=== design 1 ===
Fig. 1: design 1, the metal 3 layer
Scale: 3 px per um.
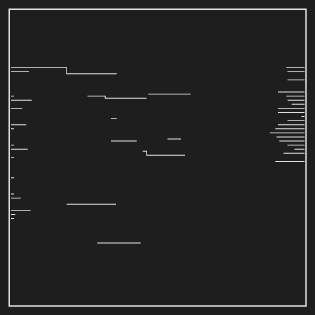

<file path="src/rtl/subcarrier_mapper.sv">
// ============================================================================
//  Module      : subcarrier_mapper
//  Description : Maps a stream of data samples onto the slots of an OFDM
//                symbol, inserting null slots (DC + guard band) and
//                polarity-scrambled pilots. Wishbone-style sink and source,
//                registered output stage with 1-cycle latency.
//  Revision    : 1.0 - initial release
// ============================================================================
`default_nettype none

module subcarrier_mapper #(
    parameter int                                   DW         = 32,
    parameter int                                   N_FFT      = 256,
    parameter int                                   GUARD_LO   = 101,
    parameter int                                   GUARD_HI   = 155,
    parameter int                                   NUM_PILOTS = 8,
    parameter logic [NUM_PILOTS*$clog2(N_FFT)-1:0]  PILOT_POS  = {8'd242, 8'd217, 8'd192, 8'd167,
                                                                  8'd87,  8'd62,  8'd37,  8'd12},
    parameter logic [NUM_PILOTS-1:0]                PILOT_PAT  = 8'b0000_0000,
    parameter logic [DW/2-1:0]                      PILOT_AMP  = 16'h7FFF,
    parameter logic [10:0]                          LFSR_SEED  = 11'h7FF
) (
    input  logic          CLK_I,
    input  logic          RST_I,
    // data sink
    input  logic [DW-1:0] DAT_I,
    input  logic          CYC_I,
    input  logic          STB_I,
    input  logic          WE_I,
    output logic          ACK_O,
    // data source
    output logic [DW-1:0] DAT_O,
    output logic          CYC_O,
    output logic          STB_O,
    output logic          WE_O,
    input  logic          ACK_I,
    // start-of-symbol marker for the beat on DAT_O
    output logic          SOS_O
);

    localparam int             SW        = $clog2(N_FFT);
    localparam int             HW        = DW / 2;
    localparam logic [SW-1:0]  SLOT_LAST = SW'(N_FFT - 1);
    localparam logic [SW-1:0]  SLOT_GLO  = SW'(GUARD_LO);
    localparam logic [SW-1:0]  SLOT_GHI  = SW'(GUARD_HI);
    localparam logic [HW-1:0]  NEG_AMP   = ~PILOT_AMP + HW'(1);

    typedef enum logic [1:0] {
        ST_IDLE  = 2'd0,
        ST_RUN   = 2'd1,
        ST_PAD   = 2'd2,
        ST_DRAIN = 2'd3
    } state_t;

    state_t          state_q, state_d;
    logic [SW-1:0]   slot_q,  slot_d;
    logic [10:0]     lfsr_q,  lfsr_d;
    logic [DW-1:0]   dat_q,   dat_d;
    logic            stb_q,   stb_d;
    logic            cyc_q,   cyc_d;
    logic            sos_q,   sos_d;

    logic [NUM_PILOTS-1:0] w_pilot_hit;
    logic            w_is_null;
    logic            w_is_pilot;
    logic            w_is_data;
    logic            w_pilot_neg;
    logic [HW-1:0]   w_pilot_re;
    logic [DW-1:0]   w_pilot_val;
    logic            w_load_en;
    logic            w_ack;
    logic            w_load;
    logic [DW-1:0]   w_load_val;
    logic [SW-1:0]   w_slot_next;
    logic [10:0]     w_lfsr_step;

    // One comparator per pilot position
    generate
        for (genvar p = 0; p < NUM_PILOTS; p++) begin : g_pilot
            assign w_pilot_hit[p] = (slot_q == PILOT_POS[p*SW +: SW]);
        end
    endgenerate

    // Slot classification: NULL wins over PILOT, everything else is DATA
    assign w_is_null   = (slot_q == '0) || ((slot_q >= SLOT_GLO) && (slot_q <= SLOT_GHI));
    assign w_is_pilot  = ~w_is_null & (|w_pilot_hit);
    assign w_is_data   = ~w_is_null & ~w_is_pilot;

    // Pilot polarity: symbol-wide scrambler bit xor the per-pilot base pattern
    assign w_pilot_neg = lfsr_q[10] ^ (|(w_pilot_hit & PILOT_PAT));
    assign w_pilot_re  = w_pilot_neg ? NEG_AMP : PILOT_AMP;
    assign w_pilot_val = {{(DW-HW){1'b0}}, w_pilot_re};

    assign w_load_en   = ~stb_q | ACK_I;
    assign w_ack       = CYC_I & STB_I & WE_I & w_load_en & (state_q == ST_RUN) & w_is_data;
    assign w_slot_next = (slot_q == SLOT_LAST) ? '0 : slot_q + SW'(1);
    assign w_lfsr_step = {lfsr_q[9:0], lfsr_q[10] ^ lfsr_q[8]};

    assign ACK_O = w_ack;
    assign DAT_O = dat_q;
    assign STB_O = stb_q;
    assign WE_O  = stb_q;
    assign CYC_O = cyc_q;
    assign SOS_O = sos_q;

    // Next-state logic: FSM transitions and output-register loading
    always_comb begin
        state_d    = state_q;
        slot_d     = slot_q;
        lfsr_d     = lfsr_q;
        dat_d      = dat_q;
        stb_d      = stb_q;
        cyc_d      = cyc_q;
        sos_d      = sos_q;
        w_load     = 1'b0;
        w_load_val = '0;

        case (state_q)
            ST_IDLE: begin
                if (CYC_I) begin
                    state_d = ST_RUN;
                    slot_d  = '0;
                    lfsr_d  = LFSR_SEED;
                    cyc_d   = 1'b1;
                end
            end

            ST_RUN: begin
                if (!CYC_I) begin
                    // Upstream ended: finish the symbol with padding, or just drain
                    state_d = (slot_q == '0) ? ST_DRAIN : ST_PAD;
                    if (w_load_en) begin
                        stb_d = 1'b0;
                        sos_d = 1'b0;
                    end
                end else if (w_load_en) begin
                    if (w_is_null) begin
                        w_load = 1'b1;
                    end else if (w_is_pilot) begin
                        w_load     = 1'b1;
                        w_load_val = w_pilot_val;
                    end else if (w_ack) begin
                        w_load     = 1'b1;
                        w_load_val = DAT_I;
                    end else begin
                        // Data slot with no sample offered: emit nothing, hold slot
                        stb_d = 1'b0;
                        sos_d = 1'b0;
                    end
                end
            end

            ST_PAD: begin
                if (w_load_en) begin
                    w_load     = 1'b1;
                    w_load_val = w_is_pilot ? w_pilot_val : '0;
                    if (slot_q == SLOT_LAST) begin
                        state_d = ST_DRAIN;
                    end
                end
            end

            ST_DRAIN: begin
                if (ACK_I) begin
                    stb_d = 1'b0;
                    sos_d = 1'b0;
                end
                if (!stb_q || ACK_I) begin
                    state_d = ST_IDLE;
                    cyc_d   = 1'b0;
                end
            end

            default: begin
                state_d = ST_IDLE;
            end
        endcase

        // Common output load: advance slot, step scrambler at end of symbol
        if (w_load) begin
            dat_d  = w_load_val;
            stb_d  = 1'b1;
            sos_d  = (slot_q == '0);
            slot_d = w_slot_next;
            if (slot_q == SLOT_LAST) begin
                lfsr_d = w_lfsr_step;
            end
        end
    end

    // State and output registers with asynchronous active-low reset
    always_ff @(posedge CLK_I or negedge RST_I) begin
        if (!RST_I) begin
            state_q <= ST_IDLE;
            slot_q  <= '0;
            lfsr_q  <= LFSR_SEED;
            dat_q   <= '0;
            stb_q   <= 1'b0;
            cyc_q   <= 1'b0;
            sos_q   <= 1'b0;
        end else begin
            state_q <= state_d;
            slot_q  <= slot_d;
            lfsr_q  <= lfsr_d;
            dat_q   <= dat_d;
            stb_q   <= stb_d;
            cyc_q   <= cyc_d;
            sos_q   <= sos_d;
        end
    end

endmodule

`default_nettype wire

</file>
<file path="config.mk">
export PLATFORM = sky130hd
export DESIGN_NAME = subcarrier_mapper
export DESIGN_NICKNAME = d
export VERILOG_FILES = /design/src/rtl/subcarrier_mapper.sv
export SDC_FILE = /design/constraint.sdc
export NUM_CORES = 1
export LEC_CHECK = 0
export ABC_CLOCK_PERIOD_IN_PS = 5800
export CAP_MARGIN = 40
export CORE_MARGIN = 3
export CORE_UTILIZATION = 35
export DETAILED_ROUTE_END_ITERATION = 8
export GPL_TIMING_DRIVEN = 0
export PLACE_DENSITY = 0.65
export SYNTH_ARGS = -nofsm -noshare
export SYNTH_HDL_FRONTEND = slang
export SYNTH_SLANG_ARGS = --single-unit
export TNS_END_PERCENT = 10
</file>
<file path="constraint.sdc">
create_clock -name CLK_I -period 5.8 [get_ports CLK_I]
set_clock_uncertainty 0.1 [all_clocks]
set_input_delay 1.16 -clock CLK_I [delete_from_list [all_inputs] [get_ports CLK_I]]
set_output_delay 1.16 -clock CLK_I [all_outputs]
set_load 0.005 [all_outputs]
</file>
=== design 2 ===
$ cat src/rtl/approx_mon_pkg.sv
// rtl/approx_mon_pkg.sv - shared state encoding and width helpers for the approximate-error monitor
package approx_mon_pkg;

  typedef enum logic [1:0] {
    ST_ACCUM  = 2'd0,
    ST_DRAIN  = 2'd1,
    ST_REPORT = 2'd2
  } mon_state_e;

  // Width of a per-sample popcount (0..w)
  function automatic int sample_hd_width(input int w);
    return $clog2(w + 1);
  endfunction

  // Sample counter / mismatch count width (0..window)
  function automatic int cnt_width(input int window);
    return $clog2(window + 1);
  endfunction

  // Hamming-distance sum width (0..window*w)
  function automatic int hd_width(input int w, input int window);
    return $clog2(window * w + 1);
  endfunction

  // Absolute-error sum width (0..window*(2^w-1))
  function automatic int abs_width(input int w, input int window);
    return $clog2(window * ((1 << w) - 1) + 1);
  endfunction

endpackage

$ cat src/rtl/approx_sample_metric.sv
// rtl/approx_sample_metric.sv - per-sample mismatch flag, Hamming distance and absolute difference
module approx_sample_metric
  import approx_mon_pkg::*;
#(
  parameter int  W   = 5,
  localparam int HDW = sample_hd_width(W)
) (
  input  logic [W-1:0]   exact,
  input  logic [W-1:0]   approx,
  output logic           mis,
  output logic [HDW-1:0] hd,
  output logic [W-1:0]   ad
);

  logic [W-1:0] diff_x;

  // Compare the two words: any differing bit, popcount of the difference, magnitude of the error
  always_comb begin
    diff_x = exact ^ approx;
    mis    = |diff_x;
    hd     = '0;
    for (int i = 0; i < W; i++) begin
      hd = hd + HDW'(diff_x[i]);
    end
    if (exact >= approx) begin
      ad = exact - approx;
    end else begin
      ad = approx - exact;
    end
  end

endmodule

$ cat src/rtl/approx_err_monitor.sv
// rtl/approx_err_monitor.sv - windowed error statistics between exact and approximate output words
module approx_err_monitor
  import approx_mon_pkg::*;
#(
  parameter int  W      = 5,
  parameter int  WINDOW = 1024,
  localparam int CW     = cnt_width(WINDOW),
  localparam int HW     = hd_width(W, WINDOW),
  localparam int AW     = abs_width(W, WINDOW)
) (
  input  logic          clk,
  input  logic          rst_n,
  input  logic          clr,
  input  logic          in_valid,
  output logic          in_ready,
  input  logic [W-1:0]  exact,
  input  logic [W-1:0]  approx,
  output logic          out_valid,
  input  logic          out_ready,
  output logic [CW-1:0] err_cnt,
  output logic [HW-1:0] hd_sum,
  output logic [AW-1:0] abs_sum,
  output logic [W-1:0]  max_abs
);

  localparam int SHW = sample_hd_width(W);

  mon_state_e     state_q, state_d;
  logic [CW-1:0]  n_q, n_d;
  logic           s1_vld_q, s1_vld_d;
  logic           s1_mis_q, s1_mis_d;
  logic [SHW-1:0] s1_hd_q, s1_hd_d;
  logic [W-1:0]   s1_ad_q, s1_ad_d;
  logic [CW-1:0]  err_cnt_q, err_cnt_d;
  logic [HW-1:0]  hd_sum_q, hd_sum_d;
  logic [AW-1:0]  abs_sum_q, abs_sum_d;
  logic [W-1:0]   max_abs_q, max_abs_d;

  logic           met_mis;
  logic [SHW-1:0] met_hd;
  logic [W-1:0]   met_ad;
  logic           accept;
  logic           last_sample;
  logic           report_taken;

  approx_sample_metric #(
    .W (W)
  ) u_metric (
    .exact  (exact),
    .approx (approx),
    .mis    (met_mis),
    .hd     (met_hd),
    .ad     (met_ad)
  );

  // Handshake outputs come from the state register alone so no input reaches them combinationally
  always_comb begin
    in_ready     = (state_q == ST_ACCUM);
    out_valid    = (state_q == ST_REPORT);
    accept       = in_valid && in_ready;
    last_sample  = (n_q == CW'(WINDOW - 1));
    report_taken = out_valid && out_ready;
    err_cnt      = err_cnt_q;
    hd_sum       = hd_sum_q;
    abs_sum      = abs_sum_q;
    max_abs      = max_abs_q;
  end

  // Window sequencing: collect WINDOW samples, one drain cycle for the pipeline, then hold the report
  always_comb begin
    state_d = state_q;
    if (clr) begin
      state_d = ST_ACCUM;
    end else begin
      case (state_q)
        ST_ACCUM:  if (accept && last_sample) state_d = ST_DRAIN;
        ST_DRAIN:  state_d = ST_REPORT;
        ST_REPORT: if (out_ready) state_d = ST_ACCUM;
        default:   state_d = ST_ACCUM;
      endcase
    end
  end

  // Metric stage, accumulators and sample counter; clr wipes everything including an in-flight sample
  always_comb begin
    n_d       = n_q;
    s1_vld_d  = accept;
    s1_mis_d  = s1_mis_q;
    s1_hd_d   = s1_hd_q;
    s1_ad_d   = s1_ad_q;
    err_cnt_d = err_cnt_q;
    hd_sum_d  = hd_sum_q;
    abs_sum_d = abs_sum_q;
    max_abs_d = max_abs_q;

    if (accept) begin
      s1_mis_d = met_mis;
      s1_hd_d  = met_hd;
      s1_ad_d  = met_ad;
      n_d      = last_sample ? '0 : n_q + CW'(1);
    end

    if (s1_vld_q) begin
      err_cnt_d = err_cnt_q + CW'(s1_mis_q);
      hd_sum_d  = hd_sum_q + HW'(s1_hd_q);
      abs_sum_d = abs_sum_q + AW'(s1_ad_q);
      if (s1_ad_q > max_abs_q) max_abs_d = s1_ad_q;
    end

    if (report_taken) begin
      err_cnt_d = '0;
      hd_sum_d  = '0;
      abs_sum_d = '0;
      max_abs_d = '0;
    end

    if (clr) begin
      n_d       = '0;
      s1_vld_d  = 1'b0;
      err_cnt_d = '0;
      hd_sum_d  = '0;
      abs_sum_d = '0;
      max_abs_d = '0;
    end
  end

  // State, pipeline and accumulator registers
  always_ff @(posedge clk or negedge rst_n) begin
    if (!rst_n) begin
      state_q   <= ST_ACCUM;
      n_q       <= '0;
      s1_vld_q  <= 1'b0;
      s1_mis_q  <= 1'b0;
      s1_hd_q   <= '0;
      s1_ad_q   <= '0;
      err_cnt_q <= '0;
      hd_sum_q  <= '0;
      abs_sum_q <= '0;
      max_abs_q <= '0;
    end else begin
      state_q   <= state_d;
      n_q       <= n_d;
      s1_vld_q  <= s1_vld_d;
      s1_mis_q  <= s1_mis_d;
      s1_hd_q   <= s1_hd_d;
      s1_ad_q   <= s1_ad_d;
      err_cnt_q <= err_cnt_d;
      hd_sum_q  <= hd_sum_d;
      abs_sum_q <= abs_sum_d;
      max_abs_q <= max_abs_d;
    end
  end

endmodule

$ cat config.mk
export PLATFORM = sky130hd
export DESIGN_NAME = approx_err_monitor
export DESIGN_NICKNAME = d
export VERILOG_FILES = /design/src/rtl/approx_mon_pkg.sv /design/src/rtl/approx_sample_metric.sv /design/src/rtl/approx_err_monitor.sv
export SDC_FILE = /design/constraint.sdc
export NUM_CORES = 1
export LEC_CHECK = 0
export CORE_MARGIN = 2
export CORE_UTILIZATION = 50
export CTS_CLUSTER_SIZE = 30
export DETAILED_ROUTE_END_ITERATION = 8
export PLACE_DENSITY = 0.75
export REMOVE_ABC_BUFFERS = 1
export SKIP_CTS_REPAIR_TIMING = 1
export SLEW_MARGIN = 20
export SYNTH_ARGS = -nofsm -noshare
export SYNTH_HDL_FRONTEND = slang
export SYNTH_HIERARCHICAL = 1
export SYNTH_SLANG_ARGS = --single-unit
export TNS_END_PERCENT = 20
$ cat constraint.sdc
create_clock -name clk -period 2.07 [get_ports clk]
set_clock_uncertainty 0.2 [all_clocks]
set_input_delay 0.414 -clock clk [delete_from_list [all_inputs] [get_ports clk]]
set_output_delay 0.414 -clock clk [all_outputs]
set_load 0.01 [all_outputs]
=== design 3 ===
### src/rtl/regfile_arb_pkg.sv
// Shared definitions for the round-robin register-file arbiter.
package regfile_arb_pkg;

    localparam int DW_DEF   = 8;
    localparam int NREG_DEF = 4;

    typedef enum logic [1:0] {
        OP_READ  = 2'b00,
        OP_WRITE = 2'b01,
        OP_SWAP  = 2'b10,
        OP_NOP   = 2'b11
    } op_e;

    typedef enum logic [1:0] {
        ST_IDLE,
        ST_EXEC,
        ST_DONE
    } state_e;

    // Round-robin pick between two requesters: on a tie the one not granted
    // last wins; a lone request wins outright. Only called with req != 0.
    function automatic logic rr_pick(input logic [1:0] req, input logic last);
        logic win;
        if (req == 2'b11) begin
            win = ~last;
        end else begin
            win = req[1];
        end
        return win;
    endfunction

endpackage

### src/rtl/regfile_store.sv
// NREG x DW register storage: one write port, one swap port, two async reads.
module regfile_store
    import regfile_arb_pkg::*;
#(
    parameter int DW   = DW_DEF,
    parameter int NREG = NREG_DEF
) (
    input  logic                     clk,
    input  logic                     reset,
    input  logic                     we,
    input  logic [$clog2(NREG)-1:0]  waddr,
    input  logic [DW-1:0]            wdata,
    input  logic                     swap_en,
    input  logic [$clog2(NREG)-1:0]  swap_a,
    input  logic [$clog2(NREG)-1:0]  swap_b,
    input  logic [DW-1:0]            swap_da,
    input  logic [DW-1:0]            swap_db,
    input  logic [$clog2(NREG)-1:0]  raddr0,
    output logic [DW-1:0]            rdata0,
    input  logic [$clog2(NREG)-1:0]  raddr1,
    output logic [DW-1:0]            rdata1
);

    logic [DW-1:0] rf_q [NREG];

    // Storage update: reset clears everything, otherwise write or swap.
    always_ff @(posedge clk) begin
        if (reset) begin
            for (int unsigned i = 0; i < NREG; i++) begin
                rf_q[i] <= '0;
            end
        end else if (we) begin
            rf_q[waddr] <= wdata;
        end else if (swap_en) begin
            rf_q[swap_a] <= swap_da;
            rf_q[swap_b] <= swap_db;
        end
    end

    // Asynchronous read ports.
    always_comb begin
        rdata0 = rf_q[raddr0];
        rdata1 = rf_q[raddr1];
    end

endmodule

### src/rtl/regfile_arbiter.sv
// Two-requester round-robin arbiter in front of a small register file.
// IDLE -> EXEC -> DONE handshake; operands are latched at grant.
module regfile_arbiter
    import regfile_arb_pkg::*;
#(
    parameter int DW   = DW_DEF,
    parameter int NREG = NREG_DEF
) (
    input  logic                     clk,
    input  logic                     reset,
    input  logic [1:0]               req,
    input  logic [1:0]               op0,
    input  logic [1:0]               op1,
    input  logic [$clog2(NREG)-1:0]  addr_a0,
    input  logic [$clog2(NREG)-1:0]  addr_a1,
    input  logic [$clog2(NREG)-1:0]  addr_b0,
    input  logic [$clog2(NREG)-1:0]  addr_b1,
    input  logic [DW-1:0]            wdata0,
    input  logic [DW-1:0]            wdata1,
    output logic [1:0]               gnt,
    output logic [1:0]               done,
    output logic [DW-1:0]            rdata,
    output logic                     busy
);

    localparam int AW = $clog2(NREG);

    state_e          state_q, state_d;
    logic            win_q, win_d;
    logic            last_q, last_d;
    op_e             op_q, op_d;
    logic [AW-1:0]   a_q, a_d;
    logic [AW-1:0]   b_q, b_d;
    logic [DW-1:0]   wd_q, wd_d;
    logic [DW-1:0]   rdata_q, rdata_d;

    logic            we;
    logic            swap_en;
    logic [DW-1:0]   rd_a;
    logic [DW-1:0]   rd_b;

    // Swap is performed by writing each old value into the other slot, both
    // read combinationally from the latched addresses before the edge.
    regfile_store #(
        .DW   (DW),
        .NREG (NREG)
    ) u_store (
        .clk     (clk),
        .reset   (reset),
        .we      (we),
        .waddr   (a_q),
        .wdata   (wd_q),
        .swap_en (swap_en),
        .swap_a  (a_q),
        .swap_b  (b_q),
        .swap_da (rd_b),
        .swap_db (rd_a),
        .raddr0  (a_q),
        .rdata0  (rd_a),
        .raddr1  (b_q),
        .rdata1  (rd_b)
    );

    // State, operand latches, round-robin pointer and read result.
    always_ff @(posedge clk) begin
        if (reset) begin
            state_q <= ST_IDLE;
            win_q   <= 1'b0;
            last_q  <= 1'b1;
            op_q    <= OP_NOP;
            a_q     <= '0;
            b_q     <= '0;
            wd_q    <= '0;
            rdata_q <= '0;
        end else begin
            state_q <= state_d;
            win_q   <= win_d;
            last_q  <= last_d;
            op_q    <= op_d;
            a_q     <= a_d;
            b_q     <= b_d;
            wd_q    <= wd_d;
            rdata_q <= rdata_d;
        end
    end

    // Next-state, operand capture and handshake outputs.
    always_comb begin
        state_d = state_q;
        win_d   = win_q;
        last_d  = last_q;
        op_d    = op_q;
        a_d     = a_q;
        b_d     = b_q;
        wd_d    = wd_q;
        rdata_d = rdata_q;
        gnt     = '0;
        done    = '0;
        we      = 1'b0;
        swap_en = 1'b0;

        case (state_q)
            ST_IDLE: begin
                if (|req) begin
                    win_d = rr_pick(req, last_q);
                    if (win_d) begin
                        op_d = op_e'(op1);
                        a_d  = addr_a1;
                        b_d  = addr_b1;
                        wd_d = wdata1;
                    end else begin
                        op_d = op_e'(op0);
                        a_d  = addr_a0;
                        b_d  = addr_b0;
                        wd_d = wdata0;
                    end
                    state_d = ST_EXEC;
                end
            end
            ST_EXEC: begin
                gnt[win_q] = 1'b1;
                case (op_q)
                    OP_READ:  rdata_d = rd_a;
                    OP_WRITE: we      = 1'b1;
                    OP_SWAP:  swap_en = (a_q != b_q);
                    default:  ;
                endcase
                state_d = ST_DONE;
            end
            ST_DONE: begin
                gnt[win_q]  = 1'b1;
                done[win_q] = 1'b1;
                last_d      = win_q;
                state_d     = ST_IDLE;
            end
            default: begin
                state_d = ST_IDLE;
            end
        endcase
    end

    assign rdata = rdata_q;
    assign busy  = (state_q != ST_IDLE);

endmodule

### config.mk
export PLATFORM = sky130hd
export DESIGN_NAME = regfile_arbiter
export DESIGN_NICKNAME = d
export VERILOG_FILES = /design/src/rtl/regfile_arb_pkg.sv /design/src/rtl/regfile_store.sv /design/src/rtl/regfile_arbiter.sv
export SDC_FILE = /design/constraint.sdc
export NUM_CORES = 1
export LEC_CHECK = 0
export CORE_UTILIZATION = 54
export DETAILED_ROUTE_END_ITERATION = 10
export PLACE_DENSITY_LB_ADDON = 0.1
export SYNTH_ARGS = -nofsm -noshare
export SYNTH_HDL_FRONTEND = slang
export SYNTH_SLANG_ARGS = --single-unit
### constraint.sdc
create_clock -name clk -period 2.7 [get_ports clk]
set_clock_uncertainty 0.05 [all_clocks]
set_input_delay 0.54 -clock clk [delete_from_list [all_inputs] [get_ports clk]]
set_output_delay 0.54 -clock clk [all_outputs]
set_load 0.02 [all_outputs]
=== design 4 ===
===== src/rtl/shift_pkg.sv =====
// Shared encodings for the parameterised shift register: mode select codes
// and the burst controller state type.
package shift_pkg;

    localparam logic [2:0] MODE_HOLD = 3'b000;
    localparam logic [2:0] MODE_SR   = 3'b001;
    localparam logic [2:0] MODE_SL   = 3'b010;
    localparam logic [2:0] MODE_LOAD = 3'b011;
    localparam logic [2:0] MODE_ROR  = 3'b100;
    localparam logic [2:0] MODE_ROL  = 3'b101;
    localparam logic [2:0] MODE_ASL  = 3'b110;
    localparam logic [2:0] MODE_RSVD = 3'b111;

    typedef enum logic [1:0] {
        IDLE = 2'd0,
        RUN  = 2'd1,
        DONE = 2'd2
    } burst_state_t;

endpackage


===== src/rtl/shift_burst_ctrl.sv =====
// Burst sequencer: counts out a requested number of single-bit shifts and
// tells the datapath when and which way to shift.
module shift_burst_ctrl
    import shift_pkg::*;
#(
    parameter int LENW = 4
) (
    input  logic            cp,
    input  logic            cr_,
    input  logic            burst_go,
    input  logic            burst_dir,
    input  logic [LENW-1:0] burst_len,
    output logic            shift_en,
    output logic            shift_dir,
    output logic            busy,
    output logic            done
);

    burst_state_t    state;
    logic [LENW-1:0] cnt;
    logic            dir_q;

    // NOTE: state is written with non-blocking assignments so every flop
    // samples pre-edge values, independent of statement order.
    always_ff @(posedge cp or negedge cr_) begin
        if (!cr_) begin
            state <= IDLE;
            cnt   <= '0;
            dir_q <= 1'b0;
        end else begin
            case (state)
                IDLE: begin
                    if (burst_go) begin
                        cnt   <= burst_len;
                        dir_q <= burst_dir;
                        state <= (burst_len == '0) ? DONE : RUN;
                    end
                end
                RUN: begin
                    cnt <= cnt - 1'b1;
                    if (cnt == LENW'(1)) begin
                        state <= DONE;
                    end
                end
                DONE:    state <= IDLE;
                default: state <= IDLE;
            endcase
        end
    end

    assign shift_en  = (state == RUN);
    assign shift_dir = dir_q;
    assign busy      = (state != IDLE);
    assign done      = (state == DONE);

endmodule


===== src/rtl/param_shift_register.sv =====
// Universal shift register with mode-selected shift/rotate/load and a
// counted burst shift; Q[0] is the first stage, "right" moves toward MSB.
module param_shift_register
    import shift_pkg::*;
#(
    parameter int WIDTH = 8,
    parameter int LENW  = $clog2(WIDTH) + 1
) (
    input  logic             cp,
    input  logic             cr_,
    input  logic [2:0]       mode,
    input  logic             sr,
    input  logic             sl,
    input  logic [WIDTH-1:0] d,
    input  logic             burst_go,
    input  logic             burst_dir,
    input  logic [LENW-1:0]  burst_len,
    output logic [WIDTH-1:0] Q,
    output logic             sout_r,
    output logic             sout_l,
    output logic             busy,
    output logic             done
);

    logic shift_en;
    logic shift_dir;

    shift_burst_ctrl #(
        .LENW (LENW)
    ) u_ctrl (
        .cp        (cp),
        .cr_       (cr_),
        .burst_go  (burst_go),
        .burst_dir (burst_dir),
        .burst_len (burst_len),
        .shift_en  (shift_en),
        .shift_dir (shift_dir),
        .busy      (busy),
        .done      (done)
    );

    // A burst request in IDLE always starts a burst, so it pre-empts mode.
    always_ff @(posedge cp or negedge cr_) begin
        if (!cr_) begin
            Q <= '0;
        end else if (shift_en) begin
            Q <= shift_dir ? {sl, Q[WIDTH-1:1]} : {Q[WIDTH-2:0], sr};
        end else if (!busy && !burst_go) begin
            case (mode)
                MODE_SR:   Q <= {Q[WIDTH-2:0], sr};
                MODE_SL:   Q <= {sl, Q[WIDTH-1:1]};
                MODE_LOAD: Q <= d;
                MODE_ROR:  Q <= {Q[WIDTH-2:0], Q[WIDTH-1]};
                MODE_ROL:  Q <= {Q[0], Q[WIDTH-1:1]};
                MODE_ASL:  Q <= {Q[WIDTH-1], Q[WIDTH-1:1]};
                default:   Q <= Q;
            endcase
        end
    end

    assign sout_r = Q[WIDTH-1];
    assign sout_l = Q[0];

endmodule


===== config.mk =====
export PLATFORM = sky130hd
export DESIGN_NAME = param_shift_register
export DESIGN_NICKNAME = d
export VERILOG_FILES = /design/src/rtl/shift_pkg.sv /design/src/rtl/shift_burst_ctrl.sv /design/src/rtl/param_shift_register.sv
export SDC_FILE = /design/constraint.sdc
export NUM_CORES = 1
export LEC_CHECK = 0
export CAP_MARGIN = 0
export CORE_UTILIZATION = 49
export CTS_CLUSTER_DIAMETER = 120
export DETAILED_ROUTE_END_ITERATION = 16
export PLACE_DENSITY_LB_ADDON = 0.12
export SKIP_LAST_GASP = 1
export SLEW_MARGIN = 20
export SYNTH_ARGS = -nofsm -noshare
export SYNTH_HDL_FRONTEND = slang
export SYNTH_HIERARCHICAL = 1
export SYNTH_SLANG_ARGS = --single-unit

===== constraint.sdc =====
create_clock -name cp -period 1.9 [get_ports cp]
set_clock_uncertainty 0.05 [all_clocks]
set_input_delay 0.38 -clock cp [delete_from_list [all_inputs] [get_ports cp]]
set_output_delay 0.38 -clock cp [all_outputs]
set_load 0.05 [all_outputs]

Fig. 2: design 2, routing congestion map
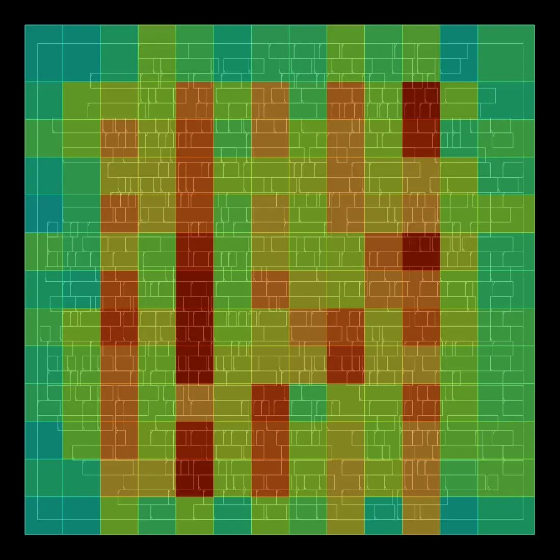
global routing usage summed across all routing layers: 20.7%
met2 track demand over resource: 35.1%
routed wirelength normalized by instance count: 13.8 um

==> flow_summary.html, design 2 <==
<!-- implementation run metrics -->
<table>
<tr><th>Metric</th><th>Value</th></tr>
<tr><th colspan="2">Floorplanning</th></tr>
<tr><td>Number of tapcells</td><td>approximately 100</td></tr>
<tr><td>Total die size</td><td>8680 um^2</td></tr>
<tr><th colspan="2">Detailed routing</th></tr>
<tr><td>Detailed-route vias per instance</td><td>5.31</td></tr>
<tr><td>1st-iter DRT viols</td><td>69</td></tr>
<tr><th colspan="2">Synth</th></tr>
<tr><td>Dominant flop cell</td><td>sky130_fd_sc_hd__dfrtp_1</td></tr>
<tr><td>Netlist area before placement</td><td>3980 um^2</td></tr>
<tr><td>Count of flip-flops with a built-in enable after synthesis</td><td>0</td></tr>
<tr><th colspan="2">Min path</th></tr>
<tr><td>Number of instances on the worst hold path</td><td>2</td></tr>
<tr><th colspan="2">Status</th></tr>
<tr><td>Result of the run</td><td>completed</td></tr>
<tr><th colspan="2">Layout</th></tr>
<tr><td>Sequential fraction of total cell area</td><td>about a third</td></tr>
<tr><td>Multi-In Gates</td><td>306</td></tr>
<tr><td>Post-layout utilization of the core</td><td>68.5%</td></tr>
<tr><td>Highest-count logic cell in the final layout</td><td>sky130_fd_sc_hd__dfrtp_1</td></tr>
<tr><td>Number of clock buffer instances in the layout</td><td>11</td></tr>
<tr><th colspan="2">Setup path</th></tr>
<tr><td>Launch point of the worst path</td><td>exact[1]</td></tr>
<tr><td>Data arrival time at the worst-slack endpoint</td><td>~2.1 ns</td></tr>
<tr><th colspan="2">Timing</th></tr>
<tr><td>Achievable clock frequency</td><td>0.483 GHz</td></tr>
<tr><th colspan="2">Global routing</th></tr>
<tr><td>Global routing's busiest layer</td><td>met2</td></tr>
</table>
[design 2: Yosys cell counts (6+ instances only)]
cell	n	share of area, %
sky130_fd_sc_hd__inv_1	29	2.7
sky130_fd_sc_hd__buf_2	6	0.76
sky130_fd_sc_hd__ha_1	27	8.5
sky130_fd_sc_hd__a21oi_1	12	1.5
sky130_fd_sc_hd__xnor2_1	10	2.2
sky130_fd_sc_hd__nand3_1	17	2.1
sky130_fd_sc_hd__nand4_1	7	1.1
sky130_fd_sc_hd__nor2_1	58	5.5
sky130_fd_sc_hd__xor2_1	26	5.7
sky130_fd_sc_hd__fa_1	6	3.0
sky130_fd_sc_hd__mux2i_1	16	4.0
sky130_fd_sc_hd__dfrtp_1	67	42
sky130_fd_sc_hd__and3_1	7	1.1
sky130_fd_sc_hd__o21ai_0	15	1.9
sky130_fd_sc_hd__nand2_1	41	3.9
[design 2: cells by family (layout without fill, tap and decap cells)]
group | after synthesis | count (layout) | share of synthesized area (%)
compound gates | 58 | 58 | 9.95
fa+ha+maj | 33 | 33 | 11.5
flops | 67 | 67 | 42.2
xor+xnor | 36 | 36 | 7.93
mux | 16 | 16 | 4.03
simple gates | 163 | 163 | 19.9
buf+inv | 42 | 143 | 4.53
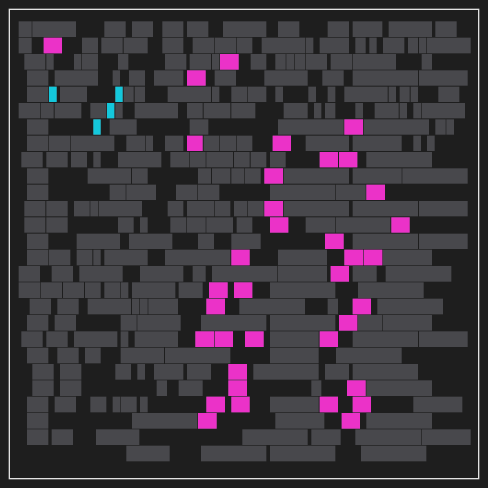
Fig. 3. Selected gate families (design 3).
Scale: 6 px per um.
AND-OR and OR-AND gates: drawn in magenta, cells 36, most used a22o_1. inverters: drawn in cyan, cells 4, most used inv_1, where upper left.
highest-count logic cell in the final layout: sky130_fd_sc_hd__clkdlybuf4s50_1
logic gate fraction of the total cell area: 37.8%

==> flow_summary.html, design 3 <==
<!-- implementation run metrics -->
<table>
<tr><th>Metric</th><th>Value</th></tr>
<tr><th colspan="2">Status</th></tr>
<tr><td>Result of the run</td><td>completed</td></tr>
<tr><th colspan="2">Timing</th></tr>
<tr><td>Count of final hold-check violations</td><td>0</td></tr>
<tr><td>Accumulated negative setup slack</td><td>0 ns</td></tr>
<tr><th colspan="2">Setup path</th></tr>
<tr><td>Type of the worst setup path</td><td>flop to primary output</td></tr>
<tr><td>Cell-by-cell listing of the critical path</td><td>inv_1 &gt; ha_1 &gt; nor2b_1 &gt; clkdlybuf4s50_1</td></tr>
<tr><td>Worst-path maximum fanout</td><td>3</td></tr>
<tr><th colspan="2">Power and ir drop</th></tr>
<tr><td>Share of power burned in registers</td><td>around half</td></tr>
<tr><td>Leakage power</td><td>1.41 nW</td></tr>
<tr><th colspan="2">Detailed routing</th></tr>
<tr><td>M1 wire length</td><td>~2800 um</td></tr>
<tr><th colspan="2">Layout</th></tr>
<tr><td>Number of clock buffer instances in the layout</td><td>11</td></tr>
<tr><td>Final-layout non-clock buffer area share</td><td>14.3%</td></tr>
<tr><td>Total number of nets in the final design</td><td>334</td></tr>
<tr><td>Logic area</td><td>1470 um^2</td></tr>
<tr><th colspan="2">Floorplanning</th></tr>
<tr><td>Number of rows created at floorplan</td><td>27</td></tr>
<tr><th colspan="2">Placed design</th></tr>
<tr><td>HPWL Detailed</td><td>about 5000 um</td></tr>
</table>
design 3: layout by cell type, fill, tap and decap left out, types with 3 or more instances in the layout:
| cell | count |
|---|---|
| sky130_fd_sc_hd__a21oi_1 | 9 |
| sky130_fd_sc_hd__clkinv_2 | 3 |
| sky130_fd_sc_hd__clkbuf_8 | 10 |
| sky130_fd_sc_hd__nand2_1 | 16 |
| sky130_fd_sc_hd__mux2i_1 | 14 |
| sky130_fd_sc_hd__a211oi_1 | 13 |
| sky130_fd_sc_hd__ha_1 | 3 |
| sky130_fd_sc_hd__a22o_1 | 32 |
| sky130_fd_sc_hd__dfxtp_1 | 30 |
| sky130_fd_sc_hd__nor2_1 | 18 |
| sky130_fd_sc_hd__mux2_2 | 8 |
| sky130_fd_sc_hd__inv_1 | 4 |
| sky130_fd_sc_hd__mux4_2 | 16 |
| sky130_fd_sc_hd__buf_4 | 15 |
| sky130_fd_sc_hd__edfxtp_1 | 32 |
| sky130_fd_sc_hd__a211o_1 | 3 |
| sky130_fd_sc_hd__or3_1 | 3 |
| sky130_fd_sc_hd__clkdlybuf4s50_1 | 44 |
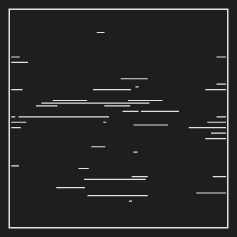
Fig. 4. The metal 3 layer (design 4).
Scale: 4 px per um.
The layer carries 222 um of wire. The wires run mostly horizontal. The layer holds 6.1% of the routed length. The longest straight run is 26.7 um.
overall via count from detail_route: 1,375
Total Routed Length: 3660 um
grt met3 use: 3.89%

==> flow_summary.html, design 4 <==
<!-- implementation run metrics -->
<table>
<tr><th>Metric</th><th>Value</th></tr>
<tr><th colspan="2">CTS</th></tr>
<tr><td>Setup bufs post-CTS</td><td>0</td></tr>
<tr><td>Clock tree root buffer cell</td><td>sky130_fd_sc_hd__clkbuf_4</td></tr>
<tr><th colspan="2">Setup path</th></tr>
<tr><td>Type of the worst setup path</td><td>flop to flop</td></tr>
<tr><td>Capture instance of the worst register-to-register path</td><td>Q[3]</td></tr>
<tr><td>Cell-by-cell listing of the critical path</td><td>inv_1 &gt; nand2_1 &gt; nor2_1 &gt; a31o_2 &gt; nand2_1 &gt; o21ai_1</td></tr>
<tr><td>WP data required</td><td>2.07 ns</td></tr>
<tr><td>Launch point of the worst path</td><td>u_ctrl/state[1]</td></tr>
<tr><th colspan="2">Global routing</th></tr>
<tr><td>Global routing usage summed across all routing layers</td><td>27.6%</td></tr>
<tr><td>Total congestion overflow</td><td>0</td></tr>
<tr><th colspan="2">Floorplanning</th></tr>
<tr><td>I/O pin count</td><td>33</td></tr>
<tr><th colspan="2">Run</th></tr>
<tr><td>Number of max-cap violations</td><td>0</td></tr>
<tr><th colspan="2">Synth</th></tr>
<tr><td>Count of flip-flops with a built-in enable after synthesis</td><td>0</td></tr>
<tr><th colspan="2">Status</th></tr>
<tr><td>Result of the run</td><td>completed</td></tr>
<tr><th colspan="2">Timing</th></tr>
<tr><td>Slew at the pin closest to its max-slew limit</td><td>0.501 ns</td></tr>
<tr><th colspan="2">Layout</th></tr>
<tr><td>Logic area</td><td>roughly 850 um^2</td></tr>
<tr><td>Clk cell area share</td><td>1.56%</td></tr>
<tr><th colspan="2">Detailed routing</th></tr>
<tr><td>1st-iter DRT viols</td><td>48</td></tr>
<tr><th colspan="2">Placed design</th></tr>
<tr><td>Placed Instances</td><td>220</td></tr>
</table>
## design 4: logic make-up (layout without fill, tap and decap cells)
kind of cell | count (synthesis) | after routing | share of synthesized area (%)
XOR/XNOR | 1 | 1 | 0.655
flip-flops | 15 | 15 | 28.1
adder cells (fa/ha/maj) | 2 | 2 | 1.87
buffers and inverters | 19 | 60 | 8.23
AND-OR/OR-AND | 44 | 44 | 25.4
multiplexers | 18 | 18 | 13.8
AND/OR/NAND/NOR | 54 | 54 | 22.1
## design 4: state kept, by name (all words and copies together), names as in the netlist
signal / cells
u_ctrl/cnt: 4
Q: 8
u_ctrl/shift_dir: 1
u_ctrl/state: 2
## design 4: critical path: cells and delay by family (launching register included)
kind            cells  cell delay [ns]
compound gates      2             0.51
buf+inv             1             0.14
flops               1             0.45
simple gates        3             0.55
## design 4: report_power, final
| group | leakage [nW] | switching, mW | total [mW] | internal [mW] |
|---|---|---|---|---|
| Sequential | 0.179 | 0.323 | 0.807 | 0.485 |
| Combinational | 0.616 | 1.12 | 1.95 | 0.836 |
| Clock | 0.0177 | 0.123 | 0.202 | 0.0785 |
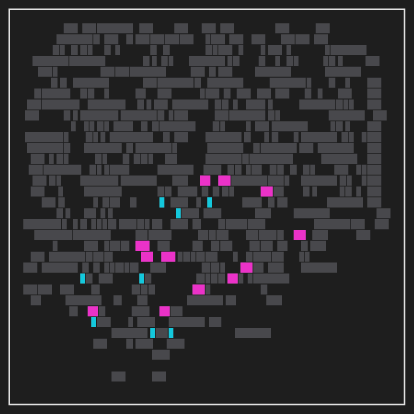
Fig. 5. Selected gate families (design 1).
Scale: 4 px per um.
AND-OR and OR-AND gates: drawn in magenta, cells 12, most used a211o_1. inverters: drawn in cyan, cells 8, most used inv_1.

Notes on Fig. 1 above:
40 nets have wire on it. The layer holds 4.0% of the routed length. The longest straight run is 18.4 um. The wires run mostly horizontal. The layer carries 305 um of wire.
overall via count from detail_route: 2,629
grt met3 use: 3.40%
Total Routed Length: 7600 um

==> flow_summary.html, design 1 <==
<!-- implementation run metrics -->
<table>
<tr><th>Metric</th><th>Value</th></tr>
<tr><th colspan="2">Power and ir drop</th></tr>
<tr><td>Share of power burned in registers</td><td>around 36%</td></tr>
<tr><th colspan="2">Global routing</th></tr>
<tr><td>Met1 layer usage reported by global route</td><td>22.2%</td></tr>
<tr><td>Met2 track demand over resource</td><td>26.4%</td></tr>
<tr><th colspan="2">Layout</th></tr>
<tr><td>Area growth from synthesis to layout</td><td>34.1%</td></tr>
<tr><td>Sequential standard cell area</td><td>1420 um^2</td></tr>
<tr><td>Flip-flop count of the largest register, all copies and words added</td><td>32</td></tr>
<tr><th colspan="2">Placed design</th></tr>
<tr><td>HPWL Detailed</td><td>5720 um</td></tr>
<tr><th colspan="2">Setup path</th></tr>
<tr><td>Worst-path maximum fanout</td><td>10</td></tr>
<tr><th colspan="2">Status</th></tr>
<tr><td>Result of the run</td><td>completed</td></tr>
<tr><th colspan="2">Synth</th></tr>
<tr><td>Yosys synthesis chip area</td><td>2990 um^2</td></tr>
<tr><td>Netlist area before placement</td><td>approximately 3000 um^2</td></tr>
<tr><td>Synth Net Count</td><td>376</td></tr>
<tr><td>Synthesized area per cell</td><td>9.11 um^2</td></tr>
<tr><th colspan="2">CTS</th></tr>
<tr><td>TritonCTS clock tree</td><td>done</td></tr>
<tr><td>Worst-case clock buffer depth</td><td>2</td></tr>
<tr><th colspan="2">Timing</th></tr>
<tr><td>Max-slew violation count</td><td>0</td></tr>
<tr><td>Count of final hold-check violations</td><td>0</td></tr>
</table>
-- design 1: cell usage in the layout, fill, tap and decap left out, drive strengths merged, types with 3 or more instances in the layout --
cell,count
dfrtp,45
a21oi,32
nor3b,3
clkbuf,11
and2,4
a21o,3
nand2,55
clkdlybuf4s50,73
nand2b,3
ha,10
dfstp,11
inv,8
nor3,6
o21ai,35
nor2,31
buf,22
nand3,9
a211o,5
-- design 1: area by class of cell --
class / instances / area share (%)
plain buffers: 25 / 3.90
repair buffers: 75 / 18.9
multi-input cells: 239 / 34.6
well taps: 105 / 3.28
flip-flops and latches: 56 / 35.3
clock inverters: 2 / 1.50
clock buffers: 6 / 1.81
inverters: 8 / 0.749
-- design 1: cell families (layout without fill, tap and decap cells) --
| logic type | after synthesis | count (layout) | synth area share, % |
|---|---|---|---|
| AND/OR/NAND/NOR | 132 | 132 | 21.9 |
| AND-OR/OR-AND | 93 | 93 | 19.0 |
| flip-flops | 56 | 56 | 47.3 |
| buffers and inverters | 33 | 116 | 6.24 |
| adder cells (fa/ha/maj) | 10 | 10 | 4.19 |
| multiplexers | 3 | 3 | 1.05 |
| XOR/XNOR | 1 | 1 | 0.293 |

=== design 5 ===
Fig. 6: design 5, selected gate families
Scale: 6 px per um.
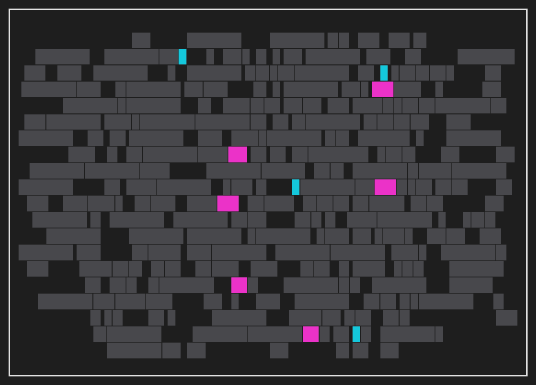

==> src/rtl/welcome_menu_ctrl_pkg.sv <==
// -----------------------------------------------------------------------------
// welcome_menu_ctrl_pkg
// Shared types and constants for the welcome/title screen sequencer.
//   menu_state_e   : sequencer states (MENU, CONFIRM, ACK, START)
//   DEF_*_FRAMES   : default frame counts for the phase generators
//   SEL_PLAY/ACK   : encoding of the menu selection
//   KEY_*          : bit positions of the keys in the packed key vector
//   cnt_width()    : counter width needed to count 0..n-1 (at least 1 bit)
// -----------------------------------------------------------------------------
package welcome_menu_ctrl_pkg;

    typedef enum logic [1:0] {
        MENU    = 2'd0,
        CONFIRM = 2'd1,
        ACK     = 2'd2,
        START   = 2'd3
    } menu_state_e;

    localparam int DEF_BLINK_FRAMES   = 32;
    localparam int DEF_FAST_FRAMES    = 4;
    localparam int DEF_HINT_FRAMES    = 64;
    localparam int DEF_FIRE_FRAMES    = 8;
    localparam int DEF_KONG_FRAMES    = 32;
    localparam int DEF_DEB_FRAMES     = 2;
    localparam int DEF_CONFIRM_FRAMES = 48;

    localparam logic SEL_PLAY = 1'b0;
    localparam logic SEL_ACK  = 1'b1;

    localparam int NUM_KEYS  = 4;
    localparam int KEY_UP    = 0;
    localparam int KEY_DOWN  = 1;
    localparam int KEY_ENTER = 2;
    localparam int KEY_BACK  = 3;

    function automatic int cnt_width(input int n);
        return (n > 1) ? $clog2(n) : 1;
    endfunction

endpackage

==> src/rtl/welcome_menu_ctrl_frame_toggle.sv <==
// -----------------------------------------------------------------------------
// welcome_menu_ctrl_frame_toggle
// Divides frame ticks by N: the counter advances on each tick, and when it
// wraps from N-1 to 0 the phase output flips. N=1 flips on every tick.
// Ports:
//   clk, rst_n : clock, asynchronous active-low reset
//   tick       : one-cycle frame pulse
//   clr        : synchronous clear of counter and phase (wins over tick)
//   phase      : registered toggle output
// -----------------------------------------------------------------------------
module welcome_menu_ctrl_frame_toggle
    import welcome_menu_ctrl_pkg::*;
#(
    parameter int N = 2
) (
    input  logic clk,
    input  logic rst_n,
    input  logic tick,
    input  logic clr,
    output logic phase
);

    localparam int            W    = cnt_width(N);
    localparam logic [W-1:0]  LAST = W'(N - 1);

    logic [W-1:0] cnt_q, cnt_d;
    logic         phase_q, phase_d;

    always_comb begin
        cnt_d   = cnt_q;
        phase_d = phase_q;
        if (clr) begin
            cnt_d   = '0;
            phase_d = 1'b0;
        end else if (tick) begin
            if (cnt_q == LAST) begin
                cnt_d   = '0;
                phase_d = ~phase_q;
            end else begin
                cnt_d = cnt_q + 1'b1;
            end
        end
    end

    always_ff @(posedge clk or negedge rst_n) begin
        if (!rst_n) begin
            cnt_q   <= '0;
            phase_q <= 1'b0;
        end else begin
            cnt_q   <= cnt_d;
            phase_q <= phase_d;
        end
    end

    assign phase = phase_q;

endmodule

==> src/rtl/welcome_menu_ctrl.sv <==
// -----------------------------------------------------------------------------
// welcome_menu_ctrl
// Title-screen sequencer: conditions the raw keys, owns the PLAY/ACK menu
// selection, produces blink/hint/fire/kong phases from frame ticks and runs
// the launch handshake toward the game core.
// Ports:
//   clk, rst_n          : clock, asynchronous active-low reset
//   frame_tick          : one-cycle pulse per frame
//   key_up/down/enter/back : raw asynchronous key levels, active high
//   game_ack            : game core accepts the start request
//   sel                 : 0 = PLAY highlighted, 1 = ACK highlighted
//   play_vis, ack_vis   : menu item visibility (combinational from registers)
//   hint_vis            : hint text visible
//   fire_phase, kong_phase : animation phases
//   show_ack            : acknowledgement page active
//   game_start          : start request to the game core
//   state_dbg           : current sequencer state, for observation
//
// Start handshake: game_start acts as "valid" and game_ack as "ready".
// game_start rises on entry to START and holds until a cycle in which
// game_ack is sampled high; that cycle completes the transfer, so
// game_start is low from the next cycle on. game_ack is ignored elsewhere.
// -----------------------------------------------------------------------------
module welcome_menu_ctrl
    import welcome_menu_ctrl_pkg::*;
#(
    parameter int BLINK_FRAMES   = DEF_BLINK_FRAMES,
    parameter int FAST_FRAMES    = DEF_FAST_FRAMES,
    parameter int HINT_FRAMES    = DEF_HINT_FRAMES,
    parameter int FIRE_FRAMES    = DEF_FIRE_FRAMES,
    parameter int KONG_FRAMES    = DEF_KONG_FRAMES,
    parameter int DEB_FRAMES     = DEF_DEB_FRAMES,
    parameter int CONFIRM_FRAMES = DEF_CONFIRM_FRAMES
) (
    input  logic        clk,
    input  logic        rst_n,
    input  logic        frame_tick,
    input  logic        key_up,
    input  logic        key_down,
    input  logic        key_enter,
    input  logic        key_back,
    input  logic        game_ack,
    output logic        sel,
    output logic        play_vis,
    output logic        ack_vis,
    output logic        hint_vis,
    output logic        fire_phase,
    output logic        kong_phase,
    output logic        show_ack,
    output logic        game_start,
    output menu_state_e state_dbg
);

    localparam int                CONF_W    = cnt_width(CONFIRM_FRAMES);
    localparam logic [CONF_W-1:0] CONF_LAST = CONF_W'(CONFIRM_FRAMES - 1);

    // ---------------------------------------------------------------------
    // Key conditioning: 2-FF synchronizer, then a history of the synced
    // level sampled on frame ticks. The debounced level only moves once the
    // last DEB_FRAMES samples agree; the press event is its rising edge.
    // ---------------------------------------------------------------------
    logic [NUM_KEYS-1:0] key_raw;
    logic [NUM_KEYS-1:0] key_ev;

    assign key_raw = {key_back, key_enter, key_down, key_up};

    for (genvar k = 0; k < NUM_KEYS; k++) begin : g_deb
        logic                  sync1_q, sync2_q;
        logic [DEB_FRAMES-1:0] hist_q, hist_d;
        logic                  deb_q, deb_d;
        logic                  deb_dly_q;

        always_comb begin
            hist_d = hist_q;
            deb_d  = deb_q;
            if (frame_tick) begin
                hist_d    = hist_q << 1;
                hist_d[0] = sync2_q;
                if (&hist_d) begin
                    deb_d = 1'b1;
                end else if (~|hist_d) begin
                    deb_d = 1'b0;
                end
            end
        end

        always_ff @(posedge clk or negedge rst_n) begin
            if (!rst_n) begin
                sync1_q   <= 1'b0;
                sync2_q   <= 1'b0;
                hist_q    <= '0;
                deb_q     <= 1'b0;
                deb_dly_q <= 1'b0;
            end else begin
                sync1_q   <= key_raw[k];
                sync2_q   <= sync1_q;
                hist_q    <= hist_d;
                deb_q     <= deb_d;
                deb_dly_q <= deb_q;
            end
        end

        // Single-cycle pulse: high only in the cycle after deb_q rises.
        assign key_ev[k] = deb_q & ~deb_dly_q;
    end

    logic ev_up, ev_down, ev_enter, ev_back;
    assign ev_up    = key_ev[KEY_UP];
    assign ev_down  = key_ev[KEY_DOWN];
    assign ev_enter = key_ev[KEY_ENTER];
    assign ev_back  = key_ev[KEY_BACK];

    // ---------------------------------------------------------------------
    // Phase generators
    // ---------------------------------------------------------------------
    logic blink_slow, blink_fast, hint_ph, fire_ph, kong_ph;
    logic fast_clr;

    welcome_menu_ctrl_frame_toggle #(.N(BLINK_FRAMES)) u_blink_slow (
        .clk(clk), .rst_n(rst_n), .tick(frame_tick), .clr(1'b0), .phase(blink_slow)
    );

    // Restarted on entry to CONFIRM so the confirmation blink always begins
    // with the selected item hidden for a full fast half-period.
    welcome_menu_ctrl_frame_toggle #(.N(FAST_FRAMES)) u_blink_fast (
        .clk(clk), .rst_n(rst_n), .tick(frame_tick), .clr(fast_clr), .phase(blink_fast)
    );

    welcome_menu_ctrl_frame_toggle #(.N(HINT_FRAMES)) u_hint (
        .clk(clk), .rst_n(rst_n), .tick(frame_tick), .clr(1'b0), .phase(hint_ph)
    );

    welcome_menu_ctrl_frame_toggle #(.N(FIRE_FRAMES)) u_fire (
        .clk(clk), .rst_n(rst_n), .tick(frame_tick), .clr(1'b0), .phase(fire_ph)
    );

    welcome_menu_ctrl_frame_toggle #(.N(KONG_FRAMES)) u_kong (
        .clk(clk), .rst_n(rst_n), .tick(frame_tick), .clr(1'b0), .phase(kong_ph)
    );

    // ---------------------------------------------------------------------
    // Sequencer FSM: state register
    // ---------------------------------------------------------------------
    menu_state_e       state_q, state_d;
    logic              sel_q, sel_d;
    logic              choice_q, choice_d;
    logic [CONF_W-1:0] conf_cnt_q, conf_cnt_d;

    always_ff @(posedge clk or negedge rst_n) begin
        if (!rst_n) begin
            state_q    <= MENU;
            sel_q      <= SEL_PLAY;
            choice_q   <= SEL_PLAY;
            conf_cnt_q <= '0;
        end else begin
            state_q    <= state_d;
            sel_q      <= sel_d;
            choice_q   <= choice_d;
            conf_cnt_q <= conf_cnt_d;
        end
    end

    // ---------------------------------------------------------------------
    // Sequencer FSM: next state
    // ---------------------------------------------------------------------
    always_comb begin
        state_d    = state_q;
        sel_d      = sel_q;
        choice_d   = choice_q;
        conf_cnt_d = conf_cnt_q;
        fast_clr   = 1'b0;
        case (state_q)
            MENU: begin
                // Enter takes priority; opposing up/down cancel each other.
                if (ev_enter) begin
                    state_d    = CONFIRM;
                    choice_d   = sel_q;
                    conf_cnt_d = '0;
                    fast_clr   = 1'b1;
                end else if (ev_up && !ev_down) begin
                    sel_d = SEL_PLAY;
                end else if (ev_down && !ev_up) begin
                    sel_d = SEL_ACK;
                end
            end
            CONFIRM: begin
                if (frame_tick) begin
                    if (conf_cnt_q == CONF_LAST) begin
                        conf_cnt_d = '0;
                        state_d    = (choice_q == SEL_PLAY) ? START : ACK;
                    end else begin
                        conf_cnt_d = conf_cnt_q + 1'b1;
                    end
                end
            end
            ACK: begin
                if (ev_back || ev_enter) begin
                    state_d = MENU;
                    sel_d   = SEL_ACK;
                end
            end
            START: begin
                if (game_ack) begin
                    state_d = MENU;
                    sel_d   = SEL_PLAY;
                end
            end
            default: begin
                state_d = MENU;
            end
        endcase
    end

    // ---------------------------------------------------------------------
    // Sequencer FSM: outputs (decoded from registers only)
    // ---------------------------------------------------------------------
    logic blink;

    always_comb begin
        blink      = (state_q == CONFIRM) ? blink_fast : blink_slow;
        sel        = sel_q;
        play_vis   = (sel_q == SEL_ACK) | blink;
        ack_vis    = (sel_q == SEL_PLAY) | blink;
        hint_vis   = ~hint_ph;
        fire_phase = fire_ph;
        kong_phase = kong_ph;
        show_ack   = (state_q == ACK);
        game_start = (state_q == START);
        state_dbg  = state_q;
    end

endmodule

==> config.mk <==
export PLATFORM = sky130hd
export DESIGN_NAME = welcome_menu_ctrl
export DESIGN_NICKNAME = d
export VERILOG_FILES = /design/src/rtl/welcome_menu_ctrl_pkg.sv /design/src/rtl/welcome_menu_ctrl_frame_toggle.sv /design/src/rtl/welcome_menu_ctrl.sv
export SDC_FILE = /design/constraint.sdc
export NUM_CORES = 1
export LEC_CHECK = 0
export CORE_ASPECT_RATIO = 0.7
export CORE_UTILIZATION = 50
export DETAILED_ROUTE_END_ITERATION = 10
export PLACE_DENSITY = 0.72
export SLEW_MARGIN = 20
export SYNTH_ARGS = -nofsm -noshare
export SYNTH_HDL_FRONTEND = slang
export SYNTH_SLANG_ARGS = --single-unit
==> constraint.sdc <==
create_clock -name clk -period 1.5 [get_ports clk]
set_clock_uncertainty 0.05 [all_clocks]
set_input_delay 0.3 -clock clk [delete_from_list [all_inputs] [get_ports clk]]
set_output_delay 0.3 -clock clk [all_outputs]
set_load 0.01 [all_outputs]
=== design 6 ===
$ cat src/rtl/lector_vga_if.sv
// lector_vga_if -- signal bundle between the VGA reader and its surroundings.
//   vgae      : video enable, into the reader
//   rd_addr   : framebuffer read address, out of the reader (15 bits)
//   rd_data   : framebuffer pixel {R,G,B}, into the reader (1-clock RAM latency)
//   VGA_R/G/B : 4-bit colour pins
//   VGA_HS/VS : active-low syncs
//   VGA_BLANK : 1 = visible pixel
//   VGA_SYNC  : composite sync, tied low
//   frame     : one-clock frame-start pulse
// The master modport is the reader itself; the slave modport is the
// framebuffer/monitor side.
interface lector_vga_if;
    logic        vgae;
    logic [14:0] rd_addr;
    logic [2:0]  rd_data;
    logic [3:0]  VGA_R;
    logic [3:0]  VGA_G;
    logic [3:0]  VGA_B;
    logic        VGA_HS;
    logic        VGA_VS;
    logic        VGA_BLANK;
    logic        VGA_SYNC;
    logic        frame;

    modport master (
        input  vgae, rd_data,
        output rd_addr, VGA_R, VGA_G, VGA_B, VGA_HS, VGA_VS,
               VGA_BLANK, VGA_SYNC, frame
    );

    modport slave (
        output vgae, rd_data,
        input  rd_addr, VGA_R, VGA_G, VGA_B, VGA_HS, VGA_VS,
               VGA_BLANK, VGA_SYNC, frame
    );
endinterface

$ cat src/rtl/lector_vga.sv
// lector_vga -- scans a 160x120x3-bit framebuffer out as a VGA raster, each
// framebuffer pixel covering a 4x4 block of screen pixels.
// Ports:
//   clk   : pixel clock, rising edge
//   reset : asynchronous, active-low
//   vga   : lector_vga_if.master (vgae, rd_addr/rd_data, VGA pins, frame)
// Pipeline: counters -> rd_addr register -> RAM data -> output registers, so
// the pins show counter position (h,v) three clocks after the counters hold it.
// Sync, active and enable flags ride a matching delay line (two stages plus
// the output register).
module lector_vga #(
    parameter int unsigned H_ACT = 640,
    parameter int unsigned H_FP  = 16,
    parameter int unsigned H_SYN = 96,
    parameter int unsigned H_BP  = 48,
    parameter int unsigned V_ACT = 480,
    parameter int unsigned V_FP  = 10,
    parameter int unsigned V_SYN = 2,
    parameter int unsigned V_BP  = 33
) (
    input  logic         clk,
    input  logic         reset,
    lector_vga_if.master vga
);

    localparam int unsigned H_TOT = H_ACT + H_FP + H_SYN + H_BP;
    localparam int unsigned V_TOT = V_ACT + V_FP + V_SYN + V_BP;

    localparam logic [9:0] H_ACT_C  = 10'(H_ACT);
    localparam logic [9:0] V_ACT_C  = 10'(V_ACT);
    localparam logic [9:0] H_LAST_C = 10'(H_TOT - 1);
    localparam logic [9:0] V_LAST_C = 10'(V_TOT - 1);
    localparam logic [9:0] HS_BEG_C = 10'(H_ACT + H_FP);
    localparam logic [9:0] HS_END_C = 10'(H_ACT + H_FP + H_SYN);
    localparam logic [9:0] VS_BEG_C = 10'(V_ACT + V_FP);
    localparam logic [9:0] VS_END_C = 10'(V_ACT + V_FP + V_SYN);

    // Replicate one framebuffer colour bit onto a 4-bit DAC channel.
    function automatic logic [3:0] rep4(input logic bit_i);
        return {4{bit_i}};
    endfunction

    // Stage 1: raster counters. run_q is clear for the first edge after reset
    // so that edge loads (0,0) and raises frame, then counting proceeds.
    logic        run_q;
    logic [9:0]  hcnt_q, hcnt_d;
    logic [9:0]  vcnt_q, vcnt_d;
    logic        frame_q, frame_d;

    // Stage 2: read address plus first delay-line stage.
    logic [14:0] rd_addr_q, rd_addr_d;
    logic        hs_a_q, hs_a_d;
    logic        vs_a_q, vs_a_d;
    logic        act_a_q, act_a_d;
    logic        en_a_q, en_a_d;

    // Stage 3: second delay-line stage, lined up with rd_data.
    logic        hs_b_q;
    logic        vs_b_q;
    logic        act_b_q;
    logic        en_b_q;

    // Stage 4: output registers.
    logic [3:0]  r_q, r_d;
    logic [3:0]  g_q, g_d;
    logic [3:0]  b_q, b_d;
    logic        hs_q;
    logic        vs_q;
    logic        blank_q;

    logic        active_s;
    logic        hs_s;
    logic        vs_s;
    logic [7:0]  fx_s;
    logic [7:0]  fy_s;
    logic [14:0] addr_s;

    // Next-state logic for counters, address and colour.
    always_comb begin
        hcnt_d    = hcnt_q;
        vcnt_d    = vcnt_q;
        rd_addr_d = 15'd0;
        hs_a_d    = 1'b1;
        vs_a_d    = 1'b1;
        act_a_d   = 1'b0;
        en_a_d    = 1'b0;
        r_d       = 4'h0;
        g_d       = 4'h0;
        b_d       = 4'h0;

        if (!run_q) begin
            hcnt_d = 10'd0;
            vcnt_d = 10'd0;
        end else if (hcnt_q == H_LAST_C) begin
            hcnt_d = 10'd0;
            if (vcnt_q == V_LAST_C) begin
                vcnt_d = 10'd0;
            end else begin
                vcnt_d = vcnt_q + 10'd1;
            end
        end else begin
            hcnt_d = hcnt_q + 10'd1;
        end
        frame_d = (hcnt_d == 10'd0) && (vcnt_d == 10'd0);

        active_s = (hcnt_q < H_ACT_C) && (vcnt_q < V_ACT_C);
        hs_s     = !((hcnt_q >= HS_BEG_C) && (hcnt_q < HS_END_C));
        vs_s     = !((vcnt_q >= VS_BEG_C) && (vcnt_q < VS_END_C));

        // fy*160 + fx as (fy<<7) + (fy<<5) + fx; max 119*160+159 fits 15 bits.
        fx_s   = hcnt_q[9:2];
        fy_s   = vcnt_q[9:2];
        addr_s = {fy_s, 7'd0} + {2'd0, fy_s, 5'd0} + {7'd0, fx_s};

        // Before the first counting edge the counters are not a real
        // position yet, so the delay line keeps its idle values.
        if (run_q) begin
            rd_addr_d = active_s ? addr_s : 15'd0;
            hs_a_d    = hs_s;
            vs_a_d    = vs_s;
            act_a_d   = active_s;
            en_a_d    = vga.vgae;
        end else begin
            rd_addr_d = 15'd0;
        end

        if (act_b_q && en_b_q) begin
            r_d = rep4(vga.rd_data[2]);
            g_d = rep4(vga.rd_data[1]);
            b_d = rep4(vga.rd_data[0]);
        end else begin
            r_d = 4'h0;
            g_d = 4'h0;
            b_d = 4'h0;
        end
    end

    // All pipeline state; sync stages idle high, everything else low.
    always_ff @(posedge clk or negedge reset) begin
        if (!reset) begin
            run_q     <= 1'b0;
            hcnt_q    <= 10'd0;
            vcnt_q    <= 10'd0;
            frame_q   <= 1'b0;
            rd_addr_q <= 15'd0;
            hs_a_q    <= 1'b1;
            vs_a_q    <= 1'b1;
            act_a_q   <= 1'b0;
            en_a_q    <= 1'b0;
            hs_b_q    <= 1'b1;
            vs_b_q    <= 1'b1;
            act_b_q   <= 1'b0;
            en_b_q    <= 1'b0;
            r_q       <= 4'h0;
            g_q       <= 4'h0;
            b_q       <= 4'h0;
            hs_q      <= 1'b1;
            vs_q      <= 1'b1;
            blank_q   <= 1'b0;
        end else begin
            run_q     <= 1'b1;
            hcnt_q    <= hcnt_d;
            vcnt_q    <= vcnt_d;
            frame_q   <= frame_d;
            rd_addr_q <= rd_addr_d;
            hs_a_q    <= hs_a_d;
            vs_a_q    <= vs_a_d;
            act_a_q   <= act_a_d;
            en_a_q    <= en_a_d;
            hs_b_q    <= hs_a_q;
            vs_b_q    <= vs_a_q;
            act_b_q   <= act_a_q;
            en_b_q    <= en_a_q;
            r_q       <= r_d;
            g_q       <= g_d;
            b_q       <= b_d;
            hs_q      <= hs_b_q;
            vs_q      <= vs_b_q;
            blank_q   <= act_b_q;
        end
    end

    assign vga.rd_addr   = rd_addr_q;
    assign vga.VGA_R     = r_q;
    assign vga.VGA_G     = g_q;
    assign vga.VGA_B     = b_q;
    assign vga.VGA_HS    = hs_q;
    assign vga.VGA_VS    = vs_q;
    assign vga.VGA_BLANK = blank_q;
    assign vga.VGA_SYNC  = 1'b0;
    assign vga.frame     = frame_q;

endmodule

$ cat src/flat_wrapper.sv
// flat-port wrapper written by rule: the top's interface ports become plain ports
module lector_vga_flat 
#(
    parameter int unsigned H_ACT = 640,
    parameter int unsigned H_FP  = 16,
    parameter int unsigned H_SYN = 96,
    parameter int unsigned H_BP  = 48,
    parameter int unsigned V_ACT = 480,
    parameter int unsigned V_FP  = 10,
    parameter int unsigned V_SYN = 2,
    parameter int unsigned V_BP  = 33
)
  (clk, reset, vga_vgae, vga_rd_data, vga_rd_addr, vga_VGA_R, vga_VGA_G, vga_VGA_B, vga_VGA_HS, vga_VGA_VS, vga_VGA_BLANK, vga_VGA_SYNC, vga_frame);
  lector_vga_if vga_i ();
  input  logic clk;
  input  logic reset;
  input wire logic [$bits(vga_i.vgae)-1:0] vga_vgae;
  input wire logic [$bits(vga_i.rd_data)-1:0] vga_rd_data;
  output wire logic [$bits(vga_i.rd_addr)-1:0] vga_rd_addr;
  output wire logic [$bits(vga_i.VGA_R)-1:0] vga_VGA_R;
  output wire logic [$bits(vga_i.VGA_G)-1:0] vga_VGA_G;
  output wire logic [$bits(vga_i.VGA_B)-1:0] vga_VGA_B;
  output wire logic [$bits(vga_i.VGA_HS)-1:0] vga_VGA_HS;
  output wire logic [$bits(vga_i.VGA_VS)-1:0] vga_VGA_VS;
  output wire logic [$bits(vga_i.VGA_BLANK)-1:0] vga_VGA_BLANK;
  output wire logic [$bits(vga_i.VGA_SYNC)-1:0] vga_VGA_SYNC;
  output wire logic [$bits(vga_i.frame)-1:0] vga_frame;
  assign vga_i.vgae = vga_vgae;
  assign vga_i.rd_data = vga_rd_data;
  assign vga_rd_addr = vga_i.rd_addr;
  assign vga_VGA_R = vga_i.VGA_R;
  assign vga_VGA_G = vga_i.VGA_G;
  assign vga_VGA_B = vga_i.VGA_B;
  assign vga_VGA_HS = vga_i.VGA_HS;
  assign vga_VGA_VS = vga_i.VGA_VS;
  assign vga_VGA_BLANK = vga_i.VGA_BLANK;
  assign vga_VGA_SYNC = vga_i.VGA_SYNC;
  assign vga_frame = vga_i.frame;
  lector_vga #(.H_ACT(H_ACT), .H_FP(H_FP), .H_SYN(H_SYN), .H_BP(H_BP), .V_ACT(V_ACT), .V_FP(V_FP), .V_SYN(V_SYN), .V_BP(V_BP)) u_core (.clk(clk), .reset(reset), .vga(vga_i));
endmodule
$ cat config.mk
export PLATFORM = sky130hd
export DESIGN_NAME = lector_vga_flat
export DESIGN_NICKNAME = d
export VERILOG_FILES = /design/src/rtl/lector_vga_if.sv /design/src/rtl/lector_vga.sv /design/src/flat_wrapper.sv
export SDC_FILE = /design/constraint.sdc
export NUM_CORES = 1
export LEC_CHECK = 0
export CAP_MARGIN = 0
export CORE_ASPECT_RATIO = 2
export CORE_MARGIN = 3
export CORE_UTILIZATION = 54
export CTS_CLUSTER_SIZE = 40
export DETAILED_ROUTE_END_ITERATION = 8
export PLACE_DENSITY = 0.79
export SYNTH_ARGS = -nofsm -noshare
export SYNTH_HDL_FRONTEND = slang
export SYNTH_SLANG_ARGS = --single-unit
$ cat constraint.sdc
create_clock -name clk -period 3.47 [get_ports clk]
set_clock_uncertainty 0.05 [all_clocks]
set_input_delay 1.041 -clock clk [delete_from_list [all_inputs] [get_ports clk]]
set_output_delay 1.041 -clock clk [all_outputs]
set_load 0.01 [all_outputs]
=== design 7 ===
==> config.mk <==
export PLATFORM = sky130hd
export DESIGN_NAME = mem_responder_flat
export DESIGN_NICKNAME = d
export VERILOG_FILES = /design/src/rtl/mem_responder_pkg.sv /design/src/rtl/mem_responder_if.sv /design/src/rtl/mem_array.sv /design/src/rtl/mem_responder.sv /design/src/flat_wrapper.sv
export SDC_FILE = /design/constraint.sdc
export NUM_CORES = 1
export LEC_CHECK = 0
export CAP_MARGIN = 20
export CORE_ASPECT_RATIO = 1.4
export CORE_MARGIN = 5
export CORE_UTILIZATION = 35
export DETAILED_ROUTE_END_ITERATION = 16
export HOLD_SLACK_MARGIN = 0.08
export SLEW_MARGIN = 0
export SYNTH_ARGS = -nofsm -noshare
export SYNTH_HDL_FRONTEND = slang
export SYNTH_SLANG_ARGS = --single-unit
export TNS_END_PERCENT = 100
==> constraint.sdc <==
create_clock -name clk -period 4.4 [get_ports clk]
set_input_delay 0.44 -clock clk [delete_from_list [all_inputs] [get_ports clk]]
set_output_delay 0.44 -clock clk [all_outputs]
set_load 0.01 [all_outputs]
==> src/rtl/mem_responder_pkg.sv <==
// Shared definitions for the memory responder: bus widths, storage depth,
// default wait-state count and the responder FSM state encoding.
package mem_responder_pkg;

  localparam int ADDR_W          = 6;
  localparam int DATA_W          = 8;
  localparam int DEPTH           = 1 << ADDR_W;
  localparam int WAIT_CYCLES_DEF = 2;
  // Wide enough for the largest legal wait-state count (15).
  localparam int CNT_W           = 4;

  typedef enum logic [1:0] {
    IDLE = 2'd0,
    WAIT = 2'd1,
    RESP = 2'd2
  } state_e;

endpackage

==> src/rtl/mem_responder_if.sv <==
// Bus bundle between a CPU/program loader (master) and the memory responder
// (slave).
//   CPU side   : address, read, write, wdata -> ; <- rdata, ready, err
//   Loader side: ld_valid, ld_addr, ld_data   -> ; <- ld_ready
//
// Handshake semantics:
//   CPU    - read/write act as a request held by the master until it sees
//            ready=1. ready is a single-cycle completion pulse. rdata is
//            meaningful only while ready=1; err pulses with ready when the
//            request had read and write both high.
//   Loader - ld_valid/ld_ready is a strict valid/ready pair: a loader write
//            transfers on a rising edge where both are high. The master keeps
//            ld_addr/ld_data stable while ld_valid=1 and ld_ready=0.
interface mem_responder_if;
  import mem_responder_pkg::*;

  logic [ADDR_W-1:0] address;
  logic              read;
  logic              write;
  logic [DATA_W-1:0] wdata;
  logic [DATA_W-1:0] rdata;
  logic              ready;
  logic              err;
  logic              ld_valid;
  logic [ADDR_W-1:0] ld_addr;
  logic [DATA_W-1:0] ld_data;
  logic              ld_ready;

  modport master (
    output address, read, write, wdata, ld_valid, ld_addr, ld_data,
    input  rdata, ready, err, ld_ready
  );

  modport slave (
    input  address, read, write, wdata, ld_valid, ld_addr, ld_data,
    output rdata, ready, err, ld_ready
  );

endinterface

==> src/rtl/mem_array.sv <==
// 64 x 8 storage: one synchronous write port, one asynchronous read port.
// Contents are deliberately not reset.
//   clk   - write clock
//   we    - write enable, sampled on the rising edge
//   waddr - write address, wdata - write data
//   raddr - read address, rdata - combinational read data
module mem_array
  import mem_responder_pkg::*;
(
  input  logic              clk,
  input  logic              we,
  input  logic [ADDR_W-1:0] waddr,
  input  logic [DATA_W-1:0] wdata,
  input  logic [ADDR_W-1:0] raddr,
  output logic [DATA_W-1:0] rdata
);

  logic [DATA_W-1:0] mem_q [DEPTH];

  always_ff @(posedge clk) begin
    if (we) begin
      mem_q[waddr] <= wdata;
    end
  end

  assign rdata = mem_q[raddr];

endmodule

==> src/rtl/mem_responder.sv <==
// Memory responder: accepts single CPU read/write requests, inserts
// WAIT_CYCLES wait states, then returns a one-cycle ready pulse. A program
// loader may write the array whenever the responder is idle and the CPU is
// not requesting.
//   clk       - single clock, rising edge
//   reset     - synchronous, active-low
//   bus       - mem_responder_if.slave (CPU + loader ports)
//   dbg_state - current FSM state for observation
module mem_responder
  import mem_responder_pkg::*;
#(
  parameter int WAIT_CYCLES = WAIT_CYCLES_DEF
) (
  input  logic                  clk,
  input  logic                  reset,
  mem_responder_if.slave        bus,
  output state_e                dbg_state
);

  localparam logic [CNT_W-1:0] CNT_LOAD =
    (WAIT_CYCLES > 0) ? CNT_W'(WAIT_CYCLES - 1) : '0;

  state_e            state_q, state_d;
  logic [CNT_W-1:0]  cnt_q, cnt_d;
  logic [ADDR_W-1:0] addr_q, addr_d;
  logic [DATA_W-1:0] wdata_q, wdata_d;
  logic              is_wr_q, is_wr_d;
  logic              is_err_q, is_err_d;

  logic              cpu_req;
  logic              ld_accept;
  logic              mem_we;
  logic [ADDR_W-1:0] mem_waddr;
  logic [DATA_W-1:0] mem_wdata;
  logic [DATA_W-1:0] mem_rdata;

  assign cpu_req   = bus.read | bus.write;
  // CPU wins over the loader; the loader is also stalled outside IDLE.
  assign ld_accept = reset & (state_q == IDLE) & bus.ld_valid & ~cpu_req;

  always_comb begin
    state_d  = state_q;
    cnt_d    = cnt_q;
    addr_d   = addr_q;
    wdata_d  = wdata_q;
    is_wr_d  = is_wr_q;
    is_err_d = is_err_q;
    case (state_q)
      IDLE: begin
        if (cpu_req) begin
          addr_d   = bus.address;
          wdata_d  = bus.wdata;
          // read+write together is handled as a write and flagged.
          is_wr_d  = bus.write;
          is_err_d = bus.read & bus.write;
          if (WAIT_CYCLES == 0) begin
            state_d = RESP;
          end else begin
            cnt_d   = CNT_LOAD;
            state_d = WAIT;
          end
        end
      end
      WAIT: begin
        if (cnt_q == '0) begin
          state_d = RESP;
        end else begin
          cnt_d = cnt_q - 1'b1;
        end
      end
      RESP:    state_d = IDLE;
      default: state_d = IDLE;
    endcase
  end

  // Write-port mux. A CPU write commits on the edge entering RESP: with no
  // wait states that is the acceptance edge, so the live bus is used;
  // otherwise the captured registers are used. Reset gates every write so an
  // aborted request never reaches the array.
  always_comb begin
    mem_we    = 1'b0;
    mem_waddr = bus.ld_addr;
    mem_wdata = bus.ld_data;
    if (reset) begin
      if ((WAIT_CYCLES == 0) && (state_q == IDLE) && bus.write) begin
        mem_we    = 1'b1;
        mem_waddr = bus.address;
        mem_wdata = bus.wdata;
      end else if ((state_q == WAIT) && (cnt_q == '0) && is_wr_q) begin
        mem_we    = 1'b1;
        mem_waddr = addr_q;
        mem_wdata = wdata_q;
      end else if (ld_accept) begin
        mem_we    = 1'b1;
      end
    end
  end

  always_ff @(posedge clk) begin
    if (!reset) begin
      state_q  <= IDLE;
      cnt_q    <= '0;
      addr_q   <= '0;
      wdata_q  <= '0;
      is_wr_q  <= 1'b0;
      is_err_q <= 1'b0;
    end else begin
      state_q  <= state_d;
      cnt_q    <= cnt_d;
      addr_q   <= addr_d;
      wdata_q  <= wdata_d;
      is_wr_q  <= is_wr_d;
      is_err_q <= is_err_d;
    end
  end

  mem_array u_mem_array (
    .clk   (clk),
    .we    (mem_we),
    .waddr (mem_waddr),
    .wdata (mem_wdata),
    .raddr (addr_q),
    .rdata (mem_rdata)
  );

  assign bus.ready    = (state_q == RESP);
  assign bus.err      = (state_q == RESP) & is_err_q;
  assign bus.rdata    = ((state_q == RESP) && !is_wr_q) ? mem_rdata : '0;
  assign bus.ld_ready = ld_accept;
  assign dbg_state    = state_q;

endmodule

==> src/flat_wrapper.sv <==
// flat-port wrapper written by rule: the top's interface ports become plain ports
module mem_responder_flat import mem_responder_pkg::*;
#(
  parameter int WAIT_CYCLES = WAIT_CYCLES_DEF
)
  (clk, reset, dbg_state, bus_address, bus_read, bus_write, bus_wdata, bus_ld_valid, bus_ld_addr, bus_ld_data, bus_rdata, bus_ready, bus_err, bus_ld_ready);
  mem_responder_if bus_i ();
  input  logic clk;
  input  logic reset;
  output state_e dbg_state;
  input wire logic [$bits(bus_i.address)-1:0] bus_address;
  input wire logic [$bits(bus_i.read)-1:0] bus_read;
  input wire logic [$bits(bus_i.write)-1:0] bus_write;
  input wire logic [$bits(bus_i.wdata)-1:0] bus_wdata;
  input wire logic [$bits(bus_i.ld_valid)-1:0] bus_ld_valid;
  input wire logic [$bits(bus_i.ld_addr)-1:0] bus_ld_addr;
  input wire logic [$bits(bus_i.ld_data)-1:0] bus_ld_data;
  output wire logic [$bits(bus_i.rdata)-1:0] bus_rdata;
  output wire logic [$bits(bus_i.ready)-1:0] bus_ready;
  output wire logic [$bits(bus_i.err)-1:0] bus_err;
  output wire logic [$bits(bus_i.ld_ready)-1:0] bus_ld_ready;
  assign bus_i.address = bus_address;
  assign bus_i.read = bus_read;
  assign bus_i.write = bus_write;
  assign bus_i.wdata = bus_wdata;
  assign bus_i.ld_valid = bus_ld_valid;
  assign bus_i.ld_addr = bus_ld_addr;
  assign bus_i.ld_data = bus_ld_data;
  assign bus_rdata = bus_i.rdata;
  assign bus_ready = bus_i.ready;
  assign bus_err = bus_i.err;
  assign bus_ld_ready = bus_i.ld_ready;
  mem_responder #(.WAIT_CYCLES(WAIT_CYCLES)) u_core (.clk(clk), .reset(reset), .bus(bus_i), .dbg_state(dbg_state));
endmodule
Fig. 7: design 5, met2 routing
Scale: 3 px per um.
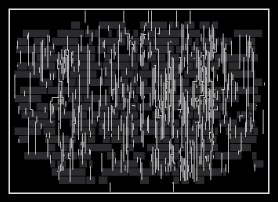
The longest straight run is 29.6 um. The wires run mostly vertical.

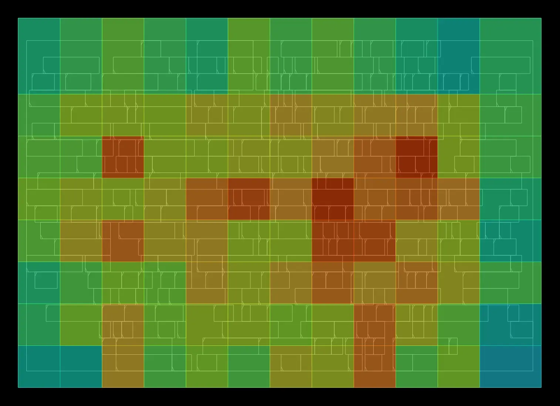
Fig. 8. Routing congestion map (design 5).
post-layout utilization of the core: 71.9%
grt met3 use: 4.90%
met2 track demand over resource: 33.3%
met1 layer usage reported by global route: 27.6%
routed wirelength normalized by instance count: 14.3 um

About Fig. 6:
inverters: drawn in cyan, cells 4, most used inv_1. AND-OR and OR-AND gates: drawn in magenta, cells 6.

==> flow_summary.html, design 5 <==
<!-- implementation run metrics -->
<table>
<tr><th>Metric</th><th>Value</th></tr>
<tr><th colspan="2">Status</th></tr>
<tr><td>Failing checks</td><td>negative setup slack</td></tr>
<tr><td>Result of the run</td><td>complete, but fails checks</td></tr>
<tr><th colspan="2">Layout</th></tr>
<tr><td>Cell class with the largest area share</td><td>registers</td></tr>
<tr><th colspan="2">Power and ir drop</th></tr>
<tr><td>Internal Pwr Total</td><td>3.41 mW</td></tr>
<tr><th colspan="2">Synth</th></tr>
<tr><td>Adder-Cell Fraction of Synth Area</td><td>7.09%</td></tr>
<tr><td>XOR/XNOR Fraction of Synth Area</td><td>3.19%</td></tr>
<tr><td>Netlist area before placement</td><td>2470 um^2</td></tr>
<tr><th colspan="2">Setup path</th></tr>
<tr><td>Crit path capture type</td><td>primary output</td></tr>
<tr><th colspan="2">Run</th></tr>
<tr><td>Number of max-cap violations</td><td>0</td></tr>
<tr><td>Number of warnings in the stage logs</td><td>29</td></tr>
<tr><th colspan="2">Timing</th></tr>
<tr><td>Fin worst setup slack</td><td>-0.223 ns</td></tr>
<tr><td>Endpoints failing setup</td><td>7</td></tr>
<tr><th colspan="2">Global routing</th></tr>
<tr><td>Largest net degree at the start of global routing</td><td>50</td></tr>
<tr><th colspan="2">CTS</th></tr>
<tr><td>H-tree lvl count</td><td>2</td></tr>
</table>
[design 5: worst paths after layout]
path / cells past startpoint / from / slack (ns) / end
setup / recovery: 4 / state_dbg[1] / -0.22 / play_vis
hold / removal: 2 / rst_n / 0.31 / u_blink_slow.cnt_q[2]
setup reg to reg: 5 / state_dbg[0] / -0.09 / conf_cnt_q[5]
hold reg to reg: 0 / g_deb[0].sync1_q / 0.31 / g_deb[0].sync2_q
max in group asynchronous: 3 / rst_n / 0.59 / u_hint.cnt_q[4]
min in group clk: 0 / g_deb[0].sync1_q / 0.31 / g_deb[0].sync2_q
[design 5: power by group through the flow]
stage	logic [mW]	registers, mW	clock network [mW]
2_1_floorplan	0.972	2.34	0
3_3_place_gp	1.63	2.34	0
3_5_place_dp	1.71	2.37	0
4_1_cts	1.76	2.34	0.870
5_1_grt	2.17	2.44	0.932
6_report	1.93	2.37	0.847
[design 5: metal layers]
layer | global-route usage, % | up-vias | routed length, um | share of wire, %
met3 | 4.90 | 7 | 185 | 3.8
met1 | 27.6 | 876 | 2370 | 49
met5 | 0 | - | 0 | 0
met4 | 4.52 | 0 | 56 | 1.1
li1 | - | 879 | - | -
met2 | 33.3 | 35 | 2260 | 46
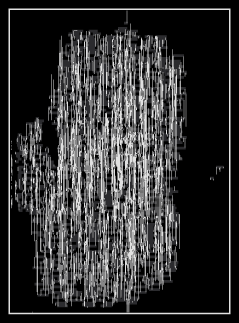
Fig. 9. Met2 routing (design 7).
Scale: 1 px per um.
1,096 nets have wire on it. The layer carries 26.4 mm of wire. The wires run mostly vertical. The layer holds 51% of the routed length.

==> flow_summary.html, design 7 <==
<!-- implementation run metrics -->
<table>
<tr><th>Metric</th><th>Value</th></tr>
<tr><th colspan="2">Placed design</th></tr>
<tr><td>Port buffer count</td><td>about 45</td></tr>
<tr><td>HPWL Detailed</td><td>roughly 33,000 um</td></tr>
<tr><th colspan="2">Global routing</th></tr>
<tr><td>Largest net degree at the start of global routing</td><td>46</td></tr>
<tr><td>First-pass GRT wire length</td><td>75,600 um</td></tr>
<tr><th colspan="2">Layout</th></tr>
<tr><td>Sequential standard cell area</td><td>15,900 um^2</td></tr>
<tr><td>Multi-In Gates</td><td>around 470</td></tr>
<tr><td>Flop Count</td><td>around 540</td></tr>
<tr><th colspan="2">Setup path</th></tr>
<tr><td>Crit-path max cell delay</td><td>0.81 ns</td></tr>
<tr><td>WP data required</td><td>~4.0 ns</td></tr>
<tr><td>Cell-by-cell listing of the critical path</td><td>buf_4 &gt; mux4_2 &gt; o22ai_1 &gt; nor4_1 &gt; a22o_1 &gt; clkdlybuf4s50_1</td></tr>
<tr><th colspan="2">Synth</th></tr>
<tr><td>Yosys synthesis chip area</td><td>roughly 21,000 um^2</td></tr>
<tr><td>Share of flip-flops with an asynchronous set or reset</td><td>0%</td></tr>
<tr><td>Synthesized area per cell</td><td>20.2 um^2</td></tr>
<tr><td>Area fraction of the dominant cell type after synthesis</td><td>71.8%</td></tr>
<tr><th colspan="2">Power and ir drop</th></tr>
<tr><td>Overall Power</td><td>10.7 mW</td></tr>
<tr><th colspan="2">Status</th></tr>
<tr><td>Result of the run</td><td>completed</td></tr>
<tr><th colspan="2">Floorplanning</th></tr>
<tr><td>Die Y-Extent</td><td>just over 300 um</td></tr>
</table>
design 7: sequential cells by signal, summed over array words and instances, names as in the netlist, named ones only:
| register | count |
|---|---|
| u_core.is_err_q | 1 |
| u_core.u_mem_array.mem_q | 512 |
| u_core.is_wr_q | 1 |
| u_core.dbg_state | 2 |
| u_core.wdata_q | 8 |
| u_core.cnt_q | 4 |
| u_core.addr_q | 6 |
design 7: where the power goes:
| part | internal (mW) | total (mW) | leakage [nW] | switching [mW] |
|---|---|---|---|---|
| combinational | 0.388 | 0.897 | 2.14 | 0.509 |
| sequential | 5.67 | 5.74 | 4.83 | 0.0708 |
| clock | 2.25 | 4.04 | 0.736 | 1.79 |
| total | 8.31 | 10.7 | 7.71 | 2.37 |
design 7: worst reg2reg max path: stages, from the launching register on:
cell and delay, ns:
sky130_fd_sc_hd__dfxtp_1 0.33, sky130_fd_sc_hd__inv_1 0.07, sky130_fd_sc_hd__ha_1 0.15, sky130_fd_sc_hd__nor3b_2 0.31, sky130_fd_sc_hd__nand4_4 0.27, sky130_fd_sc_hd__buf_4 0.30, sky130_fd_sc_hd__mux2i_1 0.24, sky130_fd_sc_hd__nand2_1 0.34
sky130_fd_sc_hd__nor2_1 0.74
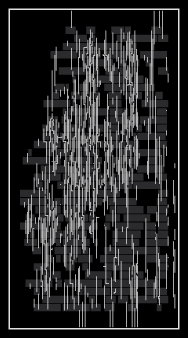
Fig. 10. Met2 routing (design 6).
Scale: 3 px per um.
280 nets have wire on it. The layer carries 2,900 um of wire. The layer holds 55% of the routed length.
overall via count from detail_route: 1,972
Total Routed Length: 5240 um
met2 track demand over resource: 37.4%

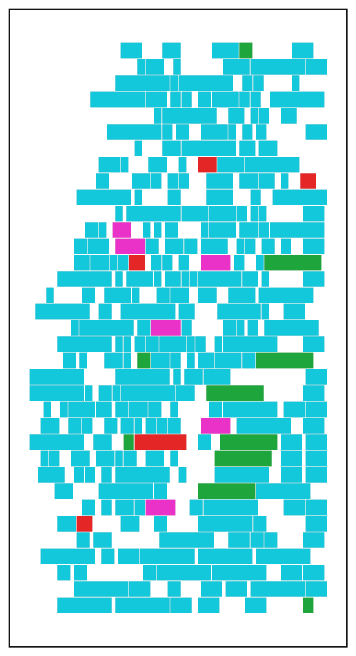
Fig. 11. Cell sizes after repair (design 6).
Scale: 6 px per um.
drive 3 to 4: drawn in red, cells 5, most used buf_4. drive 1 or less: drawn in cyan, cells 269, most used dfrtp_1. drive 2: drawn in green, cells 10, most used dfstp_2. drive 6 and up: drawn in magenta, cells 6, most used clkbuf_8.
area growth from synthesis to layout: 15.0%
Plain + repair buffers: 39
Finished Cell Area: 3110 um^2

==> flow_summary.html, design 6 <==
<!-- implementation run metrics -->
<table>
<tr><th>Metric</th><th>Value</th></tr>
<tr><th colspan="2">Min path</th></tr>
<tr><td>Launch point of the worst hold path</td><td>u_core.vs_a_q</td></tr>
<tr><th colspan="2">Synth</th></tr>
<tr><td>Count of flip-flops with a built-in enable after synthesis</td><td>0</td></tr>
<tr><td>Yosys aoi share</td><td>7.27%</td></tr>
<tr><td>Logic family by area</td><td>simple AND/OR/NAND/NOR gates</td></tr>
<tr><th colspan="2">Setup path</th></tr>
<tr><td>Crit-path most repeated cell</td><td>sky130_fd_sc_hd__inv_1</td></tr>
<tr><td>Capture instance of the worst register-to-register path</td><td>u_core.vga.rd_addr[13]</td></tr>
<tr><td>Crit path capture type</td><td>flop</td></tr>
<tr><th colspan="2">Placed design</th></tr>
<tr><td>Placed Instances</td><td>337</td></tr>
<tr><th colspan="2">Floorplanning</th></tr>
<tr><td>Horizontal die dimension</td><td>56.0 um</td></tr>
<tr><td>Number of rows created at floorplan</td><td>35</td></tr>
<tr><th colspan="2">Status</th></tr>
<tr><td>Result of the run</td><td>completed</td></tr>
<tr><th colspan="2">CTS</th></tr>
<tr><td>H-tree lvl count</td><td>2</td></tr>
<tr><th colspan="2">Detailed routing</th></tr>
<tr><td>Drt first pass iters</td><td>4</td></tr>
<tr><th colspan="2">Layout</th></tr>
<tr><td>Multi-In Gates</td><td>175</td></tr>
<tr><td>Highest-count logic cell in the final layout</td><td>sky130_fd_sc_hd__dfrtp_1</td></tr>
<tr><th colspan="2">Timing</th></tr>
<tr><td>Setup repair after global routing missed its margin</td><td>no</td></tr>
</table>
## design 6: kinds of logic (layout without fill, tap and decap cells)
group / after synthesis / in the layout
AND/OR/NAND/NOR: 103 / 103
flip-flops: 51 / 51
buffers and inverters: 37 / 64
AND-OR/OR-AND: 29 / 29
adder cells (fa/ha/maj): 21 / 21
XOR/XNOR: 20 / 20
other: 2 / 2
## design 6: through the flow
stage                     hold WS (ns)  setup slack (ns)
final                            0.311             0.366
after floorplan                  0.281             0.694
after CTS                        0.313             0.399
after global routing             0.319            0.0522
after detailed placement         0.285             0.412
after global placement           0.283             0.547
## design 6: worst max-delay path, delay by kind of cell (launching register included)
family	cells	cell delay [ns]
AND-OR/OR-AND	5	1.32
flip-flops	1	0.46
adder cells (fa/ha/maj)	2	0.90
buffers and inverters	2	0.22
AND/OR/NAND/NOR	1	0.04
## design 6: routing by layer
| layer | GRT usage, % | up-vias |
|---|---|---|
| li1 | - | 939 |
| met1 | 20.7 | 965 |
| met2 | 37.4 | 53 |
| met3 | 2.43 | 15 |
| met4 | 11.4 | 0 |
| met5 | 0 | - |

=== design 8 ===
Fig. 12: design 8, routing congestion map
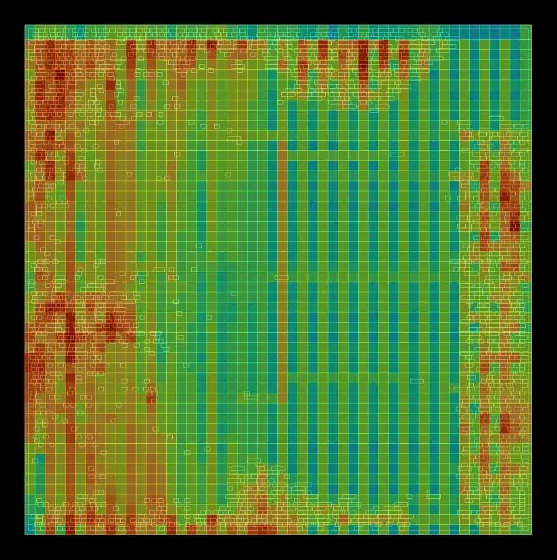

## config.mk

```make
export PLATFORM = sky130hd
export DESIGN_NAME = mig_req_arb
export DESIGN_NICKNAME = d
export VERILOG_FILES = /design/src/rtl/mig_req_arb.sv
export SDC_FILE = /design/constraint.sdc
export NUM_CORES = 1
export LEC_CHECK = 0
export CAP_MARGIN = 20
export CORE_AREA = 2 2 344 346
export DETAILED_ROUTE_END_ITERATION = 16
export DIE_AREA = 0 0 346 348
export HOLD_SLACK_MARGIN = 0.08
export MAX_ROUTING_LAYER = met4
export SYNTH_ARGS = -nofsm -noshare
export SYNTH_HDL_FRONTEND = slang
export SYNTH_SLANG_ARGS = --single-unit
```

## constraint.sdc

```tcl
create_clock -name mclk -period 4.5 [get_ports mclk]
set_input_delay 0.45 -clock mclk [delete_from_list [all_inputs] [get_ports mclk]]
set_output_delay 0.45 -clock mclk [all_outputs]
set_load 0.005 [all_outputs]
```

## src/rtl/mig_req_arb.sv

```systemverilog
// Round-robin arbiter for two masters in front of the MIG req/wdq/rdq queues.
// Optional MIG_ARB_ERR_EN: drop orphan rdq data and flag sticky arb_err.
module mig_req_arb #(
  parameter int TAG_DEPTH = 8,
  parameter int TAG_AW    = 3
) (
  input  logic         mclk,
  input  logic         mrst_n,
  input  logic         m0_req,
  output logic         m0_ack,
  input  logic [31:0]  m0_addr,
  input  logic         m0_rd_bwt,
  input  logic [127:0] m0_wdata,
  output logic         m0_rvalid,
  output logic [127:0] m0_rdata,
  input  logic         m1_req,
  output logic         m1_ack,
  input  logic [31:0]  m1_addr,
  input  logic         m1_rd_bwt,
  input  logic [127:0] m1_wdata,
  output logic         m1_rvalid,
  output logic [127:0] m1_rdata,
  output logic         req_wen,
  output logic [31:0]  req_qwaddr,
  output logic         req_wd_bwt,
  input  logic         req_wqfull,
  output logic         wdq_wen,
  output logic [127:0] wdq_wdata,
  input  logic         wdq_wqfull,
  output logic         rdq_rnext,
  input  logic         rdq_rqempty,
  input  logic [127:0] rdq_rdata,
  output logic         arb_err
);

  localparam logic [TAG_AW:0] FULL_CNT = (TAG_AW+1)'(TAG_DEPTH);

  logic                 rr_last_q, rr_last_d;
  logic [TAG_DEPTH-1:0] tag_q, tag_d;
  logic [TAG_AW-1:0]    wptr_q, wptr_d;
  logic [TAG_AW-1:0]    rptr_q, rptr_d;
  logic [TAG_AW:0]      cnt_q, cnt_d;
  logic                 m0_rvalid_q, m0_rvalid_d;
  logic                 m1_rvalid_q, m1_rvalid_d;
  logic [127:0]         m0_rdata_q, m0_rdata_d;
  logic [127:0]         m1_rdata_q, m1_rdata_d;

  logic tag_full, e0, e1, g0, g1;
  logic push, pop, head;

  // eligibility and round-robin grant
  always_comb begin
    tag_full = (cnt_q == FULL_CNT);
    e0 = m0_req & ~req_wqfull &
         (m0_rd_bwt ? ~tag_full : ~wdq_wqfull);
    e1 = m1_req & ~req_wqfull &
         (m1_rd_bwt ? ~tag_full : ~wdq_wqfull);
    g0 = e0 & (~e1 | rr_last_q);
    g1 = e1 & (~e0 | ~rr_last_q);
  end

  // queue pushes for the granted master; all zero when idle
  always_comb begin
    m0_ack     = 1'b0;
    m1_ack     = 1'b0;
    req_wen    = 1'b0;
    req_qwaddr = '0;
    req_wd_bwt = 1'b0;
    wdq_wen    = 1'b0;
    wdq_wdata  = '0;
    push       = 1'b0;
    unique case (1'b1)
      g0: begin
        m0_ack     = 1'b1;
        req_wen    = 1'b1;
        req_qwaddr = m0_addr;
        req_wd_bwt = m0_rd_bwt;
        wdq_wen    = ~m0_rd_bwt;
        wdq_wdata  = m0_rd_bwt ? '0 : m0_wdata;
        push       = m0_rd_bwt;
      end
      g1: begin
        m1_ack     = 1'b1;
        req_wen    = 1'b1;
        req_qwaddr = m1_addr;
        req_wd_bwt = m1_rd_bwt;
        wdq_wen    = ~m1_rd_bwt;
        wdq_wdata  = m1_rd_bwt ? '0 : m1_wdata;
        push       = m1_rd_bwt;
      end
      default: ;
    endcase
  end

  // tag fifo, read steering and next-state
  always_comb begin
    pop         = ~rdq_rqempty & (cnt_q != '0);
    head        = tag_q[rptr_q];
    rr_last_d   = rr_last_q;
    if (g0) rr_last_d = 1'b0;
    if (g1) rr_last_d = 1'b1;
    tag_d       = tag_q;
    if (push) tag_d[wptr_q] = g1;
    wptr_d      = wptr_q + TAG_AW'(push);
    rptr_d      = rptr_q + TAG_AW'(pop);
    cnt_d       = cnt_q + (TAG_AW+1)'(push)
                - (TAG_AW+1)'(pop);
    m0_rvalid_d = pop & ~head;
    m1_rvalid_d = pop & head;
    m0_rdata_d  = m0_rvalid_d ? rdq_rdata : m0_rdata_q;
    m1_rdata_d  = m1_rvalid_d ? rdq_rdata : m1_rdata_q;
  end

  // state registers
  always_ff @(posedge mclk or negedge mrst_n) begin
    if (!mrst_n) begin
      rr_last_q   <= 1'b1;
      tag_q       <= '0;
      wptr_q      <= '0;
      rptr_q      <= '0;
      cnt_q       <= '0;
      m0_rvalid_q <= 1'b0;
      m1_rvalid_q <= 1'b0;
      m0_rdata_q  <= '0;
      m1_rdata_q  <= '0;
    end else begin
      rr_last_q   <= rr_last_d;
      tag_q       <= tag_d;
      wptr_q      <= wptr_d;
      rptr_q      <= rptr_d;
      cnt_q       <= cnt_d;
      m0_rvalid_q <= m0_rvalid_d;
      m1_rvalid_q <= m1_rvalid_d;
      m0_rdata_q  <= m0_rdata_d;
      m1_rdata_q  <= m1_rdata_d;
    end
  end

  assign m0_rvalid = m0_rvalid_q;
  assign m1_rvalid = m1_rvalid_q;
  assign m0_rdata  = m0_rdata_q;
  assign m1_rdata  = m1_rdata_q;

`ifdef MIG_ARB_ERR_EN
  logic orphan;
  logic err_q, err_d;

  // orphan data is dropped; protocol errors are sticky
  always_comb begin
    orphan    = ~rdq_rqempty & (cnt_q == '0);
    rdq_rnext = pop | orphan;
    err_d     = err_q | orphan | (push & tag_full);
  end

  // sticky error flag
  always_ff @(posedge mclk or negedge mrst_n) begin
    if (!mrst_n) err_q <= 1'b0;
    else         err_q <= err_d;
  end

  assign arb_err = err_q;
`else
  assign rdq_rnext = pop;
  assign arb_err   = 1'b0;
`endif

endmodule

```

=== design 9 ===
--- config.mk ---
export PLATFORM = sky130hd
export DESIGN_NAME = ramarb
export DESIGN_NICKNAME = d
export VERILOG_FILES = /design/src/rtl/ramarb.sv
export SDC_FILE = /design/constraint.sdc
export NUM_CORES = 1
export LEC_CHECK = 0
export CORE_UTILIZATION = 25
export CTS_BUF_LIST = sky130_fd_sc_hd__clkbuf_2 sky130_fd_sc_hd__clkbuf_4 sky130_fd_sc_hd__clkbuf_8
export CTS_CLUSTER_SIZE = 30
export DETAILED_ROUTE_END_ITERATION = 16
export PLACE_DENSITY = 0.93
export SETUP_SLACK_MARGIN = 0.1
export SYNTH_ARGS = -nofsm -noshare
export SYNTH_HDL_FRONTEND = slang
export SYNTH_SLANG_ARGS = --single-unit
--- constraint.sdc ---
create_clock -name clk_i -period 2.7 [get_ports clk_i]
set_clock_uncertainty 0.15 [all_clocks]
set_input_delay 0.54 -clock clk_i [delete_from_list [all_inputs] [get_ports clk_i]]
set_output_delay 0.54 -clock clk_i [all_outputs]
set_load 0.01 [all_outputs]
--- src/rtl/ramarb.sv ---
// ramarb -- two-master arbiter in front of a single pipelined SRAM controller.
//
// Master 0 (video fetch) and master 1 (CPU) share one slave port. A master
// owns the slave from the cycle after it is granted until it has dropped its
// cycle and every accepted request has been acknowledged. Ties in IDLE go to
// the master that did not win last. Requests, write data and acks pass
// straight through (no added latency). An outstanding-transfer counter
// throttles the owner once 2^CNT_W-1 requests are in flight.
//
// Ports
//   clk_i, reset_i            clock, asynchronous active-high reset
//   m0_* / m1_*               master-side bus: cyc/stb/we/sel/adr/dat in,
//                             ack/stall/dat out
//   s_*                       slave-side bus to the SRAM controller:
//                             cyc/stb/we/sel/adr/dat out, ack/stall/dat in
module ramarb #(
    parameter int CNT_W = 2,
    parameter int ADR_W = 19
) (
    input  logic             clk_i,
    input  logic             reset_i,

    input  logic             m0_cyc_i,
    input  logic             m0_stb_i,
    input  logic             m0_we_i,
    input  logic [1:0]       m0_sel_i,
    input  logic [ADR_W-1:0] m0_adr_i,
    input  logic [15:0]      m0_dat_i,
    output logic             m0_ack_o,
    output logic             m0_stall_o,
    output logic [15:0]      m0_dat_o,

    input  logic             m1_cyc_i,
    input  logic             m1_stb_i,
    input  logic             m1_we_i,
    input  logic [1:0]       m1_sel_i,
    input  logic [ADR_W-1:0] m1_adr_i,
    input  logic [15:0]      m1_dat_i,
    output logic             m1_ack_o,
    output logic             m1_stall_o,
    output logic [15:0]      m1_dat_o,

    output logic             s_cyc_o,
    output logic             s_stb_o,
    output logic             s_we_o,
    output logic [1:0]       s_sel_o,
    output logic [ADR_W-1:0] s_adr_o,
    output logic [15:0]      s_dat_o,
    input  logic             s_ack_i,
    input  logic             s_stall_i,
    input  logic [15:0]      s_dat_i
);

    typedef enum logic [1:0] {
        IDLE = 2'd0,
        OWN0 = 2'd1,
        OWN1 = 2'd2
    } state_t;

    localparam logic [CNT_W-1:0] CNT_MAX = '1;

    state_t           state, state_nxt;
    // Index of the master that owned the bus most recently; reset to 1 so
    // master 0 wins the first tie.
    logic             last_win, last_win_nxt;
    logic [CNT_W-1:0] count, count_nxt;

    logic             cnt_zero;
    logic             cnt_full;
    logic             accept;
    logic             ack_fwd;

    assign cnt_zero = (count == '0);
    assign cnt_full = (count == CNT_MAX);

    // Read data is broadcast; only the owner sees an ack, so the other
    // master ignores it.
    assign m0_dat_o = s_dat_i;
    assign m1_dat_o = s_dat_i;

    always_ff @(posedge clk_i or posedge reset_i) begin
        if (reset_i) begin
            state    <= IDLE;
            count    <= '0;
            last_win <= 1'b1;
        end else begin
            state    <= state_nxt;
            count    <= count_nxt;
            last_win <= last_win_nxt;
        end
    end

    always_comb begin
        state_nxt    = state;
        last_win_nxt = last_win;
        s_cyc_o      = 1'b0;
        s_stb_o      = 1'b0;
        s_we_o       = 1'b0;
        s_sel_o      = '0;
        s_adr_o      = '0;
        s_dat_o      = '0;
        m0_stall_o   = 1'b1;
        m1_stall_o   = 1'b1;
        m0_ack_o     = 1'b0;
        m1_ack_o     = 1'b0;
        accept       = 1'b0;
        ack_fwd      = 1'b0;

        case (state)
            IDLE: begin
                if (m0_cyc_i && (!m1_cyc_i || last_win)) begin
                    state_nxt = OWN0;
                end else if (m1_cyc_i) begin
                    state_nxt = OWN1;
                end
            end

            OWN0: begin
                s_cyc_o    = m0_cyc_i || !cnt_zero;
                s_stb_o    = m0_stb_i && m0_cyc_i && !cnt_full;
                s_we_o     = m0_we_i;
                s_sel_o    = m0_sel_i;
                s_adr_o    = m0_adr_i;
                s_dat_o    = m0_dat_i;
                m0_stall_o = s_stall_i || cnt_full;
                // An ack with nothing outstanding is stray and is dropped.
                m0_ack_o   = s_ack_i && !cnt_zero;
                accept     = m0_stb_i && m0_cyc_i && !cnt_full && !s_stall_i;
                ack_fwd    = s_ack_i && !cnt_zero;
                if (!m0_cyc_i && cnt_zero) begin
                    state_nxt    = IDLE;
                    last_win_nxt = 1'b0;
                end
            end

            OWN1: begin
                s_cyc_o    = m1_cyc_i || !cnt_zero;
                s_stb_o    = m1_stb_i && m1_cyc_i && !cnt_full;
                s_we_o     = m1_we_i;
                s_sel_o    = m1_sel_i;
                s_adr_o    = m1_adr_i;
                s_dat_o    = m1_dat_i;
                m1_stall_o = s_stall_i || cnt_full;
                m1_ack_o   = s_ack_i && !cnt_zero;
                accept     = m1_stb_i && m1_cyc_i && !cnt_full && !s_stall_i;
                ack_fwd    = s_ack_i && !cnt_zero;
                if (!m1_cyc_i && cnt_zero) begin
                    state_nxt    = IDLE;
                    last_win_nxt = 1'b1;
                end
            end

            default: begin
                state_nxt = IDLE;
            end
        endcase

        // The full-count stall keeps accept low at CNT_MAX and ack_fwd is
        // low at zero, so the counter can neither wrap nor underflow.
        count_nxt = count;
        if (accept && !ack_fwd) begin
            count_nxt = count + CNT_W'(1);
        end else if (!accept && ack_fwd) begin
            count_nxt = count - CNT_W'(1);
        end
    end

endmodule

=== design 10 ===
--- config.mk ---
export PLATFORM = sky130hd
export DESIGN_NAME = uart_rx_fifo_flat
export DESIGN_NICKNAME = d
export VERILOG_FILES = /design/src/rtl/uart_rx_fifo_if.sv /design/src/rtl/uart_rx_fifo.sv /design/src/flat_wrapper.sv
export SDC_FILE = /design/constraint.sdc
export NUM_CORES = 1
export LEC_CHECK = 0
export CAP_MARGIN = 20
export CORE_ASPECT_RATIO = 1.2
export CORE_MARGIN = 1
export CORE_UTILIZATION = 55
export CTS_CLUSTER_SIZE = 14
export DETAILED_ROUTE_END_ITERATION = 10
export PLACE_DENSITY = 0.74
export SLEW_MARGIN = 20
export SYNTH_ARGS = -nofsm -noshare
export SYNTH_HDL_FRONTEND = slang
export SYNTH_SLANG_ARGS = --single-unit
export TNS_END_PERCENT = 100
--- constraint.sdc ---
create_clock -name raw_clk -period 3.75 [get_ports raw_clk]
set_input_delay 0.9375 -clock raw_clk [delete_from_list [all_inputs] [get_ports raw_clk]]
set_output_delay 0.9375 -clock raw_clk [all_outputs]
set_load 0.02 [all_outputs]
--- src/rtl/uart_rx_fifo_if.sv ---
// Receive-FIFO bus between the UART receiver/peripherals block (master) and uart_rx_fifo (slave).
// Carries the push source, the pop/clear strobes and the status/data returned by the FIFO.
interface uart_rx_fifo_if #(
    parameter int DEPTH = 16
);
    localparam int CW = $clog2(DEPTH) + 1;

    logic [7:0]    rx_data;
    logic          rx_ready;
    logic          pop;
    logic          clear;
    logic [7:0]    data_out;
    logic [CW-1:0] count;
    logic          empty;
    logic          full;
    logic          overflow;

    modport master (
        output rx_data, rx_ready, pop, clear,
        input  data_out, count, empty, full, overflow
    );

    modport slave (
        input  rx_data, rx_ready, pop, clear,
        output data_out, count, empty, full, overflow
    );
endinterface

--- src/rtl/uart_rx_fifo.sv ---
// Byte FIFO capturing UART receiver bytes (rising edge of rx_ready) until the CPU pops them.
// Optional macro UART_RX_FIFO_OVERWRITE_EN: a push into a full FIFO replaces the oldest byte.
module uart_rx_fifo #(
    parameter int DEPTH = 16
) (
    input logic           raw_clk,
    input logic           reset,
    uart_rx_fifo_if.slave bus
);
    localparam int AW = $clog2(DEPTH);
    localparam int CW = AW + 1;

`ifdef UART_RX_FIFO_OVERWRITE_EN
    localparam bit OVERWRITE = 1'b1;
`else
    localparam bit OVERWRITE = 1'b0;
`endif

    logic [7:0]    mem [DEPTH];
    logic [AW-1:0] wr_ptr;
    logic [AW-1:0] rd_ptr;
    logic [CW-1:0] count_q;
    logic          overflow_q;
    logic          rx_ready_q;

    logic push;
    logic is_empty;
    logic is_full;
    logic full_push;
    logic wr_en;
    logic rd_en;
    logic mem_we;

    always_comb begin
        push      = bus.rx_ready & ~rx_ready_q;
        is_empty  = (count_q == '0);
        is_full   = (count_q == CW'(DEPTH));
        // A push into a full FIFO with no simultaneous pop is the overflow case.
        full_push = push & is_full & ~bus.pop;
        wr_en     = push & ~full_push;
        rd_en     = bus.pop & ~is_empty;
        mem_we    = ~bus.clear & (wr_en | (full_push & OVERWRITE));
    end

    always_ff @(posedge raw_clk or negedge reset) begin
        if (!reset) begin
            wr_ptr     <= '0;
            rd_ptr     <= '0;
            count_q    <= '0;
            overflow_q <= 1'b0;
            rx_ready_q <= 1'b1;
        end else begin
            rx_ready_q <= bus.rx_ready;
            if (bus.clear) begin
                wr_ptr     <= '0;
                rd_ptr     <= '0;
                count_q    <= '0;
                overflow_q <= 1'b0;
            end else if (full_push) begin
                overflow_q <= 1'b1;
                if (OVERWRITE) begin
                    wr_ptr <= wr_ptr + AW'(1);
                    rd_ptr <= rd_ptr + AW'(1);
                end
            end else begin
                if (wr_en) wr_ptr <= wr_ptr + AW'(1);
                if (rd_en) rd_ptr <= rd_ptr + AW'(1);
                if (wr_en && !rd_en)
                    count_q <= count_q + CW'(1);
                else if (!wr_en && rd_en)
                    count_q <= count_q - CW'(1);
            end
        end
    end

    // Storage carries no reset; only the pointers and count define what is valid.
    always_ff @(posedge raw_clk) begin
        if (mem_we)
            mem[wr_ptr] <= bus.rx_data;
    end

    assign bus.data_out = is_empty ? 8'h00 : mem[rd_ptr];
    assign bus.count    = count_q;
    assign bus.empty    = is_empty;
    assign bus.full     = is_full;
    assign bus.overflow = overflow_q;
endmodule

--- src/flat_wrapper.sv ---
// flat-port wrapper written by rule: the top's interface ports become plain ports
module uart_rx_fifo_flat 
#(
    parameter int DEPTH = 16
)
  (raw_clk, reset, bus_rx_data, bus_rx_ready, bus_pop, bus_clear, bus_data_out, bus_count, bus_empty, bus_full, bus_overflow);
  uart_rx_fifo_if #(.DEPTH(DEPTH)) bus_i ();
  input logic raw_clk;
  input logic reset;
  input wire logic [$bits(bus_i.rx_data)-1:0] bus_rx_data;
  input wire logic [$bits(bus_i.rx_ready)-1:0] bus_rx_ready;
  input wire logic [$bits(bus_i.pop)-1:0] bus_pop;
  input wire logic [$bits(bus_i.clear)-1:0] bus_clear;
  output wire logic [$bits(bus_i.data_out)-1:0] bus_data_out;
  output wire logic [$bits(bus_i.count)-1:0] bus_count;
  output wire logic [$bits(bus_i.empty)-1:0] bus_empty;
  output wire logic [$bits(bus_i.full)-1:0] bus_full;
  output wire logic [$bits(bus_i.overflow)-1:0] bus_overflow;
  assign bus_i.rx_data = bus_rx_data;
  assign bus_i.rx_ready = bus_rx_ready;
  assign bus_i.pop = bus_pop;
  assign bus_i.clear = bus_clear;
  assign bus_data_out = bus_i.data_out;
  assign bus_count = bus_i.count;
  assign bus_empty = bus_i.empty;
  assign bus_full = bus_i.full;
  assign bus_overflow = bus_i.overflow;
  uart_rx_fifo #(.DEPTH(DEPTH)) u_core (.raw_clk(raw_clk), .reset(reset), .bus(bus_i));
endmodule
Fig. 13: design 8, met2 routing
Scale: 1 px per um.
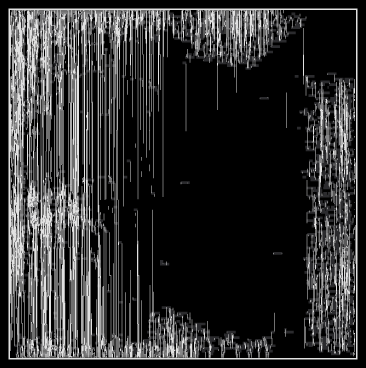
The wires run mostly vertical. The longest straight run is 237 um. 2,052 nets have wire on it. The layer holds 54% of the routed length.
Total Routed Length: 90,600 um
met2 track demand over resource: 27.3%
overall via count from detail_route: 11,498

## Picture notes: Fig. 12
routed wirelength normalized by instance count: 27.3 um
post-layout utilization of the core: 21.0%

==> flow_summary.html, design 8 <==
<!-- implementation run metrics -->
<table>
<tr><th>Metric</th><th>Value</th></tr>
<tr><th colspan="2">Global routing</th></tr>
<tr><td>First-pass GRT wire length</td><td>116,000 um</td></tr>
<tr><td>Grt met3 use</td><td>6.01%</td></tr>
<tr><th colspan="2">Power and ir drop</th></tr>
<tr><td>Largest Pwr Group</td><td>combinational logic</td></tr>
<tr><td>Sequential-cell power consumption</td><td>4.55 mW</td></tr>
<tr><td>Proportion of total power due to net switching</td><td>between 30% and 40%</td></tr>
<tr><td>IR drop worst, VDD</td><td>roughly 0.00035 V</td></tr>
<tr><th colspan="2">Synth</th></tr>
<tr><td>Area fraction of the dominant cell type after synthesis</td><td>52.7%</td></tr>
<tr><td>Count of synthesis-stage warnings from yosys</td><td>0</td></tr>
<tr><th colspan="2">Floorplanning</th></tr>
<tr><td>Area inside the core boundary</td><td>117,000 um^2</td></tr>
<tr><th colspan="2">Status</th></tr>
<tr><td>Result of the run</td><td>completed</td></tr>
<tr><th colspan="2">Layout</th></tr>
<tr><td>Finished Cell Area</td><td>between 20,000 and 25,000 um^2</td></tr>
<tr><td>Number of standard cells in the layout, taps in and fillers out</td><td>around 3,300</td></tr>
<tr><td>Area growth from synthesis to layout</td><td>87.9%</td></tr>
<tr><th colspan="2">Setup path</th></tr>
<tr><td>Worst R2R Start</td><td>cnt_q[2]</td></tr>
<tr><td>End point of the critical path</td><td>wdq_wdata[58]</td></tr>
<tr><td>Critical Path Source Type</td><td>flop</td></tr>
<tr><th colspan="2">Detailed routing</th></tr>
<tr><td>1st-iter DRT viols</td><td>568</td></tr>
<tr><td>Drt first pass iters</td><td>4</td></tr>
</table>
-- design 8: layout make-up --
type	count	area (um^2)	area share, %
antenna	40	100	0.407
clock inverter	13	114	0.463
sequential	277	6930	28.2
multi-input combinational	490	5460	22.2
clock buffer	50	985	4.00
inverter	14	52.6	0.214
tap	1536	1920	7.81
timing repair buffer	900	9040	36.7
-- design 8: state kept, by name, summed over array words and instances (netlist names) --
| register | cells |
|---|---|
| cnt_q | 4 |
| m0_rdata | 128 |
| m0_rvalid | 1 |
| m1_rdata | 128 |
| m1_rvalid | 1 |
| rptr_q | 3 |
| rr_last_q | 1 |
| tag_q | 8 |
| wptr_q | 3 |
-- design 8: kinds of logic after synthesis --
| family | Yosys count | synth area share (%) |
|---|---|---|
| flops | 277 | 52.9 |
| mux | 268 | 26.5 |
| compound gates | 183 | 12.4 |
| buf+inv | 80 | 5.56 |
| simple gates | 23 | 1.24 |
| fa+ha+maj | 11 | 1.11 |
| xor+xnor | 4 | 0.268 |
| other cells | 1 | 0.0286 |
-- design 8: metal layers --
layer | up-vias | part of all wire [%]
met4 | 0 | 4.9
met5 | - | 0
met3 | 164 | 9.1
met1 | 5673 | 32
li1 | 5008 | -
met2 | 653 | 54
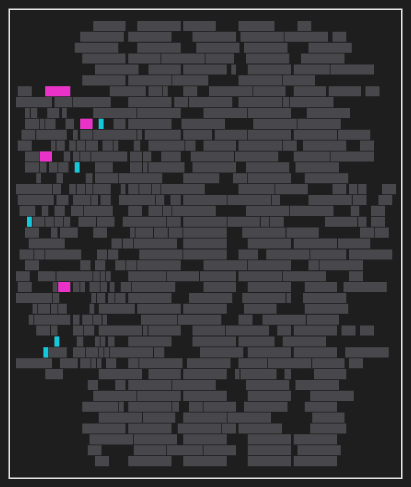
Fig. 14. Selected gate families (design 10).
Scale: 4 px per um.
AND-OR and OR-AND gates: drawn in magenta, cells 4. inverters: drawn in cyan, cells 5, most used inv_1.

==> flow_summary.html, design 10 <==
<!-- implementation run metrics -->
<table>
<tr><th>Metric</th><th>Value</th></tr>
<tr><th colspan="2">Setup path</th></tr>
<tr><td>Worst-path maximum fanout</td><td>11</td></tr>
<tr><td>Number of cells on the critical path</td><td>5</td></tr>
<tr><td>Data arrival time at the worst-slack endpoint</td><td>2.71 ns</td></tr>
<tr><th colspan="2">Min path</th></tr>
<tr><td>Hold Path Class</td><td>flop to flop</td></tr>
<tr><th colspan="2">Status</th></tr>
<tr><td>Result of the run</td><td>complete, but fails checks</td></tr>
<tr><td>Failing checks</td><td>design-rule violations</td></tr>
<tr><th colspan="2">Detailed routing</th></tr>
<tr><td>Drt first pass iters</td><td>7</td></tr>
<tr><td>Total Routed Length</td><td>roughly 12,000 um</td></tr>
<tr><td>Metal2 WL</td><td>6240 um</td></tr>
<tr><td>Total DRC errors in the routed layout</td><td>6</td></tr>
<tr><th colspan="2">Layout</th></tr>
<tr><td>Total number of nets in the final design</td><td>407</td></tr>
<tr><th colspan="2">Power and ir drop</th></tr>
<tr><td>Comb power frac</td><td>26.4%</td></tr>
<tr><td>Logic power comb</td><td>between 1 and 1.5 mW</td></tr>
<tr><th colspan="2">Synth</th></tr>
<tr><td>Largest area contributor in the netlist</td><td>sky130_fd_sc_hd__edfxtp_1</td></tr>
<tr><td>Post-synthesis register bit count</td><td>143</td></tr>
<tr><td>Yosys synthesis chip area</td><td>6050 um^2</td></tr>
<tr><td># Cells Yosys</td><td>329</td></tr>
<tr><th colspan="2">Global routing</th></tr>
<tr><td>Met2 track demand over resource</td><td>39.3%</td></tr>
</table>
[design 10: stage by stage]
step	utilization, %	std cells	cell area, um^2	setup WS [ns]
final	68.0	526	7220	0.106
after global routing	68.0	526	7220	0.00512
after CTS	68.0	526	7220	0.109
after detailed placement	62.2	494	6610	0.429
after global placement	62.2	494	6610	0.566
after floorplan	-	329	6050	0.803
[design 10: how the worst max path moves through the flow]
stage / slack, ns / start / endpoint
after global routing: 0.005 / u_core.bus.count[0] / bus_data_out[7]
after global placement: 0.57 / u_core.bus.count[1] / bus_data_out[4]
after detailed placement: 0.43 / bus_rx_ready / u_core.bus.count[4]
after CTS: 0.11 / u_core.bus.count[1] / bus_data_out[7]
final: 0.11 / u_core.bus.count[1] / bus_data_out[7]
after floorplan: 0.80 / bus_pop / u_core.bus.count[4]
[design 10: layout make-up]
cell class | count | area (um^2)
sequential | 143 | 4220
fill | 670 | 3400
multi-input combinational | 164 | 1700
timing repair buffer | 53 | 505
clock buffer | 25 | 475
tap | 129 | 161
clock inverter | 7 | 135
inverter | 5 | 18.8
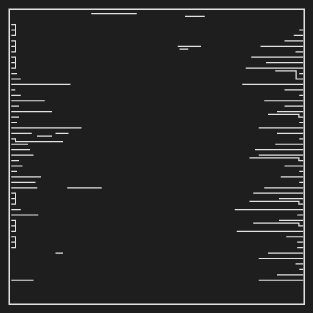
Fig. 15. The metal 3 layer (design 9).
Scale: 4 px per um.
The layer holds 10% of the routed length. The layer carries 527 um of wire.
overall via count from detail_route: 1,585
Total Routed Length: 5020 um
grt met3 use: 5.21%

==> flow_summary.html, design 9 <==
<!-- implementation run metrics -->
<table>
<tr><th>Metric</th><th>Value</th></tr>
<tr><th colspan="2">Layout</th></tr>
<tr><td>Post-layout utilization of the core</td><td>54.9%</td></tr>
<tr><th colspan="2">CTS</th></tr>
<tr><td>Clock tree root buffer cell</td><td>sky130_fd_sc_hd__clkbuf_8</td></tr>
<tr><th colspan="2">Synth</th></tr>
<tr><td>Largest area contributor in the netlist</td><td>sky130_fd_sc_hd__a22oi_1</td></tr>
<tr><td>Count of synthesis-stage warnings from yosys</td><td>0</td></tr>
<tr><th colspan="2">Placed design</th></tr>
<tr><td>Instance area at placement</td><td>~2400 um^2</td></tr>
<tr><td>HPWL Detailed</td><td>3700 um</td></tr>
<tr><th colspan="2">Timing</th></tr>
<tr><td>Tightest slew margin relative to the limit</td><td>83.6%</td></tr>
<tr><td>Slew at the pin closest to its max-slew limit</td><td>0.242 ns</td></tr>
<tr><th colspan="2">Setup path</th></tr>
<tr><td>Worst-path maximum fanout</td><td>13</td></tr>
<tr><th colspan="2">Global routing</th></tr>
<tr><td>Met1 layer usage reported by global route</td><td>16.3%</td></tr>
<tr><th colspan="2">Power and ir drop</th></tr>
<tr><td>Pwr dens</td><td>779 nW/um^2</td></tr>
<tr><td>IR drop worst, VDD</td><td>0.000441 V</td></tr>
<tr><th colspan="2">Status</th></tr>
<tr><td>Result of the run</td><td>completed</td></tr>
<tr><th colspan="2">Floorplanning</th></tr>
<tr><td>Area inside the core boundary</td><td>4820 um^2</td></tr>
</table>
-- design 9: worst max-delay path, stage by stage (launching register included) --
cell and delay [ns]:
sky130_fd_sc_hd__dfrtp_2 0.43, sky130_fd_sc_hd__inv_2 0.12, sky130_fd_sc_hd__ha_4 0.19, sky130_fd_sc_hd__buf_12 0.14, sky130_fd_sc_hd__a22oi_1 0.10, sky130_fd_sc_hd__nor2b_1 0.14
sky130_fd_sc_hd__clkdlybuf4s50_1 0.56
-- design 9: power by group --
group          switching (mW)  internal, mW
sequential             0.0474         0.120
combinational           0.762         0.978
clock                  0.0390         0.112
total                   0.849          1.21
-- design 9: cell type report --
| class | instances | area, um^2 | share of cell area, % |
|---|---|---|---|
| tap | 67 | 83.8 | 3.17 |
| clock buffer | 4 | 48.8 | 1.85 |
| inverter | 6 | 22.5 | 0.852 |
| timing repair buffer | 140 | 1520 | 57.3 |
| sequential | 5 | 128 | 4.83 |
| multi-input combinational | 113 | 845 | 32.0 |
-- design 9: layer usage --
layer,part of all wire (%),up-vias
met4,0.98,0
met3,10,4
met1,37,727
li1,-,769
met2,52,85
met5,0,-
-- design 9: sequential cells by signal (all words and copies together) (netlist names) --
signal	cells
count	2
state	2
last_win	1


==> notes/layouts.md <==
Pictures saved along the way, in no particular order.

Cell sizes after repair.
shot_01.png
Scale: 6 px per um.
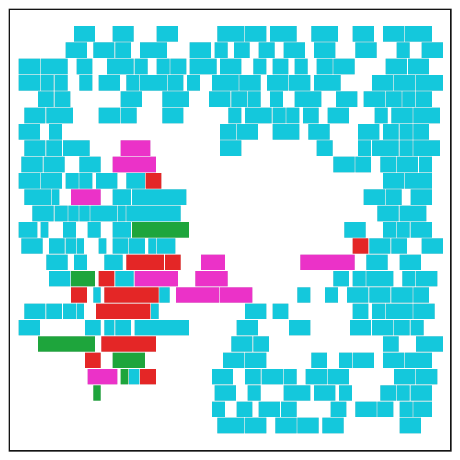
shot_02.png
Scale: 6 px per um.
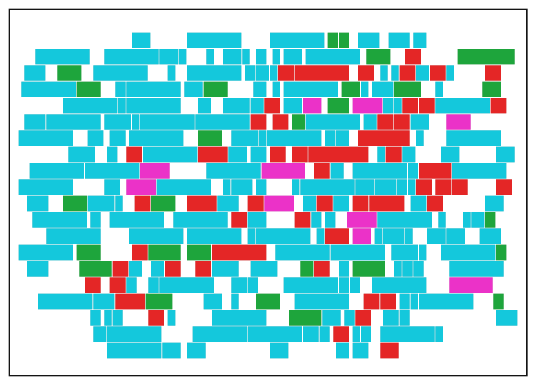
shot_03.png
Scale: 4 px per um.
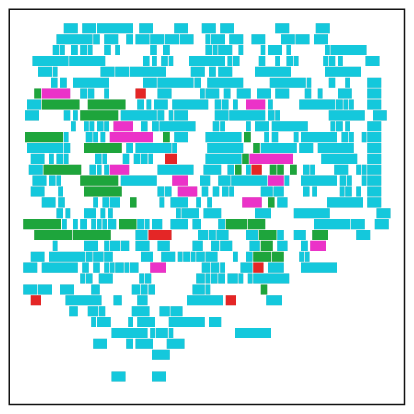
shot_04.png
Scale: 6 px per um.
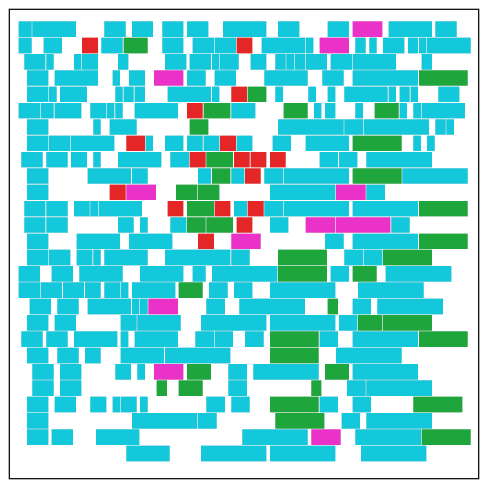
shot_05.png
Scale: 8 px per um.
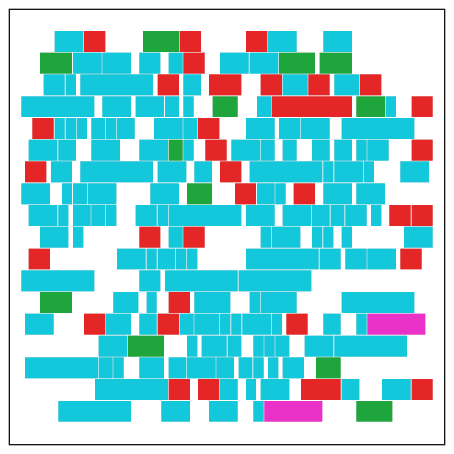
shot_06.png
Scale: 1.5 px per um.
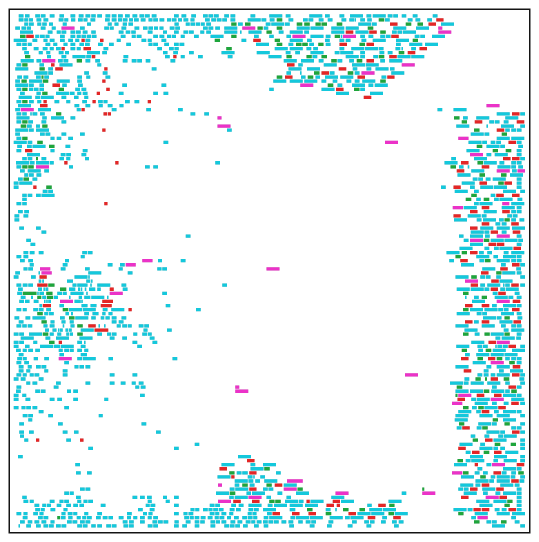
Of these, most cells: shot_06.png
Of these, smallest die: shot_05.png
For design 4, see shot_05.png.
For design 5, see shot_02.png.
For design 3, see shot_04.png.
For design 1, see shot_03.png.
For design 8, see shot_06.png.
For design 9, see shot_01.png.


==> layout pictures side by side <==
Routing congestion map.
Plate I
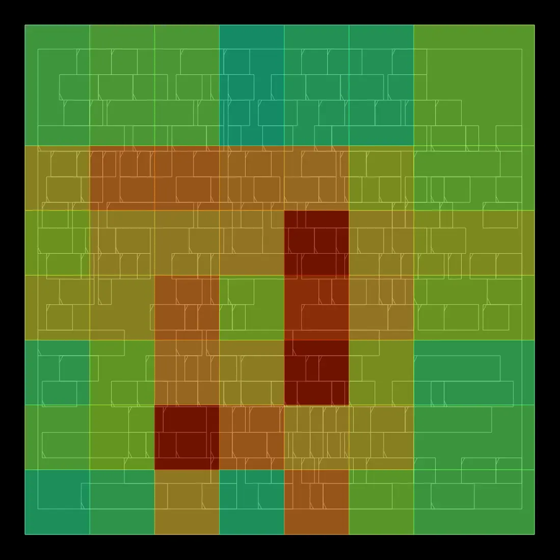
Plate II
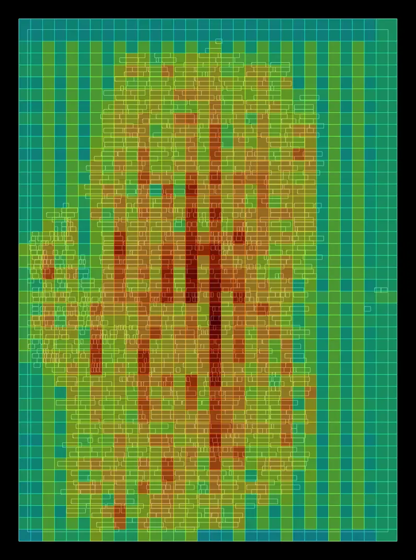
Plate III
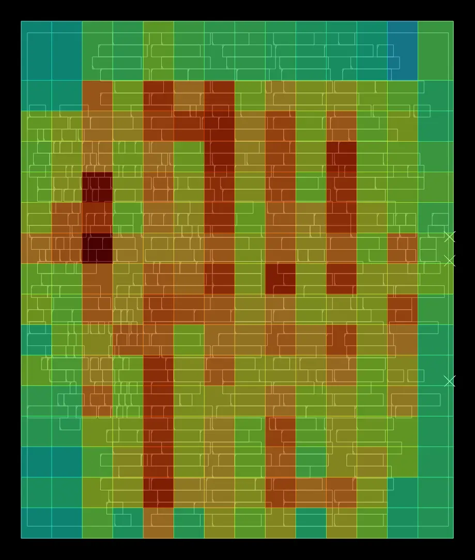
Plate IV
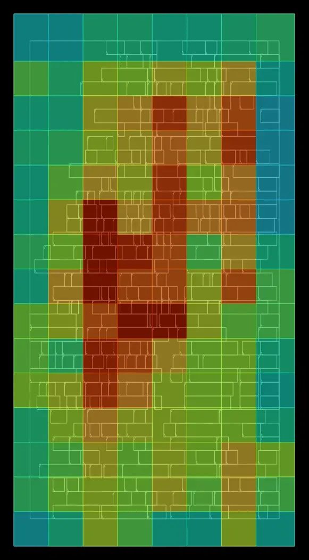
Plate V
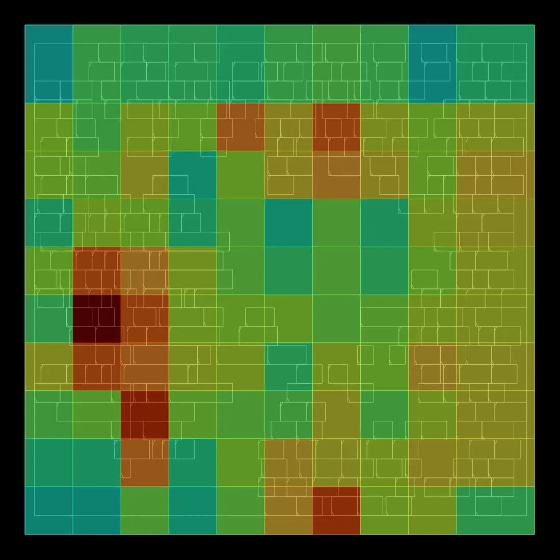
Plate VI
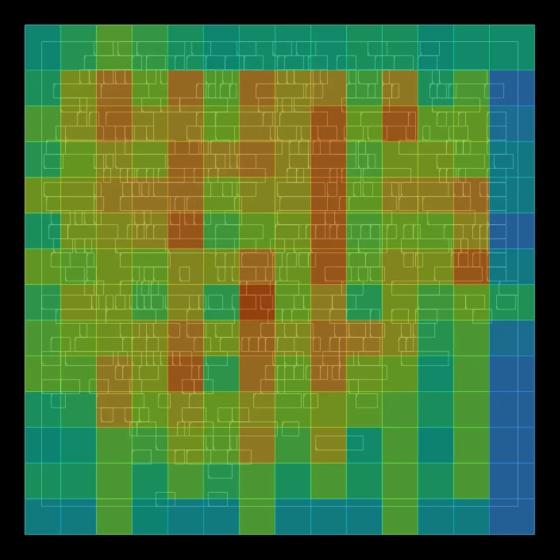
- lowest utilization: Plate II
- highest track usage: Plate I
For design 10, see Plate III.
For design 7, see Plate II.
For design 1, see Plate VI.
For design 9, see Plate V.
For design 4, see Plate I.
For design 6, see Plate IV.

Power figures rest on the tool's default switching activity, not on a simulated workload.
